# ---- design 1 ----
Design 1, M4 wires:
(3 px per um) Supply wires on this layer in gray.
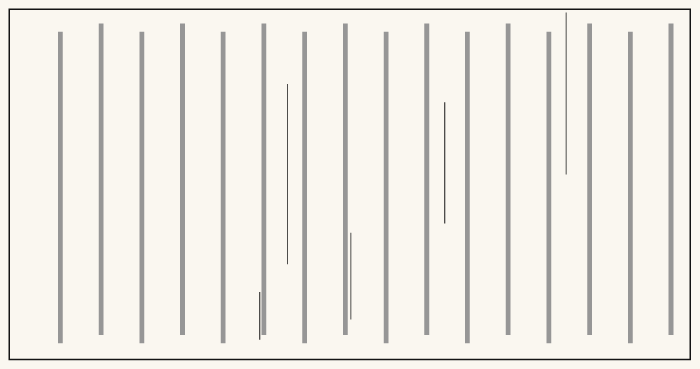

## config.mk

```make
export PLATFORM = sky130hd
export DESIGN_NAME = gnss_signal_gen
export DESIGN_NICKNAME = d
export VERILOG_FILES = /design/src/rtl/gnss_signal_gen.sv
export SDC_FILE = /design/constraint.sdc
export NUM_CORES = 1
export LEC_CHECK = 0
export CORE_ASPECT_RATIO = 0.5
export CORE_MARGIN = 3
export CORE_UTILIZATION = 30
export DETAILED_ROUTE_END_ITERATION = 16
export PLACE_DENSITY = 0.54
export REMOVE_ABC_BUFFERS = 1
export SLEW_MARGIN = 20
export SYNTH_ARGS = -nofsm -noshare
export SYNTH_HDL_FRONTEND = slang
export SYNTH_SLANG_ARGS = --single-unit
export TNS_END_PERCENT = 10
```

## constraint.sdc

```tcl
create_clock -name sys_clk -period 4.1 [get_ports sys_clk]
set_input_delay 0.615 -clock sys_clk [delete_from_list [all_inputs] [get_ports sys_clk]]
set_output_delay 0.615 -clock sys_clk [all_outputs]
set_load 0.005 [all_outputs]
```

## src/rtl/gnss_signal_gen.sv

```systemverilog
// GPS L1 C/A-style signal generator: code NCO driving G1/G2 Gold-code LFSRs,
// chip/epoch/nav-bit counters, a one-entry navigation-bit buffer with a
// valid/ready handshake, and a carrier NCO quantised to a 2-bit sign/magnitude
// IF sample. All outputs are registered with one cycle of latency.
module gnss_signal_gen (
    input  logic        sys_clk,
    input  logic        rst,
    input  logic        enable,
    input  logic [31:0] code_fcw,
    input  logic [31:0] carr_fcw,
    input  logic [3:0]  g2_tap_a,
    input  logic [3:0]  g2_tap_b,
    input  logic        nav_bit,
    input  logic        nav_valid,
    output logic        nav_ready,
    output logic        sample_sign,
    output logic        sample_mag,
    output logic        sample_valid,
    output logic        epoch,
    output logic        nav_edge,
    output logic        nav_underrun
);

    localparam logic [9:0] LFSR_SEED    = 10'h3FF;
    localparam logic [9:0] LAST_CHIP    = 10'd1022;
    localparam logic [4:0] LAST_EPOCH   = 5'd19;

    // Bit i-1 of the LFSR vector holds stage i, so stage 10 is bit 9.
    function automatic logic g2Select(input logic [9:0] g2, input logic [3:0] tap);
        logic bitSel;
        bitSel = 1'b0;
        for (int i = 1; i <= 10; i++) begin
            if (tap == 4'(i)) begin
                bitSel = g2[i-1];
            end
        end
        return bitSel;
    endfunction

    logic [31:0] codeAcc_q,     codeAcc_d;
    logic [31:0] carrAcc_q,     carrAcc_d;
    logic [9:0]  g1_q,          g1_d;
    logic [9:0]  g2_q,          g2_d;
    logic [9:0]  chipCnt_q,     chipCnt_d;
    logic [4:0]  epochCnt_q,    epochCnt_d;
    logic        curNav_q,      curNav_d;
    logic        bufBit_q,      bufBit_d;
    logic        bufFull_q,     bufFull_d;
    logic        underrun_q,    underrun_d;
    logic        sampleSign_q,  sampleSign_d;
    logic        sampleMag_q,   sampleMag_d;
    logic        sampleValid_q, sampleValid_d;
    logic        epoch_q,       epoch_d;
    logic        navEdge_q,     navEdge_d;

    logic [32:0] codeSum;
    logic        chipTick;
    logic        chipBit;
    logic        carNeg;
    logic        carBig;
    logic        epochEvt;
    logic        edgeEvt;
    logic        navAccept;

    // Next-state logic: NCOs, LFSRs, counters, nav buffer and the output sample,
    // all derived from the current (pre-update) register state.
    always_comb begin
        codeAcc_d     = codeAcc_q;
        carrAcc_d     = carrAcc_q;
        g1_d          = g1_q;
        g2_d          = g2_q;
        chipCnt_d     = chipCnt_q;
        epochCnt_d    = epochCnt_q;
        curNav_d      = curNav_q;
        bufBit_d      = bufBit_q;
        bufFull_d     = bufFull_q;
        underrun_d    = underrun_q;
        sampleSign_d  = sampleSign_q;
        sampleMag_d   = sampleMag_q;
        sampleValid_d = 1'b0;
        epoch_d       = 1'b0;
        navEdge_d     = 1'b0;

        codeSum   = {1'b0, codeAcc_q} + {1'b0, code_fcw};
        chipTick  = codeSum[32];
        chipBit   = g1_q[9] ^ g2Select(g2_q, g2_tap_a) ^ g2Select(g2_q, g2_tap_b);
        carNeg    = carrAcc_q[31] ^ carrAcc_q[30];
        carBig    = ~(carrAcc_q[30] ^ carrAcc_q[29]);
        epochEvt  = enable && chipTick && (chipCnt_q == LAST_CHIP);
        edgeEvt   = epochEvt && (epochCnt_q == LAST_EPOCH);
        navAccept = nav_valid && !bufFull_q;

        if (enable) begin
            codeAcc_d     = codeSum[31:0];
            carrAcc_d     = carrAcc_q + carr_fcw;
            sampleSign_d  = chipBit ^ curNav_q ^ carNeg;
            sampleMag_d   = carBig;
            sampleValid_d = 1'b1;
            epoch_d       = epochEvt;
            navEdge_d     = edgeEvt;

            if (chipTick) begin
                if (chipCnt_q == LAST_CHIP) begin
                    chipCnt_d  = 10'd0;
                    g1_d       = LFSR_SEED;
                    g2_d       = LFSR_SEED;
                    epochCnt_d = (epochCnt_q == LAST_EPOCH) ? 5'd0 : epochCnt_q + 5'd1;
                end else begin
                    chipCnt_d = chipCnt_q + 10'd1;
                    g1_d      = {g1_q[8:0], g1_q[2] ^ g1_q[9]};
                    g2_d      = {g2_q[8:0], g2_q[1] ^ g2_q[2] ^ g2_q[5] ^
                                            g2_q[7] ^ g2_q[8] ^ g2_q[9]};
                end
            end

            if (edgeEvt) begin
                if (bufFull_q) begin
                    curNav_d  = bufBit_q;
                    bufFull_d = 1'b0;
                end else begin
                    curNav_d   = 1'b0;
                    underrun_d = 1'b1;
                end
            end
        end

        // The handshake runs even while the generator is paused; an accept
        // only happens into an empty buffer, so it never collides with a drain.
        if (navAccept) begin
            bufFull_d = 1'b1;
            bufBit_d  = nav_bit;
        end
    end

    // State register with synchronous reset back to the code-phase origin.
    always_ff @(posedge sys_clk) begin
        if (rst) begin
            codeAcc_q     <= 32'd0;
            carrAcc_q     <= 32'd0;
            g1_q          <= LFSR_SEED;
            g2_q          <= LFSR_SEED;
            chipCnt_q     <= 10'd0;
            epochCnt_q    <= 5'd0;
            curNav_q      <= 1'b0;
            bufBit_q      <= 1'b0;
            bufFull_q     <= 1'b0;
            underrun_q    <= 1'b0;
            sampleSign_q  <= 1'b0;
            sampleMag_q   <= 1'b0;
            sampleValid_q <= 1'b0;
            epoch_q       <= 1'b0;
            navEdge_q     <= 1'b0;
        end else begin
            codeAcc_q     <= codeAcc_d;
            carrAcc_q     <= carrAcc_d;
            g1_q          <= g1_d;
            g2_q          <= g2_d;
            chipCnt_q     <= chipCnt_d;
            epochCnt_q    <= epochCnt_d;
            curNav_q      <= curNav_d;
            bufBit_q      <= bufBit_d;
            bufFull_q     <= bufFull_d;
            underrun_q    <= underrun_d;
            sampleSign_q  <= sampleSign_d;
            sampleMag_q   <= sampleMag_d;
            sampleValid_q <= sampleValid_d;
            epoch_q       <= epoch_d;
            navEdge_q     <= navEdge_d;
        end
    end

    assign nav_ready    = !bufFull_q;
    assign sample_sign  = sampleSign_q;
    assign sample_mag   = sampleMag_q;
    assign sample_valid = sampleValid_q;
    assign epoch        = epoch_q;
    assign nav_edge     = navEdge_q;
    assign nav_underrun = underrun_q;

endmodule

```

# ---- design 2 ----
[src/rtl/mult_seq_ctrl_if.sv]
// mult_seq_ctrl_if -- request/result bundle for the sequential multiplier.
//   START  : request to begin a multiply (sampled on CLK rising edge)
//   SIGNED : 1 = two's-complement operands, 0 = unsigned (sampled with START)
//   A, B   : multiplicand / multiplier, WIDTH bits (sampled with START)
//   P      : 2*WIDTH-bit product, valid from the DONE cycle until the next DONE
//   BUSY   : high while an operation is in progress
//   DONE   : one-cycle pulse marking P valid
// master = requester side, slave = multiplier side.
interface mult_seq_ctrl_if #(
  parameter int WIDTH = 32
);
  logic                 START;
  logic                 SIGNED;
  logic [WIDTH-1:0]     A;
  logic [WIDTH-1:0]     B;
  logic [2*WIDTH-1:0]   P;
  logic                 BUSY;
  logic                 DONE;

  modport master (
    output START, SIGNED, A, B,
    input  P, BUSY, DONE
  );

  modport slave (
    input  START, SIGNED, A, B,
    output P, BUSY, DONE
  );
endinterface

[src/rtl/mult_seq_ctrl.sv]
// mult_seq_ctrl -- radix-2 shift-add sequential multiplier, signed or unsigned.
// Operands are reduced to magnitudes at capture, multiplied unsigned over WIDTH
// cycles, and the sign is applied in one final cycle. Latency is fixed at
// WIDTH+2 edges from the START edge to the DONE cycle.
// Ports:
//   CLK   : single clock, rising edge
//   RESET : synchronous, active-high; aborts any operation, clears P
//   bus   : mult_seq_ctrl_if.slave (START, SIGNED, A, B in; P, BUSY, DONE out)
module mult_seq_ctrl #(
  parameter int WIDTH = 32
) (
  input  logic            CLK,
  input  logic            RESET,
  mult_seq_ctrl_if.slave  bus
);

  localparam int CNT_W = $clog2(WIDTH) + 1;
  localparam int ACC_W = 2 * WIDTH + 1;

  typedef enum logic [1:0] {
    IDLE = 2'd0,
    CALC = 2'd1,
    SIGN = 2'd2
  } state_e;

  state_e               state_q, state_d;
  logic [CNT_W-1:0]     cnt_q, cnt_d;
  logic [WIDTH-1:0]     mcand_q, mcand_d;
  logic [ACC_W-1:0]     acc_q, acc_d;
  logic                 neg_q, neg_d;
  logic [2*WIDTH-1:0]   p_q, p_d;
  logic                 done_q, done_d;
  logic [WIDTH:0]       sum_w;
  logic [2*WIDTH-1:0]   fin_w;

  // Unsigned magnitude of an operand. The most negative value maps onto
  // 2^(WIDTH-1), which still fits in WIDTH unsigned bits.
  function automatic logic [WIDTH-1:0] magnitude(input logic signed [WIDTH-1:0] v,
                                                 input logic is_signed);
    logic [WIDTH-1:0] r;
    r = v;
    if (is_signed && v < 0)
      r = ~v + {{(WIDTH-1){1'b0}}, 1'b1};
    return r;
  endfunction

  function automatic logic [2*WIDTH-1:0] negate(input logic [2*WIDTH-1:0] v);
    return ~v + {{(2*WIDTH-1){1'b1}} & '0, 1'b1};
  endfunction

  always_comb begin
    state_d = state_q;
    cnt_d   = cnt_q;
    mcand_d = mcand_q;
    acc_d   = acc_q;
    neg_d   = neg_q;
    p_d     = p_q;
    done_d  = 1'b0;
    // Upper half plus multiplicand, carry kept in the extra accumulator bit.
    sum_w   = {1'b0, acc_q[2*WIDTH-1:WIDTH]} + {1'b0, mcand_q};
    fin_w   = neg_q ? negate(acc_q[2*WIDTH-1:0]) : acc_q[2*WIDTH-1:0];

    case (state_q)
      IDLE: begin
        if (bus.START) begin
          mcand_d = magnitude(bus.A, bus.SIGNED);
          // Multiplier magnitude sits in the low half and is consumed LSB first.
          acc_d   = {{(WIDTH+1){1'b0}}, magnitude(bus.B, bus.SIGNED)};
          neg_d   = bus.SIGNED & (bus.A[WIDTH-1] ^ bus.B[WIDTH-1]);
          cnt_d   = '0;
          state_d = CALC;
        end
      end
      CALC: begin
        if (acc_q[0])
          acc_d = {sum_w, acc_q[WIDTH-1:0]} >> 1;
        else
          acc_d = acc_q >> 1;
        cnt_d = cnt_q + 1'b1;
        if (cnt_q == CNT_W'(WIDTH - 1))
          state_d = SIGN;
      end
      SIGN: begin
        acc_d   = {1'b0, fin_w};
        p_d     = fin_w;
        done_d  = 1'b1;
        state_d = IDLE;
      end
      default: state_d = IDLE;
    endcase
  end

  always_ff @(posedge CLK) begin
    if (RESET) begin
      state_q <= IDLE;
      cnt_q   <= '0;
      acc_q   <= '0;
      neg_q   <= 1'b0;
      p_q     <= '0;
      done_q  <= 1'b0;
    end else begin
      state_q <= state_d;
      cnt_q   <= cnt_d;
      acc_q   <= acc_d;
      neg_q   <= neg_d;
      p_q     <= p_d;
      done_q  <= done_d;
    end
  end

  // Multiplicand is only read in CALC, which is always preceded by a capture.
  always_ff @(posedge CLK) begin
    mcand_q <= mcand_d;
  end

  assign bus.P    = p_q;
  assign bus.BUSY = (state_q != IDLE);
  assign bus.DONE = done_q;

endmodule

[src/flat_wrapper.sv]
// flat-port wrapper written by rule: the top's interface ports become plain ports
module mult_seq_ctrl_flat 
#(
  parameter int WIDTH = 32
)
  (CLK, RESET, bus_START, bus_SIGNED, bus_A, bus_B, bus_P, bus_BUSY, bus_DONE);
  mult_seq_ctrl_if #(.WIDTH(WIDTH)) bus_i ();
  input  logic CLK;
  input  logic RESET;
  input wire logic [$bits(bus_i.START)-1:0] bus_START;
  input wire logic [$bits(bus_i.SIGNED)-1:0] bus_SIGNED;
  input wire logic [$bits(bus_i.A)-1:0] bus_A;
  input wire logic [$bits(bus_i.B)-1:0] bus_B;
  output wire logic [$bits(bus_i.P)-1:0] bus_P;
  output wire logic [$bits(bus_i.BUSY)-1:0] bus_BUSY;
  output wire logic [$bits(bus_i.DONE)-1:0] bus_DONE;
  assign bus_i.START = bus_START;
  assign bus_i.SIGNED = bus_SIGNED;
  assign bus_i.A = bus_A;
  assign bus_i.B = bus_B;
  assign bus_P = bus_i.P;
  assign bus_BUSY = bus_i.BUSY;
  assign bus_DONE = bus_i.DONE;
  mult_seq_ctrl #(.WIDTH(WIDTH)) u_core (.CLK(CLK), .RESET(RESET), .bus(bus_i));
endmodule
[config.mk]
export PLATFORM = sky130hd
export DESIGN_NAME = mult_seq_ctrl_flat
export DESIGN_NICKNAME = d
export VERILOG_FILES = /design/src/rtl/mult_seq_ctrl_if.sv /design/src/rtl/mult_seq_ctrl.sv /design/src/flat_wrapper.sv
export SDC_FILE = /design/constraint.sdc
export NUM_CORES = 1
export LEC_CHECK = 0
export CORE_ASPECT_RATIO = 0.8
export CORE_MARGIN = 4
export CORE_UTILIZATION = 51
export DETAILED_ROUTE_END_ITERATION = 12
export PLACE_DENSITY = 0.85
export SYNTH_ARGS = -nofsm -noshare
export SYNTH_HDL_FRONTEND = slang
export SYNTH_SLANG_ARGS = --single-unit
[constraint.sdc]
create_clock -name CLK -period 3.5 [get_ports CLK]
set_input_delay 0.875 -clock CLK [delete_from_list [all_inputs] [get_ports CLK]]
set_output_delay 0.875 -clock CLK [all_outputs]
set_load 0.05 [all_outputs]
# ---- design 3 ----
==> config.mk <==
export PLATFORM = sky130hd
export DESIGN_NAME = tick_event_counter
export DESIGN_NICKNAME = d
export VERILOG_FILES = /design/src/rtl/tick_event_counter.sv
export SDC_FILE = /design/constraint.sdc
export NUM_CORES = 1
export LEC_CHECK = 0
export ABC_AREA = 1
export ABC_CLOCK_PERIOD_IN_PS = 5200
export CAP_MARGIN = 10
export CORE_MARGIN = 1
export CORE_UTILIZATION = 50
export DETAILED_ROUTE_END_ITERATION = 16
export DONT_BUFFER_PORTS = 1
export PLACE_DENSITY_LB_ADDON = 0.05
export REMOVE_ABC_BUFFERS = 1
export SETUP_SLACK_MARGIN = 0.4
export SLEW_MARGIN = 20
export SYNTH_ARGS = -nofsm -noshare
export SYNTH_HDL_FRONTEND = slang
export SYNTH_SLANG_ARGS = --single-unit
==> constraint.sdc <==
create_clock -name clk_in -period 5.2 [get_ports clk_in]
set_clock_uncertainty 0.1 [all_clocks]
set_input_delay 1.04 -clock clk_in [delete_from_list [all_inputs] [get_ports clk_in]]
set_output_delay 1.04 -clock clk_in [all_outputs]
set_load 0.03 [all_outputs]
==> src/rtl/tick_event_counter.sv <==
// ---------------------------------------------------------------------------
// tick_event_counter
//
// Purpose:
//   Counts rising edges of the prescaler's divided clock (tick_in) without
//   clocking anything from it. tick_in is synchronised into the clk_in domain
//   as plain data. A single-cycle tick is then derived from its rising edge.
//   The counter counts up or down, with compare match, auto-reload, one-shot
//   mode and modular wrap detection.
//
// Parameters:
//   WIDTH        width of count, load_value, compare and capture_value
//   SYNC_STAGES  synchroniser depth on tick_in (2..4)
//
// Ports:
//   clk_in         system clock
//   reset          asynchronous reset, active-low
//   tick_in        divided clock from the prescaler, asynchronous data
//   start          pulse: IDLE/DONE -> RUN
//   stop           pulse: RUN -> IDLE (wins over start)
//   load           pulse: count <= load_value (highest priority)
//   load_value     load and auto-reload value
//   compare        match value
//   dir            0 = count up, 1 = count down
//   oneshot        1 = park in DONE on match, 0 = auto-reload and keep running
//   count          current count (registered)
//   match          one-cycle pulse on compare hit (registered)
//   wrap           one-cycle pulse on modular wrap (registered)
//   running        high in RUN
//   done           high in DONE
//
// Optional feature (macro TICK_COUNTER_CAPTURE_EN):
//   capture        pulse: snapshot count into capture_value
//   capture_value  count as it stood before any same-cycle update
// ---------------------------------------------------------------------------
module tick_event_counter #(
  parameter int WIDTH       = 32,
  parameter int SYNC_STAGES = 2
) (
  input  logic             clk_in,
  input  logic             reset,
  input  logic             tick_in,
  input  logic             start,
  input  logic             stop,
  input  logic             load,
  input  logic [WIDTH-1:0] load_value,
  input  logic [WIDTH-1:0] compare,
  input  logic             dir,
  input  logic             oneshot,
`ifdef TICK_COUNTER_CAPTURE_EN
  input  logic             capture,
  output logic [WIDTH-1:0] capture_value,
`endif
  output logic [WIDTH-1:0] count,
  output logic             match,
  output logic             wrap,
  output logic             running,
  output logic             done
);

  typedef enum logic [1:0] {
    IDLE = 2'd0,
    RUN  = 2'd1,
    DONE = 2'd2
  } state_t;

  state_t           state;
  state_t           state_next;
  logic [SYNC_STAGES-1:0] sync_q;
  logic             edge_q;
  logic             tick;
  logic             step_tick;
  logic [WIDTH-1:0] next_val;
  logic             hit;
  logic             at_wrap;

  // Synchroniser chain plus one edge flop. Because tick_in is an unrelated
  // clock, only the last synchroniser stage is ever used by the logic below.
  always_ff @(posedge clk_in or negedge reset) begin
    if (!reset) begin
      sync_q <= '0;
      edge_q <= 1'b0;
    end else begin
      sync_q <= {sync_q[SYNC_STAGES-2:0], tick_in};
      edge_q <= sync_q[SYNC_STAGES-1];
    end
  end

  assign tick = sync_q[SYNC_STAGES-1] & ~edge_q;

  // A tick advances the counter only in RUN. Any load, stop or start in the
  // same cycle swallows it, so control pulses never race the arithmetic.
  assign step_tick = (state == RUN) && tick && !load && !stop && !start;

  assign next_val = dir ? (count - WIDTH'(1)) : (count + WIDTH'(1));
  assign hit      = (next_val == compare);
  assign at_wrap  = dir ? (count == '0) : (count == '1);

  // State register.
  always_ff @(posedge clk_in or negedge reset) begin
    if (!reset) begin
      state <= IDLE;
    end else begin
      state <= state_next;
    end
  end

  // Next-state logic. Load never moves the state by itself; stop beats start.
  always_comb begin
    state_next = state;
    case (state)
      IDLE: begin
        if (start && !stop) state_next = RUN;
      end
      RUN: begin
        if (stop) begin
          state_next = IDLE;
        end else if (step_tick && hit && oneshot) begin
          state_next = DONE;
        end
      end
      DONE: begin
        if (start && !stop) state_next = RUN;
      end
      default: state_next = IDLE;
    endcase
  end

  // State-decoded status outputs.
  always_comb begin
    running = (state == RUN);
    done    = (state == DONE);
  end

  // Count datapath. match and wrap default low so they pulse for exactly the
  // cycle whose count they describe. In auto-reload mode the reloaded value
  // replaces the matching value, but wrap still reports the step taken.
  always_ff @(posedge clk_in or negedge reset) begin
    if (!reset) begin
      count <= '0;
      match <= 1'b0;
      wrap  <= 1'b0;
    end else begin
      match <= 1'b0;
      wrap  <= 1'b0;
      if (load) begin
        count <= load_value;
      end else if (step_tick) begin
        match <= hit;
        wrap  <= at_wrap;
        if (hit && !oneshot) begin
          count <= load_value;
        end else begin
          count <= next_val;
        end
      end
    end
  end

`ifdef TICK_COUNTER_CAPTURE_EN
  // Capture snapshots the pre-update count, so it is independent of any
  // load/tick landing on the same edge.
  always_ff @(posedge clk_in or negedge reset) begin
    if (!reset) begin
      capture_value <= '0;
    end else if (capture) begin
      capture_value <= count;
    end
  end
`endif

endmodule

# ---- design 4 ----
[config.mk]
export PLATFORM = sky130hd
export DESIGN_NAME = ftq_queue
export DESIGN_NICKNAME = d
export VERILOG_FILES = /design/src/rtl/ftq_queue.sv
export SDC_FILE = /design/constraint.sdc
export NUM_CORES = 1
export LEC_CHECK = 0
export CORE_UTILIZATION = 45
export DETAILED_ROUTE_END_ITERATION = 6
export PLACE_DENSITY_LB_ADDON = 0.05
export SLEW_MARGIN = 20
export SYNTH_ARGS = -nofsm -noshare
export SYNTH_HDL_FRONTEND = slang
export SYNTH_SLANG_ARGS = --single-unit
[constraint.sdc]
create_clock -name clk_i -period 18.4 [get_ports clk_i]
set_clock_uncertainty 0.15 [all_clocks]
set_input_delay 1.84 -clock clk_i [delete_from_list [all_inputs] [get_ports clk_i]]
set_output_delay 1.84 -clock clk_i [all_outputs]
set_load 0.01 [all_outputs]
[src/rtl/ftq_queue.sv]
// Fetch Target Queue: buffers BPU fetch blocks, issues them in order to the IFU
// and holds each one until the backend commits it.
module ftq_queue #(
    parameter int DEPTH      = 8,
    parameter int ADDR_WIDTH = 32,
    parameter int PTRW       = $clog2(DEPTH)
) (
    input  logic                  clk_i,
    input  logic                  rest_i,
    input  logic                  bpu_valid_i,
    input  logic [ADDR_WIDTH-1:0] bpu_pc_i,
    input  logic [ADDR_WIDTH-1:0] bpu_target_i,
    input  logic                  bpu_taken_i,
    output logic                  ifu_valid_o,
    input  logic                  ifu_ready_i,
    output logic [ADDR_WIDTH-1:0] ifu_pc_o,
    output logic [ADDR_WIDTH-1:0] ifu_target_o,
    output logic                  ifu_taken_o,
    output logic [PTRW-1:0]       ifu_ptr_o,
    input  logic                  commit_valid_i,
    input  logic                  ftq_stop_i,
    input  logic                  ftq_flash_i,
    output logic                  ftq_req_o,
    output logic [PTRW:0]         count_o,
    output logic                  ovf_err_o
);

    localparam logic [PTRW:0] DEPTH_P = (PTRW+1)'(DEPTH);

    logic [ADDR_WIDTH-1:0] pc_mem_q  [DEPTH];
    logic [ADDR_WIDTH-1:0] tgt_mem_q [DEPTH];
    logic                  tkn_mem_q [DEPTH];

    logic [PTRW:0] enq_q, enq_d;
    logic [PTRW:0] fetch_q, fetch_d;
    logic [PTRW:0] commit_q, commit_d;
    logic          ftq_req_q, ftq_req_d;
    logic          ovf_err_q, ovf_err_d;

    logic [PTRW:0] count;
    logic [PTRW:0] count_d;
    logic          full;
    logic          empty;
    logic          ifu_valid;
    logic          accept;
    logic          enq_fire;
    logic          drop;
    logic          issue_fire;
    logic          commit_ok;
    logic          commit_bad;

    always_comb begin
        count      = enq_q - commit_q;
        full       = (count == DEPTH_P);
        empty      = (fetch_q == enq_q);
        ifu_valid  = ~empty & ~ftq_flash_i;
        accept     = bpu_valid_i & ~ftq_stop_i & ~ftq_flash_i;
        enq_fire   = accept & ~full;
        drop       = accept & full;
        issue_fire = ifu_valid & ifu_ready_i;
        commit_ok  = commit_valid_i & (commit_q != fetch_q);
        commit_bad = commit_valid_i & (commit_q == fetch_q);

        commit_d = commit_q + {{PTRW{1'b0}}, commit_ok};
        enq_d    = enq_q + {{PTRW{1'b0}}, enq_fire};
        fetch_d  = fetch_q + {{PTRW{1'b0}}, issue_fire};
        // A flash keeps only committed work: the commit lands first, then
        // everything younger is discarded.
        if (ftq_flash_i) begin
            enq_d   = commit_d;
            fetch_d = commit_d;
        end

        count_d   = enq_d - commit_d;
        ftq_req_d = (count_d == DEPTH_P);
        ovf_err_d = ovf_err_q | drop | commit_bad;
    end

    always_ff @(posedge clk_i) begin
        if (!rest_i) begin
            enq_q     <= '0;
            fetch_q   <= '0;
            commit_q  <= '0;
            ftq_req_q <= 1'b0;
            ovf_err_q <= 1'b0;
        end else begin
            enq_q     <= enq_d;
            fetch_q   <= fetch_d;
            commit_q  <= commit_d;
            ftq_req_q <= ftq_req_d;
            ovf_err_q <= ovf_err_d;
        end
    end

    // Entry storage needs no reset; pointers define what is live.
    always_ff @(posedge clk_i) begin
        if (rest_i && enq_fire) begin
            pc_mem_q[enq_q[PTRW-1:0]]  <= bpu_pc_i;
            tgt_mem_q[enq_q[PTRW-1:0]] <= bpu_target_i;
            tkn_mem_q[enq_q[PTRW-1:0]] <= bpu_taken_i;
        end
    end

    assign ifu_valid_o  = ifu_valid;
    assign ifu_pc_o     = pc_mem_q[fetch_q[PTRW-1:0]];
    assign ifu_target_o = tgt_mem_q[fetch_q[PTRW-1:0]];
    assign ifu_taken_o  = tkn_mem_q[fetch_q[PTRW-1:0]];
    assign ifu_ptr_o    = fetch_q[PTRW-1:0];
    assign ftq_req_o    = ftq_req_q;
    assign count_o      = count;
    assign ovf_err_o    = ovf_err_q;

endmodule

Design 3, M4 wires:
(4 px per um) Supply wires on this layer in gray.
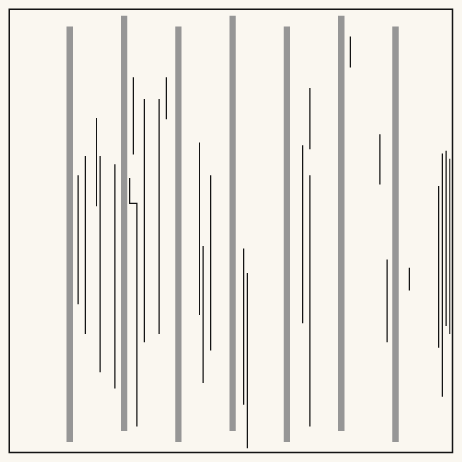
- wire length on this layer: 977 um
- share of all routed wire: 4.9%

==> run_results.csv, design 3 <==
group,metric,value,unit
power,swShare,54.60,%
power,pwr_density_cell,361.7,nW/um^2
power,seq_power_share,25.6,%
power,maxPowerGroup,"combinational logic",
timing,hold_viol_final,0,
power,vdd_drop_max,0.1858,mV
setup_path,path_class,"reg -> reg",
setup_path,arrival,3.79,ns
clock_network,clkSinkCount,39,
power,clkPwrFrac,16.3,%
setup_path,cp_num_buf_inv,0,
timing,clock.fmax,268.6,MHz
logic_synthesis,synth-main-ff-cell,"dfrtp_1",
min_path,hold_end,"sync_q[1]",
logic_synthesis,synth-edff-count,0,
global_route,grt_util_met1,40.64,%
layout,top_regs,"count: 32 flops, state: 2 flops, sync_q: 2 flops",
logic_synthesis,netlist_top_cells_count,"nand2_1 (426), inv_1 (201), nand3_1 (142), nor2_1 (68), dfrtp_1 (39)",
setup_path,crit_slowest_cell,"dfrtp_1",
logic_synthesis,yosysWarningCount,0,
min_path,hp-class,"reg -> reg",
placement,dp_hpwl,16310,um
routing,met3WireLength,1618,um
timing,tightest_slew,1.085,ns
logic_synthesis,ys_cells,1078,
clock_network,clockBufferDepth,2,
power,fin_total_pwr,2.212,mW
layout,nFillCells,1280,
floorplan,die_h,110.5,um
logic_synthesis,synth_cell_types,38,
power,power_frac_comb,58.0,%
logic_synthesis,yosysSeqAreaShare,16.59,%
logic_synthesis,syn-mean-instance-area,5.456,sq um
global_route,grt_pass1_vias,6025,
layout,final_nets,1174,
logic_synthesis,largest_area_cell,"nand2_1",
logic_synthesis,mappedNetlistArea,5882,sq um
run_status,status,"completed",
setup_path,startpoint_type,"flip-flop",
layout,instances_no_fill,1215,
power,intPower,1.004,mW
power,powerSeq,0.567,mW
placement,dpl_worst_slack,1.200,ns
timing,slew_violations,0,
routing,drc,0,
routing,dr_wl_met2,9494,um
setup_path,critPathCaptureType,"flip-flop",
[design 3: cell type report]
cell class | instances | area, sq um | area share (%)
clock buffers | 5 | 125.1 | 2.046
clock inverters | 3 | 43.79 | 0.7162
inverters | 206 | 773.2 | 12.65
multi-input cells | 816 | 3995 | 65.34
flip-flops and latches | 39 | 975.9 | 15.96
well taps | 143 | 178.9 | 2.926
repair buffers | 3 | 22.52 | 0.3683
[design 3: logic make-up (layout without fill, tap and decap cells)]
| kind of cell | count (synthesis) | count (layout) | synth area share [%] |
|---|---|---|---|
| adder cells (fa/ha/maj) | 31 | 31 | 6.722 |
| buffers and inverters | 223 | 217 | 15.53 |
| flip-flops | 39 | 39 | 16.59 |
| AND-OR/OR-AND | 33 | 33 | 2.999 |
| AND/OR/NAND/NOR | 742 | 742 | 55.97 |
| XOR/XNOR | 10 | 10 | 2.191 |
[design 3: worst max path at each step]
stage,start,end,slack (ns)
4_1_cts,dir,count[15],1.50
2_1_floorplan,load,count[0],1.08
3_3_place_gp,dir,count[15],1.22
3_5_place_dp,dir,count[15],1.20
5_1_grt,count[0],count[25],1.10
6_report,count[0],count[15],1.48
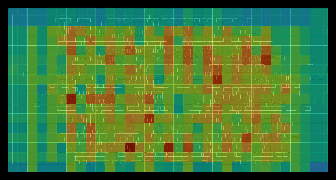
Design 1: routing congestion
M3 GR Usage: 2.662%
grt met1 use: 18.40%
gr busiest metal: met2
all-layer global routing usage: 14.07%
met2 usage: 24.22%

About 'M4 wires' of design 1:
- longest straight run: 59.8 um
- nets with wire on the layer: 4
- share of all routed wire: 1.1%
- wire length on this layer: 198 um

==> run_results.csv, design 1 <==
group,metric,value,unit
layout,regArea,2162,sq um
logic_synthesis,synth-main-ff-cell,"dfxtp_1",
layout,nFlopsAndLatches,108,
routing,drtIter0Drc,341,
setup_path,critPathCaptureType,"flip-flop",
clock_network,clkLatencyLatePin,0.36,ns
global_route,grt_pass1_vias,6164,
clock_network,clockBufferDepth,2,
job,warnings,26,
power,p_leak,3.790,nW
setup_path,endpoint,"chipCnt_q[1]",
setup_path,startpoint_type,"input port",
routing,ant_nets,0,
layout,final_nets,1098,
run_status,status,"completed",
logic_synthesis,mappedNetlistArea,7293,sq um
logic_synthesis,ys_ff,108,
layout,instances_no_fill,1265,
setup_path,cp_slowest_stage_delay,0.48,ns
logic_synthesis,yosysWarningCount,0,
job,maxCapViolations,0,
setup_path,path_class,"in -> reg",
min_path,hp-class,"reg -> reg",
setup_path,worst-path-stages,12,
logic_synthesis,synth.cellmix.adderShare,11.87,%
logic_synthesis,synth_cell_types,70,
global_route,grt_start_max_net_pins,57,
==> design 1: where the power goes <==
part / switching (mW) / internal, mW / leakage [nW] / total [mW]
Combinational: 0.692 / 0.653 / 2.75 / 1.35
Sequential: 0.0879 / 1.19 / 0.887 / 1.28
Clock: 0.451 / 0.506 / 0.155 / 0.957
Total: 1.23 / 2.35 / 3.79 / 3.58
==> design 1: cell usage in the layout (no fill, tap or decap), types with 4 or more instances in the layout <==
cell             instances
nor2b_1                 11
nand3b_1                 5
and3_1                   8
dfxtp_1                108
o21bai_1                 9
or3_1                    7
a21boi_0                 7
o211ai_1                 8
a21o_1                  24
clkbuf_16                9
a31oi_1                 10
inv_1                   27
a21oi_1                 46
nand3_1                 32
nor3_1                   8
nand2_1                 94
a211o_1                  5
o31ai_1                  4
nand4_1                  6
o21ai_0                 53
a211oi_1                13
mux2i_1                 43
xnor2_1                 57
o22ai_1                  6
clkdlybuf4s50_1         81
ha_1                    66
o21a_1                  13
nor3b_1                  5
xor2_1                  12
nand2b_1                16
buf_4                   12
nor2_1                  87
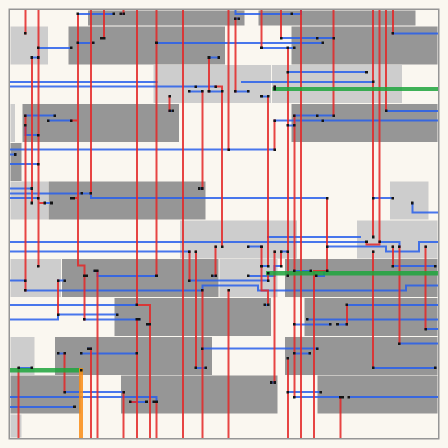
Design 4: a small window of the routed layout
Window x 93 to 123, y 50 to 80 um. Cells in gray, sequential cells in the stronger gray; small squares are vias.
- orange: met4
- blue: met1
- red: met2
- green: met3
- netlist names of flops here include: pc_mem_q (13)
- cells with their middle in the window: 20
- sequential cells in the window: 13
- most frequent: edfxtp_1 (13), mux4_2 (3), mux2_2 (2)

==> run_results.csv, design 4 <==
group,metric,value,unit
run_status,status,"completed",
clock_network,clk_pin_slew,0.06,ns
clock_network,clkLatencyLatePin,0.59,ns
logic_synthesis,ys_async_sr_fraction,0,%
global_route,grtUsageTotal,18.20,%
setup_path,path_class,"reg -> out",
logic_synthesis,synth_cell_types,34,
timing,slew_violations,0,
setup_path,critical_path_required,16.41,ns
floorplan,tap_cells,592,
power,swShare,23.49,%
setup_path,critPathCaptureType,"primary output",
layout,n_antenna_cell,0,
clock_network,post-cts-setup-buffers,0,
power,powerSeq,1.39,mW
timing,setup_tns,0,ns
setup_path,crit_chain,"buf_4 > buf_4 > mux4_2 > mux2_2 > clkdlybuf4s50_1",
placement,dp_hpwl,21000,um
placement,dp.cells,1593,
layout,comb_area_share,18.01,%
routing,avgRoutedWirePerCell,24.24,um
logic_synthesis,yosysWarningCount,0,
layout,final_core_util,54.69,%
setup_path,crit_slowest_cell,"dfxtp_4",
power,seq_power_share,46.8,%
## design 4: path summary, 6_finish.rpt
check              from                to  slack (ns)  depth (start not counted)
max          fetch_q[0]  ifu_target_o[19]       11.69                          5
min           ovf_err_o         ovf_err_o        0.40                          2
max reg2reg    enq_q[0]  tgt_mem_q[7][19]       13.89                         11
min reg2reg   ovf_err_o         ovf_err_o        0.40                          2
## design 4: layer usage
| metal | GRT usage, % | wire, um | up-vias |
|---|---|---|---|
| met3 | 3.665 | 2037 | 60 |
| li1 | - | - | 4054 |
| met4 | 5.248 | 760 | 6 |
| met2 | 29.72 | 20230 | 176 |
| met1 | 24.89 | 18020 | 4875 |
| met5 | 0 | 37 | - |
## design 4: worst max-delay path: cells and delay by family (launching register included)
family / cells / cell delay (ns)
flops: 1 / 0.92
mux: 2 / 0.87
buf+inv: 3 / 2.23
## design 4: flip-flops by register name (all words and copies together), names as in the netlist
| name | count |
|---|---|
| ftq_req_o | 1 |
| tgt_mem_q | 256 |
| enq_q | 4 |
| tkn_mem_q | 8 |
| ovf_err_o | 1 |
| commit_q | 4 |
| pc_mem_q | 256 |
| fetch_q | 4 |
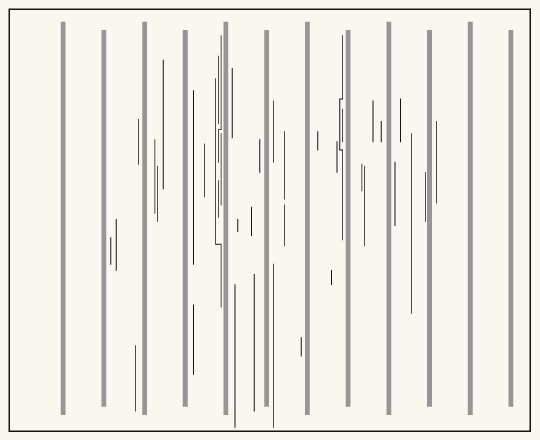
Design 2: M4 wires
(3 px per um) Supply wires on this layer in gray.
- longest straight run: 59.8 um
- wire length on this layer: 980 um
- share of all routed wire: 2.8%

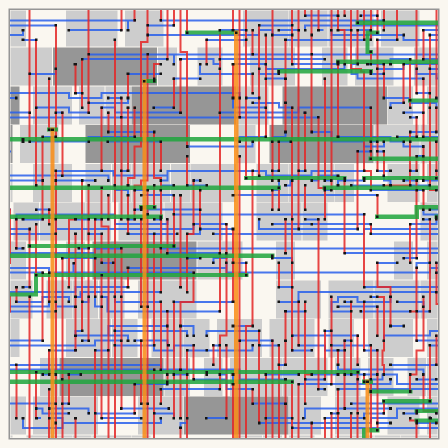
Design 2: a small window of the routed layout
Window x 72 to 102, y 27 to 57 um. Cells in gray, sequential cells in the stronger gray; small squares are vias.
- blue: met1
- red: met2
- orange: met4
- green: met3
- netlist names of flops here include: u_core.acc_q (7), u_core.bus.P (1)
- cells with their middle in the window: 86
- sequential cells in the window: 8
- most frequent: a21oi_1 (12), nor2_1 (10), dfxtp_1 (8)

==> run_results.csv, design 2 <==
group,metric,value,unit
routing,dr_wl_met2,15670,um
power,power_frac_comb,38.7,%
layout,largestClassByArea,"logic gates",
setup_path,cp_num_buf_inv,1,
power,p_sw,2.817,mW
layout,clock_buffers,20,
logic_synthesis,simple_gate_area_share,19.23,%
setup_path,cp_slowest_stage_delay,0.57,ns
global_route,globalRouteOverflowTotal,0,
routing,vias_per_cell,6.246,
logic_synthesis,syn-mean-instance-area,8.051,sq um
global_route,grtUsageTotal,27.32,%
layout,final_core_util,64.83,%
power,clkPwrFrac,25.8,%
layout,bufAreaShareNonClock,15.67,%
power,pwr_density_cell,509.1,nW/um^2
timing,slew_violations,0,
run_status,status,"completed",
timing,setup_viol,0,
layout,logic_gate_count,1090,
layout,clockNetworkAreaShare,3.968,%
global_route,met2_usage,43.56,%
clock_network,cts_tree,"yes",
logic_synthesis,yosysSeqAreaShare,33.44,%
routing,wl_met1,14750,um
layout,regArea,3725,sq um
placement,place.gp.congestion,0.9496,
routing,dr.pass1.iters,6,
logic_synthesis,netlist_top_cells_count,"nor2_1 (150), dfxtp_1 (138), a21oi_1 (127), nand2_1 (124)",
timing,setup_ws,0.08132,ns
logic_synthesis,yosysWarningCount,0,
placement,dpl_worst_slack,-0.3976,ns
floorplan,dieArea,24280,sq um
power,p_leak,5.333,nW
timing,period_needed,3.419,ns
setup_path,critPathCaptureType,"flip-flop",
logic_synthesis,area_leaders,"dfxtp_1 (25%), edfxtp_1 (8.6%), xor2_1 (6.3%)",
logic_synthesis,synth-main-ff-cell,"dfxtp_1",
routing,drt-total-wl,34640,um
timing,setup_tns,0,ns
logic_synthesis,yosysTopAreaCellShare,24.81,%
## design 2: sequential cells by signal, indices dropped and copies added (netlist names)
register / flops
u_core.cnt_q: 6
u_core.acc_q: 64
u_core.bus.DONE: 1
u_core.mcand_q: 32
u_core.state_q: 2
u_core.neg_q: 1
u_core.bus.P: 64
## design 2: worst paths after layout
path,endpoint,start,cells past startpoint
hold / removal,u_core.bus.P[54],u_core.bus.P[54],2
setup reg to reg,u_core.acc_q[61],u_core.acc_q[34],9
hold reg to reg,u_core.bus.P[54],u_core.bus.P[54],2
setup / recovery,u_core.acc_q[61],u_core.acc_q[34],9
## design 2: stage by stage
| stage | hold slack, ns | cells | total power [mW] |
|---|---|---|---|
| floorplan | 0.4543 | 1383 | 4.290 |
| global placement | 0.4527 | 1813 | 5.145 |
| detailed placement | 0.4592 | 1813 | 5.208 |
| CTS | 0.4700 | 1845 | 7.016 |
| global route | 0.4898 | 1846 | 7.422 |
| finish | 0.4681 | 1846 | 7.095 |
## design 2: what timing repair did
action,4_1_cts,5_1_grt
endpoints found under the setup margin,0,22
gates resized,0,13
setup buffers,0,1

==> layout pictures side by side <==
Gate-type map.
panel A
(3 px per um)
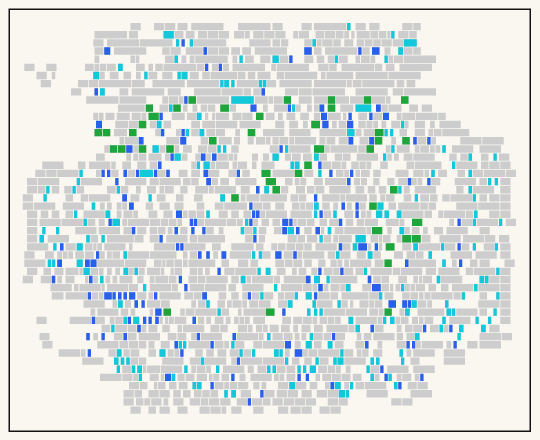
panel B
(3 px per um)
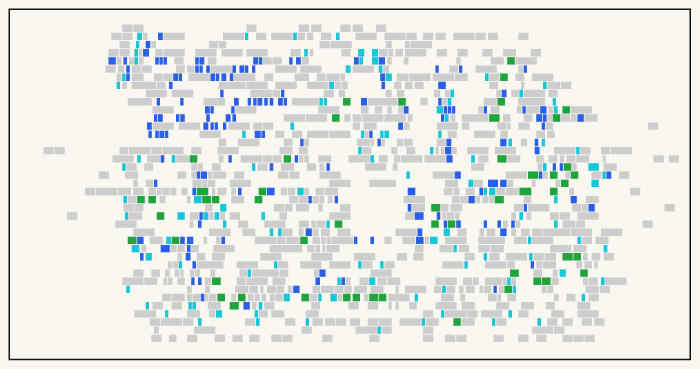
panel C
(4 px per um)
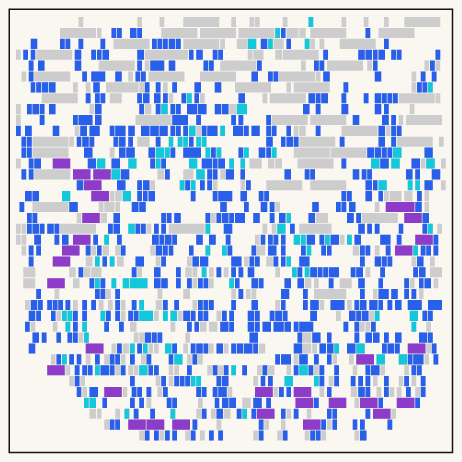
panel D
(3 px per um)
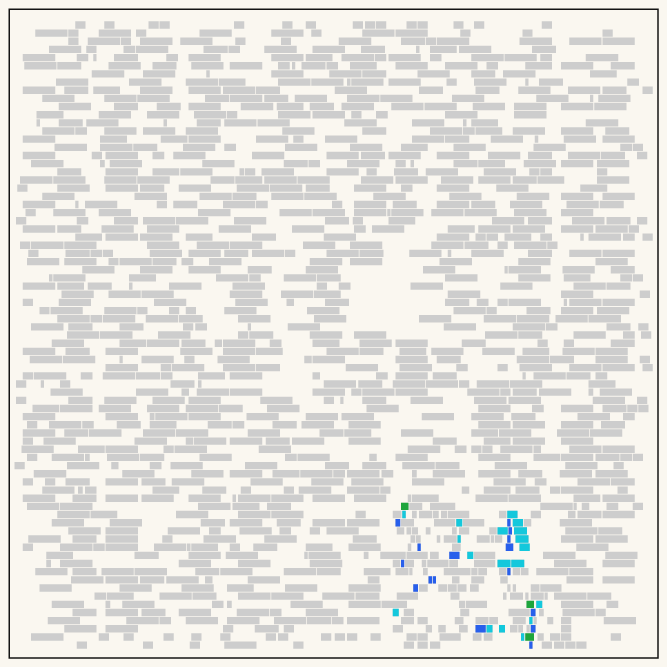
The one with the smallest die is panel C.
The one with the largest die is panel D.
Panel C is design 3.
Panel B is design 1.
Panel D is design 4.
Panel A is design 2.

Key to panel A:
- blue: NAND gates (cells 168; most used nand2_1)
- green: AND-OR and OR-AND gates (cells 44; most used a21o_1)
- cyan: NOR gates (cells 224; most used nor2_1; where spread over the die)


# ---- design 5 ----
<file path="src/rtl/alu_rtl.sv">
// Registered ALU with split-operand collection, a bounded wait for the missing
// operand, and a clock enable that freezes every register.
module alu_rtl #(
   parameter int OP_WIDTH  = 8,
   parameter int CMD_WIDTH = 4,
   parameter int TIMEOUT   = 16
) (
   input  logic                 clk,
   input  logic                 RST,
   input  logic                 CE,
   input  logic [1:0]           INP_VALID,
   input  logic                 MODE,
   input  logic [CMD_WIDTH-1:0] CMD,
   input  logic [OP_WIDTH-1:0]  OPA,
   input  logic [OP_WIDTH-1:0]  OPB,
   input  logic                 CIN,
   output logic [OP_WIDTH:0]    RES,
   output logic                 COUT,
   output logic                 OFLOW,
   output logic                 G,
   output logic                 L,
   output logic                 E,
   output logic                 ERR,
   output logic [1:0]           state_dbg
);

   localparam int SH_W  = $clog2(OP_WIDTH);
   localparam int CNT_W = $clog2(TIMEOUT + 1);

   // Handshake: INP_VALID bit 0 qualifies OPA, bit 1 qualifies OPB; each
   // CE-enabled edge consumes whatever is flagged, there is no back-pressure.
   typedef enum logic [1:0] {
      S_IDLE = 2'd0,
      S_WAIT = 2'd1,
      S_EXEC = 2'd2
   } state_t;

   state_t                state, state_n;
   logic [CNT_W-1:0]      cnt, cnt_n;
   logic                  mode_l, cin_l;
   logic [CMD_WIDTH-1:0]  cmd_l;
   logic [OP_WIDTH-1:0]   opa_l, opb_l;
   logic [1:0]            have_l;

   logic                  sel_mode, sel_cin;
   logic [CMD_WIDTH-1:0]  sel_cmd;
   logic [OP_WIDTH-1:0]   sel_a, sel_b;
   logic [1:0]            avail, need;
   logic                  complete;
   logic                  do_exec, do_tout, do_latch;

   logic [OP_WIDTH:0]     c_res;
   logic                  c_cout, c_oflow, c_g, c_l, c_e, c_err;
   logic [OP_WIDTH:0]     ea, eb, ec, one;
   logic [2*OP_WIDTH-1:0] dbl, rol_full, ror_full;
   logic                  rot_err;

   // Bit 0: command needs OPA, bit 1: needs OPB. Invalid commands need nothing
   // so they are reported as soon as any input is flagged.
   function automatic logic [1:0] need_ops(input logic mode, input logic [CMD_WIDTH-1:0] cmd);
      logic [1:0] n;
      n = 2'b00;
      if (mode) begin
         case (int'(cmd))
            0, 1, 2, 3, 8: n = 2'b11;
            4, 5:          n = 2'b01;
            6, 7:          n = 2'b10;
            default:       n = 2'b00;
         endcase
      end else begin
         case (int'(cmd))
            0, 1, 2, 3, 4, 5, 12, 13: n = 2'b11;
            6, 8, 9:                  n = 2'b01;
            7, 10, 11:                n = 2'b10;
            default:                  n = 2'b00;
         endcase
      end
      return n;
   endfunction

   always_comb begin
      if (state == S_WAIT) begin
         sel_mode = mode_l;
         sel_cmd  = cmd_l;
         sel_cin  = cin_l;
         sel_a    = have_l[0] ? opa_l : OPA;
         sel_b    = have_l[1] ? opb_l : OPB;
         avail    = have_l | INP_VALID;
      end else begin
         sel_mode = MODE;
         sel_cmd  = CMD;
         sel_cin  = CIN;
         sel_a    = OPA;
         sel_b    = OPB;
         avail    = INP_VALID;
      end
   end

   assign need     = need_ops(sel_mode, sel_cmd);
   assign complete = (INP_VALID != 2'b00) && ((avail & need) == need);

   assign ea       = {1'b0, sel_a};
   assign eb       = {1'b0, sel_b};
   assign ec       = {{OP_WIDTH{1'b0}}, sel_cin};
   assign one      = {{OP_WIDTH{1'b0}}, 1'b1};
   assign dbl      = {sel_a, sel_a};
   assign rol_full = dbl << sel_b[SH_W-1:0];
   assign ror_full = dbl >> sel_b[SH_W-1:0];
   assign rot_err  = (sel_b >> SH_W) != '0;

   always_comb begin
      c_res   = '0;
      c_cout  = 1'b0;
      c_oflow = 1'b0;
      c_g     = 1'b0;
      c_l     = 1'b0;
      c_e     = 1'b0;
      c_err   = 1'b0;
      if (sel_mode) begin
         case (int'(sel_cmd))
            0: begin c_res = ea + eb;      c_cout  = c_res[OP_WIDTH]; end
            1: begin c_res = ea - eb;      c_oflow = c_res[OP_WIDTH]; end
            2: begin c_res = ea + eb + ec; c_cout  = c_res[OP_WIDTH]; end
            3: begin c_res = ea - eb - ec; c_oflow = c_res[OP_WIDTH]; end
            4: begin c_res = ea + one;     c_cout  = c_res[OP_WIDTH]; end
            5: begin c_res = ea - one;     c_oflow = c_res[OP_WIDTH]; end
            6: begin c_res = eb + one;     c_cout  = c_res[OP_WIDTH]; end
            7: begin c_res = eb - one;     c_oflow = c_res[OP_WIDTH]; end
            8: begin
               c_g = sel_a > sel_b;
               c_l = sel_a < sel_b;
               c_e = sel_a == sel_b;
            end
            default: c_err = 1'b1;
         endcase
      end else begin
         case (int'(sel_cmd))
            0:  c_res = {1'b0, sel_a & sel_b};
            1:  c_res = {1'b0, ~(sel_a & sel_b)};
            2:  c_res = {1'b0, sel_a | sel_b};
            3:  c_res = {1'b0, ~(sel_a | sel_b)};
            4:  c_res = {1'b0, sel_a ^ sel_b};
            5:  c_res = {1'b0, ~(sel_a ^ sel_b)};
            6:  c_res = {1'b0, ~sel_a};
            7:  c_res = {1'b0, ~sel_b};
            8:  c_res = {1'b0, sel_a >> 1};
            9:  c_res = {1'b0, sel_a << 1};
            10: c_res = {1'b0, sel_b >> 1};
            11: c_res = {1'b0, sel_b << 1};
            12: begin c_res = {1'b0, rol_full[2*OP_WIDTH-1:OP_WIDTH]}; c_err = rot_err; end
            13: begin c_res = {1'b0, ror_full[OP_WIDTH-1:0]};          c_err = rot_err; end
            default: c_err = 1'b1;
         endcase
      end
   end

   // EXEC behaves like IDLE for new input, which gives back-to-back throughput.
   always_comb begin
      state_n  = state;
      cnt_n    = cnt;
      do_exec  = 1'b0;
      do_tout  = 1'b0;
      do_latch = 1'b0;
      case (state)
         S_WAIT: begin
            if (complete) begin
               do_exec = 1'b1;
               state_n = S_EXEC;
               cnt_n   = '0;
            end else if (cnt == CNT_W'(TIMEOUT - 1)) begin
               do_tout = 1'b1;
               state_n = S_IDLE;
               cnt_n   = '0;
            end else begin
               cnt_n = cnt + 1'b1;
            end
         end
         default: begin
            if (complete) begin
               do_exec = 1'b1;
               state_n = S_EXEC;
            end else if (INP_VALID != 2'b00) begin
               do_latch = 1'b1;
               state_n  = S_WAIT;
               cnt_n    = '0;
            end else begin
               state_n = S_IDLE;
            end
         end
      endcase
   end

   always_ff @(posedge clk or posedge RST) begin
      if (RST)     state <= S_IDLE;
      else if (CE) state <= state_n;
   end

   always_ff @(posedge clk or posedge RST) begin
      if (RST) begin
         cnt    <= '0;
         mode_l <= 1'b0;
         cmd_l  <= '0;
         cin_l  <= 1'b0;
         opa_l  <= '0;
         opb_l  <= '0;
         have_l <= 2'b00;
         RES    <= '0;
         COUT   <= 1'b0;
         OFLOW  <= 1'b0;
         G      <= 1'b0;
         L      <= 1'b0;
         E      <= 1'b0;
         ERR    <= 1'b0;
      end else if (CE) begin
         cnt <= cnt_n;
         if (do_latch) begin
            mode_l <= MODE;
            cmd_l  <= CMD;
            cin_l  <= CIN;
            opa_l  <= OPA;
            opb_l  <= OPB;
            have_l <= INP_VALID;
         end
         if (do_exec) begin
            RES   <= c_res;
            COUT  <= c_cout;
            OFLOW <= c_oflow;
            G     <= c_g;
            L     <= c_l;
            E     <= c_e;
            ERR   <= c_err;
         end else if (do_tout) begin
            RES   <= '0;
            COUT  <= 1'b0;
            OFLOW <= 1'b0;
            G     <= 1'b0;
            L     <= 1'b0;
            E     <= 1'b0;
            ERR   <= 1'b1;
         end
      end
   end

   assign state_dbg = state;

endmodule

</file>
<file path="config.mk">
export PLATFORM = sky130hd
export DESIGN_NAME = alu_rtl
export DESIGN_NICKNAME = d
export VERILOG_FILES = /design/src/rtl/alu_rtl.sv
export SDC_FILE = /design/constraint.sdc
export NUM_CORES = 1
export LEC_CHECK = 0
export CAP_MARGIN = 30
export CORE_MARGIN = 2
export CORE_UTILIZATION = 45
export CTS_BUF_LIST = sky130_fd_sc_hd__clkbuf_4 sky130_fd_sc_hd__clkbuf_8 sky130_fd_sc_hd__clkbuf_16
export CTS_CLUSTER_SIZE = 25
export DETAILED_ROUTE_END_ITERATION = 12
export MAX_ROUTING_LAYER = met4
export PLACE_DENSITY = 0.78
export SYNTH_ARGS = -nofsm -noshare
export SYNTH_HDL_FRONTEND = slang
export SYNTH_SLANG_ARGS = --single-unit
</file>
<file path="constraint.sdc">
create_clock -name clk -period 4.4 [get_ports clk]
set_clock_uncertainty 0.15 [all_clocks]
set_input_delay 0.66 -clock clk [delete_from_list [all_inputs] [get_ports clk]]
set_output_delay 0.66 -clock clk [all_outputs]
set_load 0.01 [all_outputs]
</file>
# ---- design 6 ----
**src/rtl/entropy_pkg.sv**
```systemverilog
// Shared constants and types for the AC entropy scan path.
package entropy_pkg;

    localparam int COEFF_W = 20;

    // Progressive scan: maps scan position to raster index within an 8x8 block
    localparam logic [5:0] SCAN_PROG [64] = '{
        6'd0,  6'd1,  6'd8,  6'd9,  6'd2,  6'd3,  6'd10, 6'd11,
        6'd16, 6'd17, 6'd24, 6'd25, 6'd18, 6'd19, 6'd26, 6'd27,
        6'd4,  6'd5,  6'd12, 6'd20, 6'd13, 6'd6,  6'd7,  6'd14,
        6'd21, 6'd28, 6'd29, 6'd22, 6'd15, 6'd23, 6'd30, 6'd31,
        6'd32, 6'd33, 6'd40, 6'd48, 6'd41, 6'd34, 6'd35, 6'd42,
        6'd49, 6'd56, 6'd57, 6'd50, 6'd43, 6'd36, 6'd37, 6'd44,
        6'd51, 6'd58, 6'd59, 6'd52, 6'd45, 6'd38, 6'd39, 6'd46,
        6'd53, 6'd60, 6'd61, 6'd54, 6'd47, 6'd55, 6'd62, 6'd63
    };

    typedef enum logic [2:0] {
        IDLE,
        CLEAR,
        RUN,
        DRAIN,
        DONE
    } state_e;

endpackage

```
**src/rtl/entropy_skid_fifo2.sv**
```systemverilog
// Two-entry FIFO that soaks up read data returning after the consumer stalls.
module entropy_skid_fifo2 #(
    parameter int W = 21
) (
    input  logic         clk,
    input  logic         reset_n,
    input  logic         push,
    input  logic         pop,
    input  logic [W-1:0] wdata,
    output logic [W-1:0] head,
    output logic [1:0]   count
);

    logic [W-1:0] mem_q [2];
    logic         rd_ptr_q;
    logic         wr_ptr_q;
    logic [1:0]   count_q;

    always_ff @(posedge clk or negedge reset_n) begin
        if (!reset_n) begin
            rd_ptr_q <= 1'b0;
            wr_ptr_q <= 1'b0;
            count_q  <= 2'd0;
        end else begin
            if (push) wr_ptr_q <= ~wr_ptr_q;
            if (pop)  rd_ptr_q <= ~rd_ptr_q;
            count_q <= count_q + {1'b0, push} - {1'b0, pop};
        end
    end

    // Storage carries no reset; count qualifies its contents
    always_ff @(posedge clk) begin
        if (push) mem_q[wr_ptr_q] <= wdata;
    end

    assign head  = mem_q[rd_ptr_q];
    assign count = count_q;

endmodule

```
**src/rtl/entropy_ac_scan_sequencer.sv**
```systemverilog
// Streams a slice's AC coefficients (scan pos 1..63, block-interleaved) from the
// coefficient buffer to the run/level encoder with ready/valid flow control.
module entropy_ac_scan_sequencer #(
    parameter int COEFF_W      = entropy_pkg::COEFF_W,
    parameter int MAX_BLK_LOG2 = 3,
    parameter int ADDR_W       = MAX_BLK_LOG2 + 6
) (
    input  logic               clk,
    input  logic               reset_n,
    input  logic               start,
    input  logic [1:0]         blk_log2,
    output logic               busy,
    output logic               done,
    output logic               enc_clear,
    output logic               rd_en,
    output logic [ADDR_W-1:0]  rd_addr,
    input  logic [COEFF_W-1:0] rd_data,
    output logic               coeff_valid,
    output logic [COEFF_W-1:0] coeff_data,
    output logic               coeff_last,
    input  logic               coeff_ready
);

    import entropy_pkg::*;

    state_e                  state_q;
    state_e                  state_d;
    logic [1:0]              lg_q;
    logic [1:0]              lg_start;
    logic [5:0]              pos_q;
    logic [MAX_BLK_LOG2-1:0] blk_q;
    logic [MAX_BLK_LOG2-1:0] blk_mask;
    logic                    last_rd;
    logic                    credit_ok;
    logic                    hs;
    logic [1:0]              occ;
    logic                    vld_p1;
    logic                    last_p1;
    logic [1:0]              fifo_count;
    logic [COEFF_W:0]        fifo_head;
    logic                    fifo_push;
    logic                    fifo_pop;

    always_comb begin
        lg_start = blk_log2;
        if ({30'd0, blk_log2} > 32'(MAX_BLK_LOG2)) lg_start = 2'(MAX_BLK_LOG2);
    end

    always_comb begin
        blk_mask = '0;
        for (int i = 0; i < MAX_BLK_LOG2; i++) begin
            blk_mask[i] = (i < int'(lg_q));
        end
    end

    assign last_rd = (pos_q == 6'd63) && (blk_q == blk_mask);

    // Credit counts FIFO entries plus the read in flight; a same-cycle pop frees one slot
    assign occ       = fifo_count + {1'b0, vld_p1};
    assign hs        = coeff_valid & coeff_ready;
    assign credit_ok = ({1'b0, occ} < (3'd2 + {2'b0, hs}));

    always_ff @(posedge clk or negedge reset_n) begin
        if (!reset_n) state_q <= IDLE;
        else          state_q <= state_d;
    end

    always_comb begin
        state_d   = state_q;
        busy      = 1'b0;
        done      = 1'b0;
        enc_clear = 1'b0;
        rd_en     = 1'b0;
        case (state_q)
            IDLE: begin
                if (start) state_d = CLEAR;
            end
            CLEAR: begin
                busy      = 1'b1;
                enc_clear = 1'b1;
                state_d   = RUN;
            end
            RUN: begin
                busy  = 1'b1;
                rd_en = credit_ok;
                if (credit_ok && last_rd) state_d = DRAIN;
            end
            DRAIN: begin
                busy = 1'b1;
                // Leave when this cycle's handshake empties everything
                if (occ == {1'b0, hs}) state_d = DONE;
            end
            DONE: begin
                done    = 1'b1;
                state_d = IDLE;
            end
            default: state_d = IDLE;
        endcase
    end

    // Stage p0: scan counters and address generation
    always_ff @(posedge clk or negedge reset_n) begin
        if (!reset_n) begin
            lg_q  <= 2'd0;
            pos_q <= 6'd0;
            blk_q <= '0;
        end else if (state_q == IDLE && start) begin
            lg_q  <= lg_start;
            pos_q <= 6'd1;
            blk_q <= '0;
        end else if (rd_en) begin
            if (blk_q == blk_mask) begin
                blk_q <= '0;
                pos_q <= pos_q + 6'd1;
            end else begin
                blk_q <= blk_q + 1'b1;
            end
        end
    end

    assign rd_addr = rd_en ? {blk_q, SCAN_PROG[pos_q]} : '0;

    // Stage p1: buffer read returning, tagged with the slice-last flag
    always_ff @(posedge clk or negedge reset_n) begin
        if (!reset_n) begin
            vld_p1  <= 1'b0;
            last_p1 <= 1'b0;
        end else begin
            vld_p1  <= rd_en;
            last_p1 <= rd_en & last_rd;
        end
    end

    // Returning data bypasses straight to the output when the FIFO is empty and ready is high
    assign fifo_pop  = (fifo_count != 2'd0) & coeff_ready;
    assign fifo_push = vld_p1 & ~((fifo_count == 2'd0) & coeff_ready);

    entropy_skid_fifo2 #(
        .W (COEFF_W + 1)
    ) u_fifo (
        .clk     (clk),
        .reset_n (reset_n),
        .push    (fifo_push),
        .pop     (fifo_pop),
        .wdata   ({last_p1, rd_data}),
        .head    (fifo_head),
        .count   (fifo_count)
    );

    assign coeff_valid = (fifo_count != 2'd0) | vld_p1;

    always_comb begin
        coeff_data = '0;
        coeff_last = 1'b0;
        if (fifo_count != 2'd0) begin
            coeff_data = fifo_head[COEFF_W-1:0];
            coeff_last = fifo_head[COEFF_W];
        end else if (vld_p1) begin
            coeff_data = rd_data;
            coeff_last = last_p1;
        end
    end

endmodule

```
**config.mk**
```make
export PLATFORM = sky130hd
export DESIGN_NAME = entropy_ac_scan_sequencer
export DESIGN_NICKNAME = d
export VERILOG_FILES = /design/src/rtl/entropy_pkg.sv /design/src/rtl/entropy_skid_fifo2.sv /design/src/rtl/entropy_ac_scan_sequencer.sv
export SDC_FILE = /design/constraint.sdc
export NUM_CORES = 1
export LEC_CHECK = 0
export ABC_AREA = 0
export CORE_MARGIN = 2
export CORE_UTILIZATION = 42
export DETAILED_ROUTE_END_ITERATION = 12
export PLACE_DENSITY_LB_ADDON = 0.12
export SYNTH_ARGS = -nofsm -noshare
export SYNTH_HDL_FRONTEND = slang
export SYNTH_SLANG_ARGS = --single-unit
```
**constraint.sdc**
```tcl
create_clock -name clk -period 6.6 [get_ports clk]
set_input_delay 0.66 -clock clk [delete_from_list [all_inputs] [get_ports clk]]
set_output_delay 0.66 -clock clk [all_outputs]
set_load 0.01 [all_outputs]
```
# ---- design 7 ----
<file path="src/rtl/traffic_pkg.sv">
// traffic_pkg: phase encoding, lamp codes, default phase durations and lamp decode helpers
package traffic_pkg;
   typedef enum logic [2:0] {NS_GRN, NS_YEL, RED_A, EW_GRN, EW_YEL, RED_B, PED_WALK, EMERG} phase_e;
   localparam logic [2:0] LT_RED = 3'b100;
   localparam logic [2:0] LT_YEL = 3'b010;
   localparam logic [2:0] LT_GRN = 3'b001;
   localparam int DEF_WIDTH   = 6;
   localparam int DEF_GREEN_T = 20;
   localparam int DEF_YEL_T   = 3;
   localparam int DEF_RED_T   = 1;
   localparam int DEF_WALK_T  = 10;
   function automatic logic [2:0] ns_lamp(input phase_e p);
      return p == NS_GRN ? LT_GRN : p == NS_YEL ? LT_YEL : LT_RED;
   endfunction
   function automatic logic [2:0] ew_lamp(input phase_e p);
      return p == EW_GRN ? LT_GRN : p == EW_YEL ? LT_YEL : LT_RED;
   endfunction
endpackage

</file>
<file path="src/rtl/traffic_phase_ctrl.sv">
// traffic_phase_ctrl: intersection phase sequencer timed by an external seconds timer
module traffic_phase_ctrl
   import traffic_pkg::*;
#(
   parameter int WIDTH   = DEF_WIDTH,
   parameter int GREEN_T = DEF_GREEN_T,
   parameter int YEL_T   = DEF_YEL_T,
   parameter int RED_T   = DEF_RED_T,
   parameter int WALK_T  = DEF_WALK_T
) (
   input  logic             clk,
   input  logic             rst_n,
   input  logic             i_ped_req,
   input  logic             i_emergency,
   input  logic [WIDTH-1:0] i_timer_count,
   output logic             o_timer_start,
   output logic [2:0]       o_ns_light,
   output logic [2:0]       o_ew_light,
   output logic             o_walk,
   output logic             o_ped_pending
);
   phase_e           r_state, w_next;
   logic [2:0]       r_ns_light, r_ew_light;
   logic             r_walk, r_ped_pending;
   logic [WIDTH-1:0] w_lim;
   logic             w_exp;
   always_comb begin
      w_lim = r_state inside {NS_GRN, EW_GRN} ? WIDTH'(GREEN_T - 1) :
              r_state inside {NS_YEL, EW_YEL} ? WIDTH'(YEL_T - 1) :
              r_state == PED_WALK ? WIDTH'(WALK_T - 1) : WIDTH'(RED_T - 1);
      // >= rather than == so a count that ran past the limit still ends the phase
      w_exp = i_timer_count >= w_lim;
      w_next = r_state;
      case (r_state)
         NS_GRN:   if (w_exp || i_emergency) w_next = NS_YEL;
         NS_YEL:   if (w_exp) w_next = i_emergency ? EMERG : RED_A;
         RED_A:    if (w_exp) w_next = i_emergency ? EMERG : EW_GRN;
         EW_GRN:   if (w_exp || i_emergency) w_next = EW_YEL;
         EW_YEL:   if (w_exp) w_next = i_emergency ? EMERG : RED_B;
         RED_B:    if (w_exp) w_next = i_emergency ? EMERG : r_ped_pending ? PED_WALK : NS_GRN;
         PED_WALK: if (i_emergency) w_next = EMERG; else if (w_exp) w_next = NS_GRN;
         default:  if (!i_emergency) w_next = RED_A;
      endcase
      // timer is held cleared for the whole preempt so RED_A starts from zero
      o_timer_start = (w_next != r_state) || (r_state == EMERG);
   end
   always_ff @(posedge clk or negedge rst_n) begin
      if (!rst_n) begin
         r_state       <= NS_GRN;
         r_ped_pending <= 1'b0;
         r_ns_light    <= LT_GRN;
         r_ew_light    <= LT_RED;
         r_walk        <= 1'b0;
      end else begin
         r_state       <= w_next;
         r_ped_pending <= (w_next == PED_WALK && r_state != PED_WALK) ? 1'b0 : r_ped_pending | i_ped_req;
         r_ns_light    <= ns_lamp(w_next);
         r_ew_light    <= ew_lamp(w_next);
         r_walk        <= w_next == PED_WALK;
      end
   end
   assign o_ns_light    = r_ns_light;
   assign o_ew_light    = r_ew_light;
   assign o_walk        = r_walk;
   assign o_ped_pending = r_ped_pending;
endmodule

</file>
<file path="config.mk">
export PLATFORM = sky130hd
export DESIGN_NAME = traffic_phase_ctrl
export DESIGN_NICKNAME = d
export VERILOG_FILES = /design/src/rtl/traffic_pkg.sv /design/src/rtl/traffic_phase_ctrl.sv
export SDC_FILE = /design/constraint.sdc
export NUM_CORES = 1
export LEC_CHECK = 0
export CAP_MARGIN = 20
export CORE_MARGIN = 10
export CORE_UTILIZATION = 27
export CTS_BUF_LIST = sky130_fd_sc_hd__clkbuf_4 sky130_fd_sc_hd__clkbuf_8 sky130_fd_sc_hd__clkbuf_16
export CTS_CLUSTER_DIAMETER = 60
export DETAILED_ROUTE_END_ITERATION = 16
export HOLD_SLACK_MARGIN = 0.08
export REMOVE_ABC_BUFFERS = 1
export SLEW_MARGIN = 20
export SYNTH_ARGS = -nofsm -noshare
export SYNTH_HDL_FRONTEND = slang
export SYNTH_SLANG_ARGS = --single-unit
</file>
<file path="constraint.sdc">
create_clock -name clk -period 2.8 [get_ports clk]
set_input_delay 0.42 -clock clk [delete_from_list [all_inputs] [get_ports clk]]
set_output_delay 0.42 -clock clk [all_outputs]
set_load 0.01 [all_outputs]
</file>
# ---- design 8 ----
===== config.mk =====
export PLATFORM = sky130hd
export DESIGN_NAME = addsub_result_buffer
export DESIGN_NICKNAME = d
export VERILOG_FILES = /design/src/rtl/addsub_result_buffer.sv
export SDC_FILE = /design/constraint.sdc
export NUM_CORES = 1
export LEC_CHECK = 0
export CAP_MARGIN = 15
export CORE_MARGIN = 4
export CORE_UTILIZATION = 30
export DETAILED_ROUTE_END_ITERATION = 7
export GPL_TIMING_DRIVEN = 1
export HOLD_SLACK_MARGIN = 0.02
export MAX_ROUTING_LAYER = met4
export PLACE_DENSITY_LB_ADDON = 0.08
export SYNTH_ARGS = -nofsm -noshare
export SYNTH_HDL_FRONTEND = slang
export SYNTH_SLANG_ARGS = --single-unit

===== constraint.sdc =====
create_clock -name clk -period 5 [get_ports clk]
set_clock_uncertainty 0.05 [all_clocks]
set_input_delay 0.75 -clock clk [delete_from_list [all_inputs] [get_ports clk]]
set_output_delay 0.75 -clock clk [all_outputs]
set_load 0.1 [all_outputs]

===== src/rtl/addsub_result_buffer.sv =====
// addsub_result_buffer
//
// Sits after the VFU vector add/sub stage of the LN datapath. The add/sub IP
// has no back-pressure on its result side. This block therefore gates the
// IP's issue enable with a credit check. Each issued op is tracked through a
// {valid, tag} pipeline whose length matches the IP latency. The result
// vector is captured into a first-word-fall-through FIFO when the op
// emerges, and the FIFO is offered to the next LN stage.
//
// Handshakes (both sides): a transfer happens on a rising clk edge exactly
// when the producer's valid and the consumer's ready are both high in the
// cycle before that edge. Valid never depends on ready. Ready (issue_ready)
// depends only on registers.
//
// Ports
//   clk          single clock, rising edge
//   rst          asynchronous, active-low reset
//   issue_valid  upstream wants to issue an add/sub this cycle
//   issue_tag    sideband tag carried with the op
//   issue_ready  a credit is free (FIFO occupancy + in-flight ops < DEPTH)
//   addsub_en    issue_valid && issue_ready; drives the add/sub stage enable
//   res_vec      add/sub stage result vector
//   out_valid    FIFO non-empty (registered)
//   out_ready    consumer accepts the head entry
//   out_vec      head result, 0 when empty
//   out_tag      head tag, 0 when empty
//   count        FIFO occupancy (registered)
//   overflow     sticky: a write arrived while full with no pop
module addsub_result_buffer #(
    parameter int N       = 4,
    parameter int WIDTH   = 16,
    parameter int LATENCY = 8,
    parameter int DEPTH   = 4,
    parameter int TAG_W   = 4
) (
    input  logic                       clk,
    input  logic                       rst,
    input  logic                       issue_valid,
    input  logic [TAG_W-1:0]           issue_tag,
    output logic                       issue_ready,
    output logic                       addsub_en,
    input  logic [N*WIDTH-1:0]         res_vec,
    output logic                       out_valid,
    input  logic                       out_ready,
    output logic [N*WIDTH-1:0]         out_vec,
    output logic [TAG_W-1:0]           out_tag,
    output logic [$clog2(DEPTH+1)-1:0] count,
    output logic                       overflow
);

    localparam int VW = N * WIDTH;
    localparam int CW = $clog2(DEPTH + 1);
    localparam int PW = $clog2(DEPTH);
    localparam int IW = $clog2(LATENCY + 1);
    // Wide enough to hold count + inflight without wrapping.
    localparam int SW = ((CW > IW) ? CW : IW) + 1;

    // Latency-matched tracking pipeline. Bit LATENCY-1 is the stage whose
    // result is on res_vec in the current cycle.
    logic [LATENCY-1:0] pipe_valid_q, pipe_valid_d;
    logic [TAG_W-1:0]   pipe_tag_q [LATENCY];
    logic [TAG_W-1:0]   pipe_tag_d [LATENCY];
    logic [IW-1:0]      inflight_q, inflight_d;

    // FIFO storage and bookkeeping.
    logic [VW-1:0]      mem_vec_q [DEPTH];
    logic [VW-1:0]      mem_vec_d [DEPTH];
    logic [TAG_W-1:0]   mem_tag_q [DEPTH];
    logic [TAG_W-1:0]   mem_tag_d [DEPTH];
    logic [PW-1:0]      rd_ptr_q, rd_ptr_d;
    logic [PW-1:0]      wr_ptr_q, wr_ptr_d;
    logic [CW-1:0]      count_q, count_d;
    logic               out_valid_q, out_valid_d;
    logic               overflow_q, overflow_d;

    logic               fire;
    logic               wr_en;
    logic               wr_accept;
    logic               pop;
    logic               full;
    logic [SW-1:0]      credit_used;

    // Credits come only from registered state. A pop in this cycle frees its
    // slot for the next cycle, not this one.
    assign credit_used = SW'(count_q) + SW'(inflight_q);
    assign issue_ready = (credit_used < SW'(DEPTH));
    assign fire        = issue_valid && issue_ready;
    assign addsub_en   = fire;

    assign wr_en = pipe_valid_q[LATENCY-1];
    assign pop   = out_valid_q && out_ready;
    assign full  = (count_q == CW'(DEPTH));
    // A write into a full FIFO only lands if the head leaves at the same edge.
    assign wr_accept = wr_en && (!full || pop);

    assign out_valid = out_valid_q;
    assign out_vec   = out_valid_q ? mem_vec_q[rd_ptr_q] : '0;
    assign out_tag   = out_valid_q ? mem_tag_q[rd_ptr_q] : '0;
    assign count     = count_q;
    assign overflow  = overflow_q;

    always_comb begin
        pipe_valid_d = '0;
        for (int i = 0; i < LATENCY; i++) begin
            pipe_tag_d[i] = '0;
        end
        pipe_valid_d[0] = fire;
        pipe_tag_d[0]   = issue_tag;
        for (int i = 1; i < LATENCY; i++) begin
            pipe_valid_d[i] = pipe_valid_q[i-1];
            pipe_tag_d[i]   = pipe_tag_q[i-1];
        end

        // Counter instead of a popcount: one enters per fire, one leaves per
        // emerging result.
        inflight_d = inflight_q + IW'(fire) - IW'(wr_en);
    end

    always_comb begin
        for (int i = 0; i < DEPTH; i++) begin
            mem_vec_d[i] = mem_vec_q[i];
            mem_tag_d[i] = mem_tag_q[i];
        end
        rd_ptr_d   = rd_ptr_q;
        wr_ptr_d   = wr_ptr_q;
        count_d    = count_q;
        overflow_d = overflow_q;

        if (wr_accept) begin
            mem_vec_d[wr_ptr_q] = res_vec;
            mem_tag_d[wr_ptr_q] = pipe_tag_q[LATENCY-1];
            wr_ptr_d            = wr_ptr_q + PW'(1);
        end
        if (pop) begin
            rd_ptr_d = rd_ptr_q + PW'(1);
        end

        case ({wr_accept, pop})
            2'b10:   count_d = count_q + CW'(1);
            2'b01:   count_d = count_q - CW'(1);
            default: count_d = count_q;
        endcase

        if (wr_en && full && !pop) begin
            overflow_d = 1'b1;
        end

        out_valid_d = (count_d != '0);
    end

    always_ff @(posedge clk or negedge rst) begin
        if (!rst) begin
            pipe_valid_q <= '0;
            for (int i = 0; i < LATENCY; i++) begin
                pipe_tag_q[i] <= '0;
            end
            inflight_q <= '0;
            for (int i = 0; i < DEPTH; i++) begin
                mem_vec_q[i] <= '0;
                mem_tag_q[i] <= '0;
            end
            rd_ptr_q    <= '0;
            wr_ptr_q    <= '0;
            count_q     <= '0;
            out_valid_q <= 1'b0;
            overflow_q  <= 1'b0;
        end else begin
            pipe_valid_q <= pipe_valid_d;
            for (int i = 0; i < LATENCY; i++) begin
                pipe_tag_q[i] <= pipe_tag_d[i];
            end
            inflight_q <= inflight_d;
            for (int i = 0; i < DEPTH; i++) begin
                mem_vec_q[i] <= mem_vec_d[i];
                mem_tag_q[i] <= mem_tag_d[i];
            end
            rd_ptr_q    <= rd_ptr_d;
            wr_ptr_q    <= wr_ptr_d;
            count_q     <= count_d;
            out_valid_q <= out_valid_d;
            overflow_q  <= overflow_d;
        end
    end

endmodule



==> notes/layouts.md <==
Pictures saved along the way, in no particular order.

Gate-type map.
shot_01.png
(4 px per um)
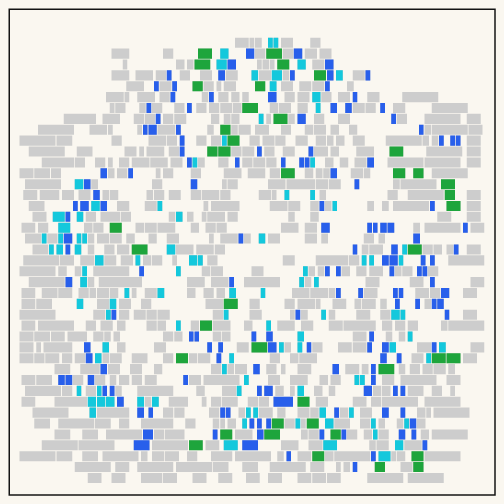
shot_02.png
(6 px per um)
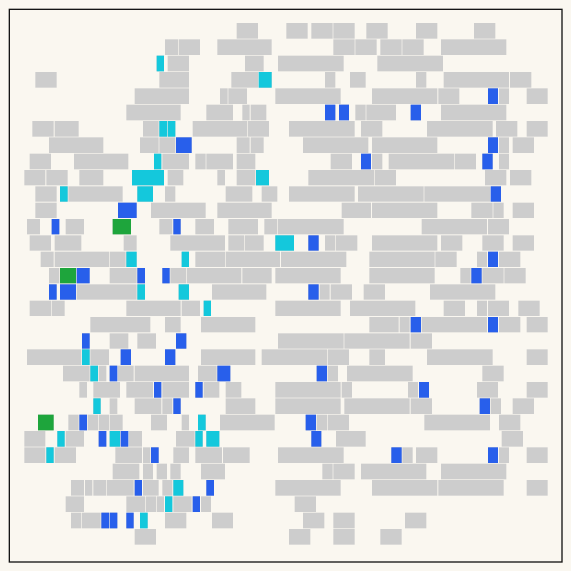
shot_03.png
(2 px per um)
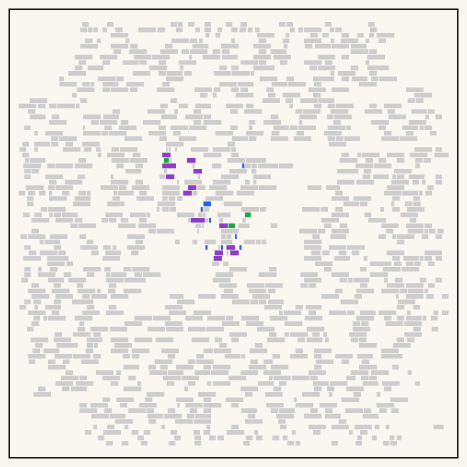
shot_04.png
(8 px per um)
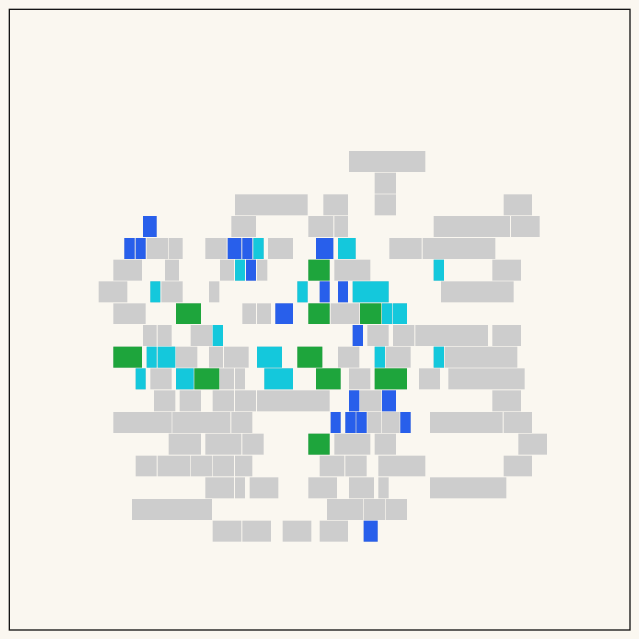
shot_04.png is design 7.
shot_02.png is design 6.
shot_01.png is design 5.
shot_03.png is design 8.
The one with the largest die is shot_03.png.

Key to shot_02.png:
- blue: NAND gates (cells 49; most used nand3_1; where spread over the die)
- cyan: NOR gates (cells 27; most used nor2_1)
- green: AND-OR and OR-AND gates (cells 3)

Design 8, routing congestion:
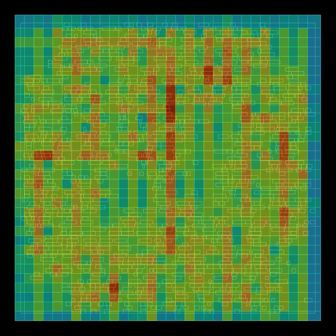
drt wl/cell: 20.29 um
all-layer global routing usage: 14.04%
Core Util, Final: 38.38%

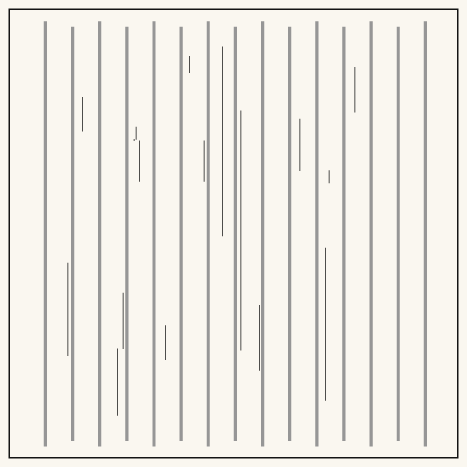
Design 8: M4 wires
(2 px per um) Supply wires on this layer in gray.
- share of all routed wire: 1.7%
- longest straight run: 120 um
- wire length on this layer: 575 um
- nets with wire on the layer: 6

==> run_results.csv, design 8 <==
group,metric,value,unit
min_path,hp-class,"in -> async",
floorplan,initCoreUtil,30.49,%
setup_path,startpoint,"rd_ptr_q[0]",
clock_network,post-cts-setup-buffers,0,
setup_path,startpoint_type,"flip-flop",
logic_synthesis,yosys_area,13930,sq um
clock_network,clkLatencyLatePin,0.54,ns
global_route,grt_start_max_net_pins,109,
routing,wl_met1,15170,um
power,intPower,5.026,mW
placement,dpl_worst_slack,1.461,ns
clock_network,cts_buffers,40,
clock_network,ctsResizeCount,0,
setup_path,cp_num_buf_inv,2,
timing,setup_tns,0,ns
power,p_sw,1.319,mW
run_status,status,"completed",
global_route,grt-busiest-layer,"met2",
routing,vias_per_cell,4.667,
setup_path,worst-path-stages,4,
timing,setup_ws,0.9706,ns
setup_path,r2r_slack,2.24,ns
layout,seq_share,46.44,%
global_route,use_met3,4.408,%
routing,top_layer_used,"met4",
global_route,grt_pass1_wl,53080,um
layout,clock_buffers,49,
setup_path,path_class,"reg -> out",
setup_path,path_delay_family,"buffers and inverters",
routing,met3WireLength,1959,um
layout,nFillCells,4334,
global_route,globalRouteOverflowTotal,0,
## design 8: power groups by stage
stage	Sequential, mW	Combinational (mW)	Clock, mW
6_report	2.80	0.271	3.27
5_1_grt	2.82	0.305	3.51
4_1_cts	2.80	0.281	3.41
3_5_place_dp	2.85	0.280	0
3_3_place_gp	2.85	0.277	0
2_1_floorplan	2.83	0.126	0
## design 8: synthesized netlist by cell type
cell type / count / area (sq um)
a21bo_2: 1 / 10.01
a21boi_4: 1 / 18.77
a21o_1: 1 / 7.510
a21oi_1: 1 / 5.000
a21oi_2: 4 / 35.03
a31o_2: 1 / 8.760
a31oi_1: 1 / 6.260
and2_1: 70 / 437.9
buf_2: 25 / 125.1
buf_4: 4 / 30.03
buf_6: 8 / 90.09
clkbuf_1: 14 / 52.55
dfrtp_1: 325 / 8133
fa_1: 2 / 40.04
ha_1: 11 / 137.6
inv_1: 12 / 45.04
mux2_1: 20 / 225.2
mux2_2: 253 / 2849
mux4_2: 68 / 1531
nand2_1: 7 / 26.28
nand4bb_1: 1 / 11.26
nor2_2: 1 / 6.260
o21ai_0: 2 / 10.01
or3_1: 1 / 6.260
or4_1: 1 / 7.510
xnor2_1: 6 / 52.55
xor2_1: 2 / 17.52
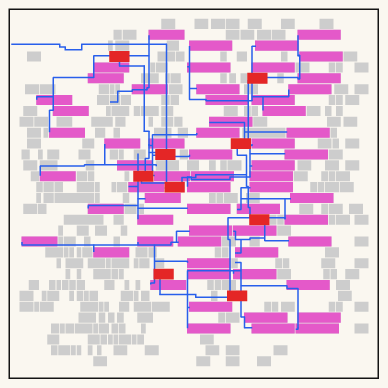
Design 6: routed clock nets over the placement
(4 px per um)
- blue: clock wires (length 794 um)
- magenta: flip-flops (count 62)
- red: cells driving clock nets (count 9)
- routed clock nets: 10

==> run_results.csv, design 6 <==
group,metric,value,unit
placement,place_area,3940,sq um
power,pwr_density_cell,396.9,nW/um^2
logic_synthesis,yosys_area,3243,sq um
logic_synthesis,netlist_top_cells_count,"edfxtp_1 (42), o21ai_0 (27), nand3_1 (24), mux2i_1 (21)",
layout,clockNetworkAreaShare,4.778,%
logic_synthesis,mux_area_share,7.523,%
logic_synthesis,ys_sh_aoi,13.16,%
layout,nFillCells,667,
timing,setup_viol,0,
timing,setup_ws,2.332,ns
clock_network,cts_tree,"yes",
layout,syn_to_final_growth,27.58,%
run_status,status,"completed",
floorplan,ioPinCount,61,
floorplan,chipWidth,91.88,um
global_route,grt_start_max_net_pins,45,
==> design 6: worst paths after layout <==
kind | slack [ns] | cells past startpoint | from | endpoint
worst max-delay path | 2.33 | 7 | vld_p1 | rd_addr[6]
worst min-delay path | 0.48 | 0 | last_p1 | u_fifo.mem_q[1][20]
worst max register to register | 3.58 | 8 | vld_p1 | blk_q[1]
worst min register to register | 0.48 | 0 | last_p1 | u_fifo.mem_q[1][20]
max in group asynchronous | 5.18 | 1 | reset_n | vld_p1
min in group asynchronous | 0.85 | 1 | reset_n | pos_q[5]
==> design 6: worst max-delay path: stages, from the launching register on <==
cell,delay (ns)
dfrtp_1,0.69
or3_1,0.51
and2_1,0.17
ha_1,0.19
o211ai_2,0.65
inv_1,0.34
and2_1,0.26
clkdlybuf4s50_1,0.48
==> design 6: report_power, final <==
| group | switching [mW] | internal [mW] |
|---|---|---|
| clock | 0.152 | 0.175 |
| combinational | 0.362 | 0.358 |
| sequential | 0.0838 | 0.512 |
| total | 0.598 | 1.04 |
==> design 6: layer usage <==
| metal | track usage, % | wire (um) |
|---|---|---|
| met1 | 21.07 | 2979 |
| met3 | 3.944 | 319 |
| met5 | 0 | 0 |
| met4 | 7.090 | 52 |
| met2 | 25.98 | 3175 |
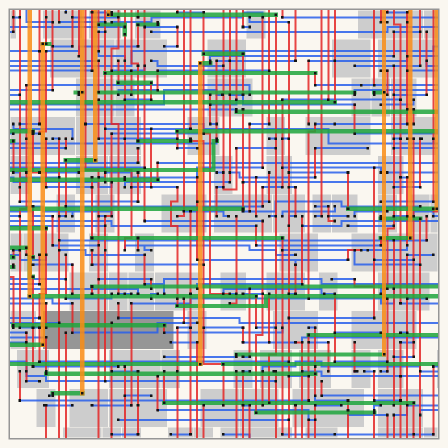
Design 5: a small window of the routed layout
Window x 46 to 76, y 21 to 51 um. Cells in gray, sequential cells in the stronger gray; small squares are vias.
- orange: met4
- blue: met1
- green: met3
- red: met2
- netlist names of flops here include: cmd_l (1)
- sequential cells in the window: 1
- most frequent: buf_4 (10), nor2_1 (9), nand2_1 (8)
- cells with their middle in the window: 72

==> run_results.csv, design 5 <==
group,metric,value,unit
run_status,status,"completed",
timing,slew_violations,0,
layout,largest_reg_flops,9,
setup_path,cp_max_fo,12,
global_route,grt_pass1_vias,6395,
layout,drive_gt1_share,13.76,%
timing,slew_headroom,33.40,%
clock_network,clk_pin_slew,0.06,ns
setup_path,rr_worst_depth,13,
timing,tightest_slew,0.9953,ns
clock_network,postCtsHoldBufs,0,
floorplan,die_h,121.1,um
logic_synthesis,yosysWarningCount,0,
setup_path,crit_slowest_cell,"a2111oi_1",
logic_synthesis,mux_area_share,12.34,%
layout,top_register,"RES",
clock_network,cts-root-buf,"clkbuf_16",
setup_path,critPathCaptureType,"flip-flop",
floorplan,rows,42,
clock_network,post-cts-setup-buffers,0,
min_path,whs_path_depth,2,
clock_network,cts_tree,"yes",
logic_synthesis,syn_inst,790,
logic_synthesis,synth_cell_types,83,
logic_synthesis,area_leaders,"dfrtp_1 (19%), ha_1 (7.3%), nand2_1 (5.9%)",
routing,dr.pass1.iters,5,
setup_path,cp_num_buf_inv,2,
routing,drt-total-wl,23800,um
setup_path,path_delay_family,"simple AND/OR/NAND/NOR gates",
design 5: metrics by stage:
step	worst slack (ns)	utilization, %	hold WS, ns	TNS, ns	instance area [sq um]
final	0.1431	55.25	0.3363	0	7346
after global routing	0.01448	55.25	0.3571	0	7346
after CTS	0.04303	55.15	0.3409	0	7332
after detailed placement	-0.05876	53.87	0.3271	-0.05876	7162
after global placement	-0.01119	53.72	0.3158	-0.01119	7142
after floorplan	0.009459	-	0.3116	0	6186
design 5: cell type report:
class	count	area (sq um)	share of cell area, %
Sequential cell	46	1151	15.67
Clock buffer	6	132.6	1.805
Clock inverter	2	37.54	0.5110
Inverter	32	120.1	1.635
Multi-Input combinational cell	667	4723	64.30
Tap cell	176	220.2	2.998
Timing Repair Buffer	112	960.9	13.08
design 5: report_power, final:
group | switching (mW) | internal [mW] | total (mW) | leakage, nW
sequential | 0.202 | 0.593 | 0.794 | 0.578
clock | 0.175 | 0.275 | 0.450 | 0.0805
combinational | 1.76 | 1.23 | 2.99 | 2.34
total | 2.14 | 2.09 | 4.23 | 3.00
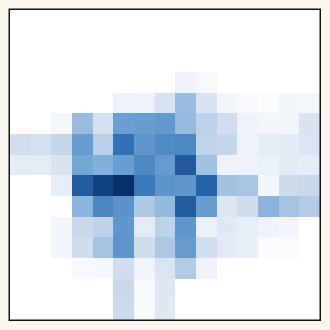
Design 7: wire density map
(4 px per um) The die is cut into 15 by 15 equal tiles; white is low, dark blue is high, scaled to the fullest tile. Values are wire area over tile area, all layers added.
- densest ninth of the die: middle
- nearly empty tiles: 48%
- emptiest ninth of the die: top left
- fullest tile: 0.44
- tiles over half the peak: 12%
- mean over tiles: 0.067

==> run_results.csv, design 7 <==
group,metric,value,unit
layout,drive_gt1_share,33.57,%
routing,vias_per_cell,5.005,
layout,layout_top_cell,"buf_4",
job,maxCapViolations,0,
run_status,status,"finished with violations",
layout,nFillCells,334,
routing,drt-total-wl,2556,um
setup_path,rr_worst_depth,10,
placement,place.gp.congestion,0.8485,
layout,clockNetworkAreaShare,2.286,%
setup_path,cp_max_fo,3,
logic_synthesis,synth-edff-count,0,
logic_synthesis,syn_inst,104,
power,clkPwrFrac,7.9,%
timing,setup_viol,1,
routing,ant_nets,0,
layout,buffers_excl_clock,40,
logic_synthesis,ys_sh_xor,1.828,%
timing,period_needed,2.824,ns
layout,comb_area_share,43.81,%
logic_synthesis,ys_async_sr_fraction,100.0,%
timing,finalClockPeriodUsage,100.9,%
logic_synthesis,yosysWarningCount,0,
timing,clock_skew,0.002939,ns
clock_network,clkSinkCount,11,
power,powerSeq,0.282,mW
setup_path,critical_path_required,2.38,ns
layout,inverters_excl_clock,5,
logic_synthesis,ys_ff,11,
power,swShare,43.67,%
logic_synthesis,synthTopLogicFamily,"AND-OR/OR-AND gates",
clock_network,clk_pin_slew,0.07,ns
power,p_leak,0.5639,nW
setup_path,r2r_slack,0.10,ns
timing,setup_ws,-0.02436,ns
setup_path,startpoint_type,"flip-flop",
layout,nFlopsAndLatches,11,
job,warnings,27,
setup_path,path_class,"reg -> out",
logic_synthesis,largest_area_cell,"dfrtp_1",
timing,clock.fmax,354.1,MHz
run_status,violations,"setup timing",
design 7: metrics by stage:
stage / TNS [ns] / setup slack [ns] / utilization (%) / hold WS, ns / area [sq um]
5_1_grt: -0.1433 / -0.1433 / 42.34 / 0.5226 / 1314
6_report: -0.02436 / -0.02436 / 42.34 / 0.4873 / 1314
3_3_place_gp: -0.3644 / -0.3644 / 39.72 / 0.6410 / 1232
3_5_place_dp: -0.3621 / -0.3621 / 39.72 / 0.6605 / 1232
4_1_cts: -0.08959 / -0.08959 / 41.90 / 0.4930 / 1300
2_1_floorplan: -0.08429 / -0.08429 / - / 0.1244 / 847.1
design 7: routing by layer:
metal	track usage [%]	wire length [um]	up-vias
li1	-	-	445
met1	11.07	1136	450
met2	14.05	1246	22
met3	2.765	160	4
met4	3.285	12	0
met5	0	0	-
design 7: what timing repair did:
item,CTS,global route
setup endpoints to repair,1,3
buffers inserted,2,0
hold buffers,0,0
pin swaps,5,6
resized,9,6
design 7: state kept, by name, indices dropped and copies added, names as in the netlist:
| name | count |
|---|---|
| o_ns_light | 3 |
| o_ew_light | 3 |
| o_ped_pending | 1 |
| o_walk | 1 |
| r_state | 3 |


## Gallery

A small window of the routed layout.
image #1
Window x 98 to 128, y 20 to 50 um. Cells in gray, sequential cells in the stronger gray; small squares are vias.
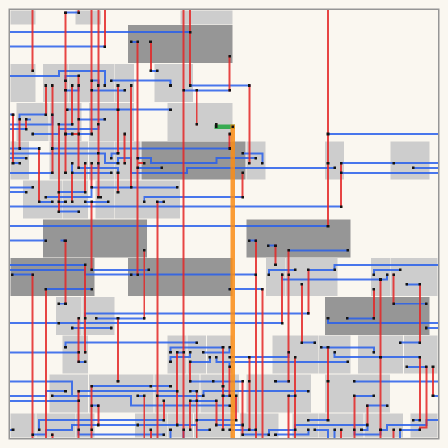
image #2
Window x 24 to 54, y 8 to 38 um. Cells in gray, sequential cells in the stronger gray; small squares are vias.
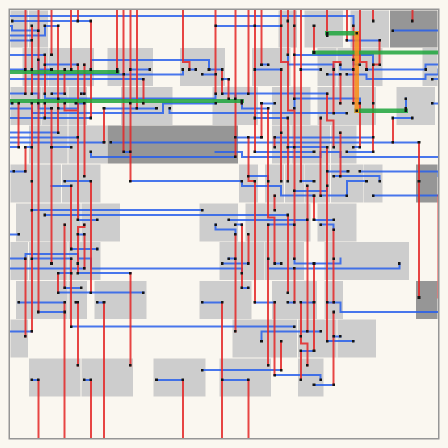
image #3
Window x 97 to 127, y 52 to 82 um. Cells in gray, sequential cells in the stronger gray; small squares are vias.
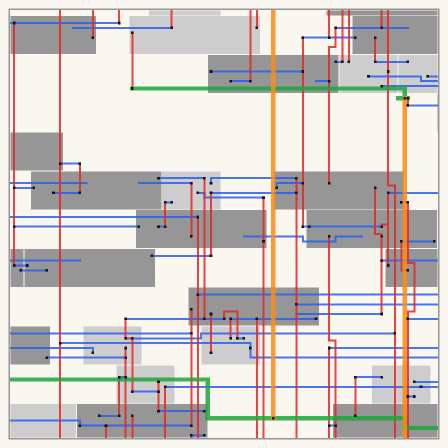
image #4
Window x 40 to 70, y 18 to 48 um. Cells in gray, sequential cells in the stronger gray; small squares are vias.
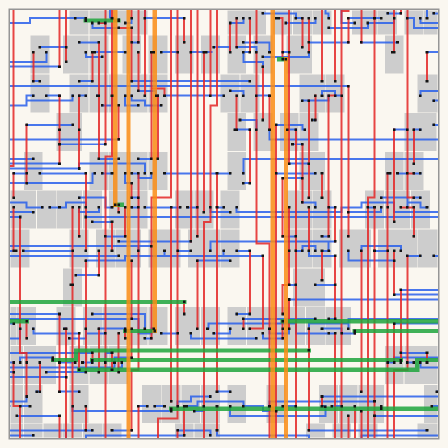
image #5
Window x 31 to 61, y 13 to 43 um. Cells in gray, sequential cells in the stronger gray; small squares are vias.
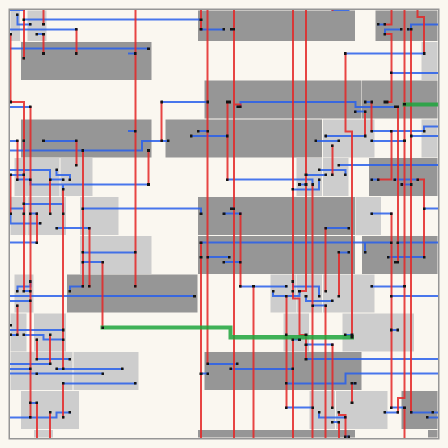
| from | picture |
|---|---|
| design 7 | image #2 |
| design 3 | image #4 |
| design 1 | image #1 |
| design 8 | image #3 |
| design 6 | image #5 |


==> layout pictures side by side <==
Wire density map.
Plate I
(1.5 px per um) The die is cut into 22 by 22 equal tiles; white is low, dark blue is high, scaled to the fullest tile. Values are wire area over tile area, all layers added.
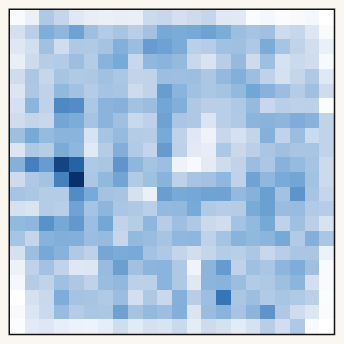
Plate II
(1.5 px per um) The die is cut into 22 by 22 equal tiles; white is low, dark blue is high, scaled to the fullest tile. Values are wire area over tile area, all layers added.
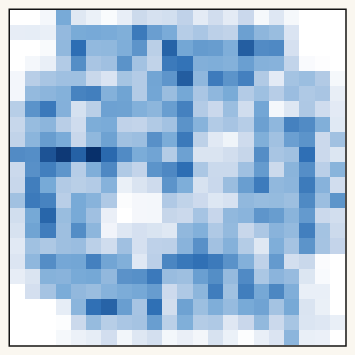
Plate III
(3 px per um) The die is cut into 24 by 24 equal tiles; white is low, dark blue is high, scaled to the fullest tile. Values are wire area over tile area, all layers added.
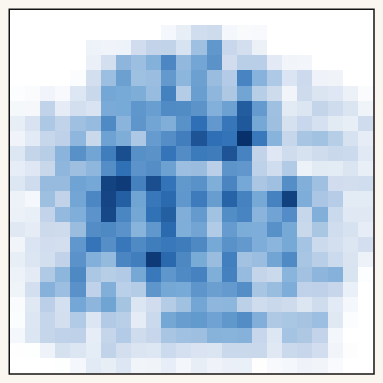
Plate IV
(2 px per um) The die is cut into 35 by 28 equal tiles; white is low, dark blue is high, scaled to the fullest tile. Values are wire area over tile area, all layers added.
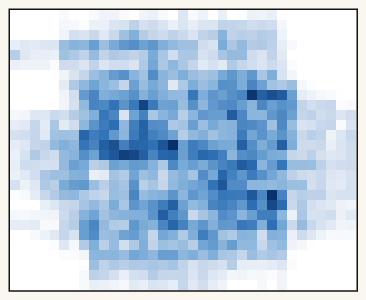
Plate V
(2 px per um) The die is cut into 23 by 12 equal tiles; white is low, dark blue is high, scaled to the fullest tile. Values are wire area over tile area, all layers added.
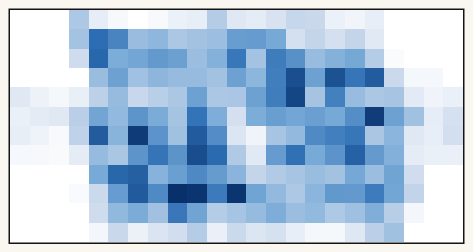
Plate VI
(3 px per um) The die is cut into 22 by 22 equal tiles; white is low, dark blue is high, scaled to the fullest tile. Values are wire area over tile area, all layers added.
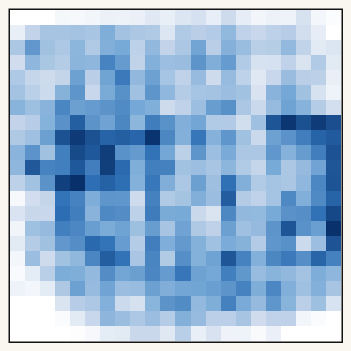
Plate IV -> design 2
Plate III -> design 5
Plate VI -> design 3
Plate II -> design 8
Plate I -> design 4
Plate V -> design 1
- smallest die: Plate VI

Power is estimated from default activity; no workload was simulated.
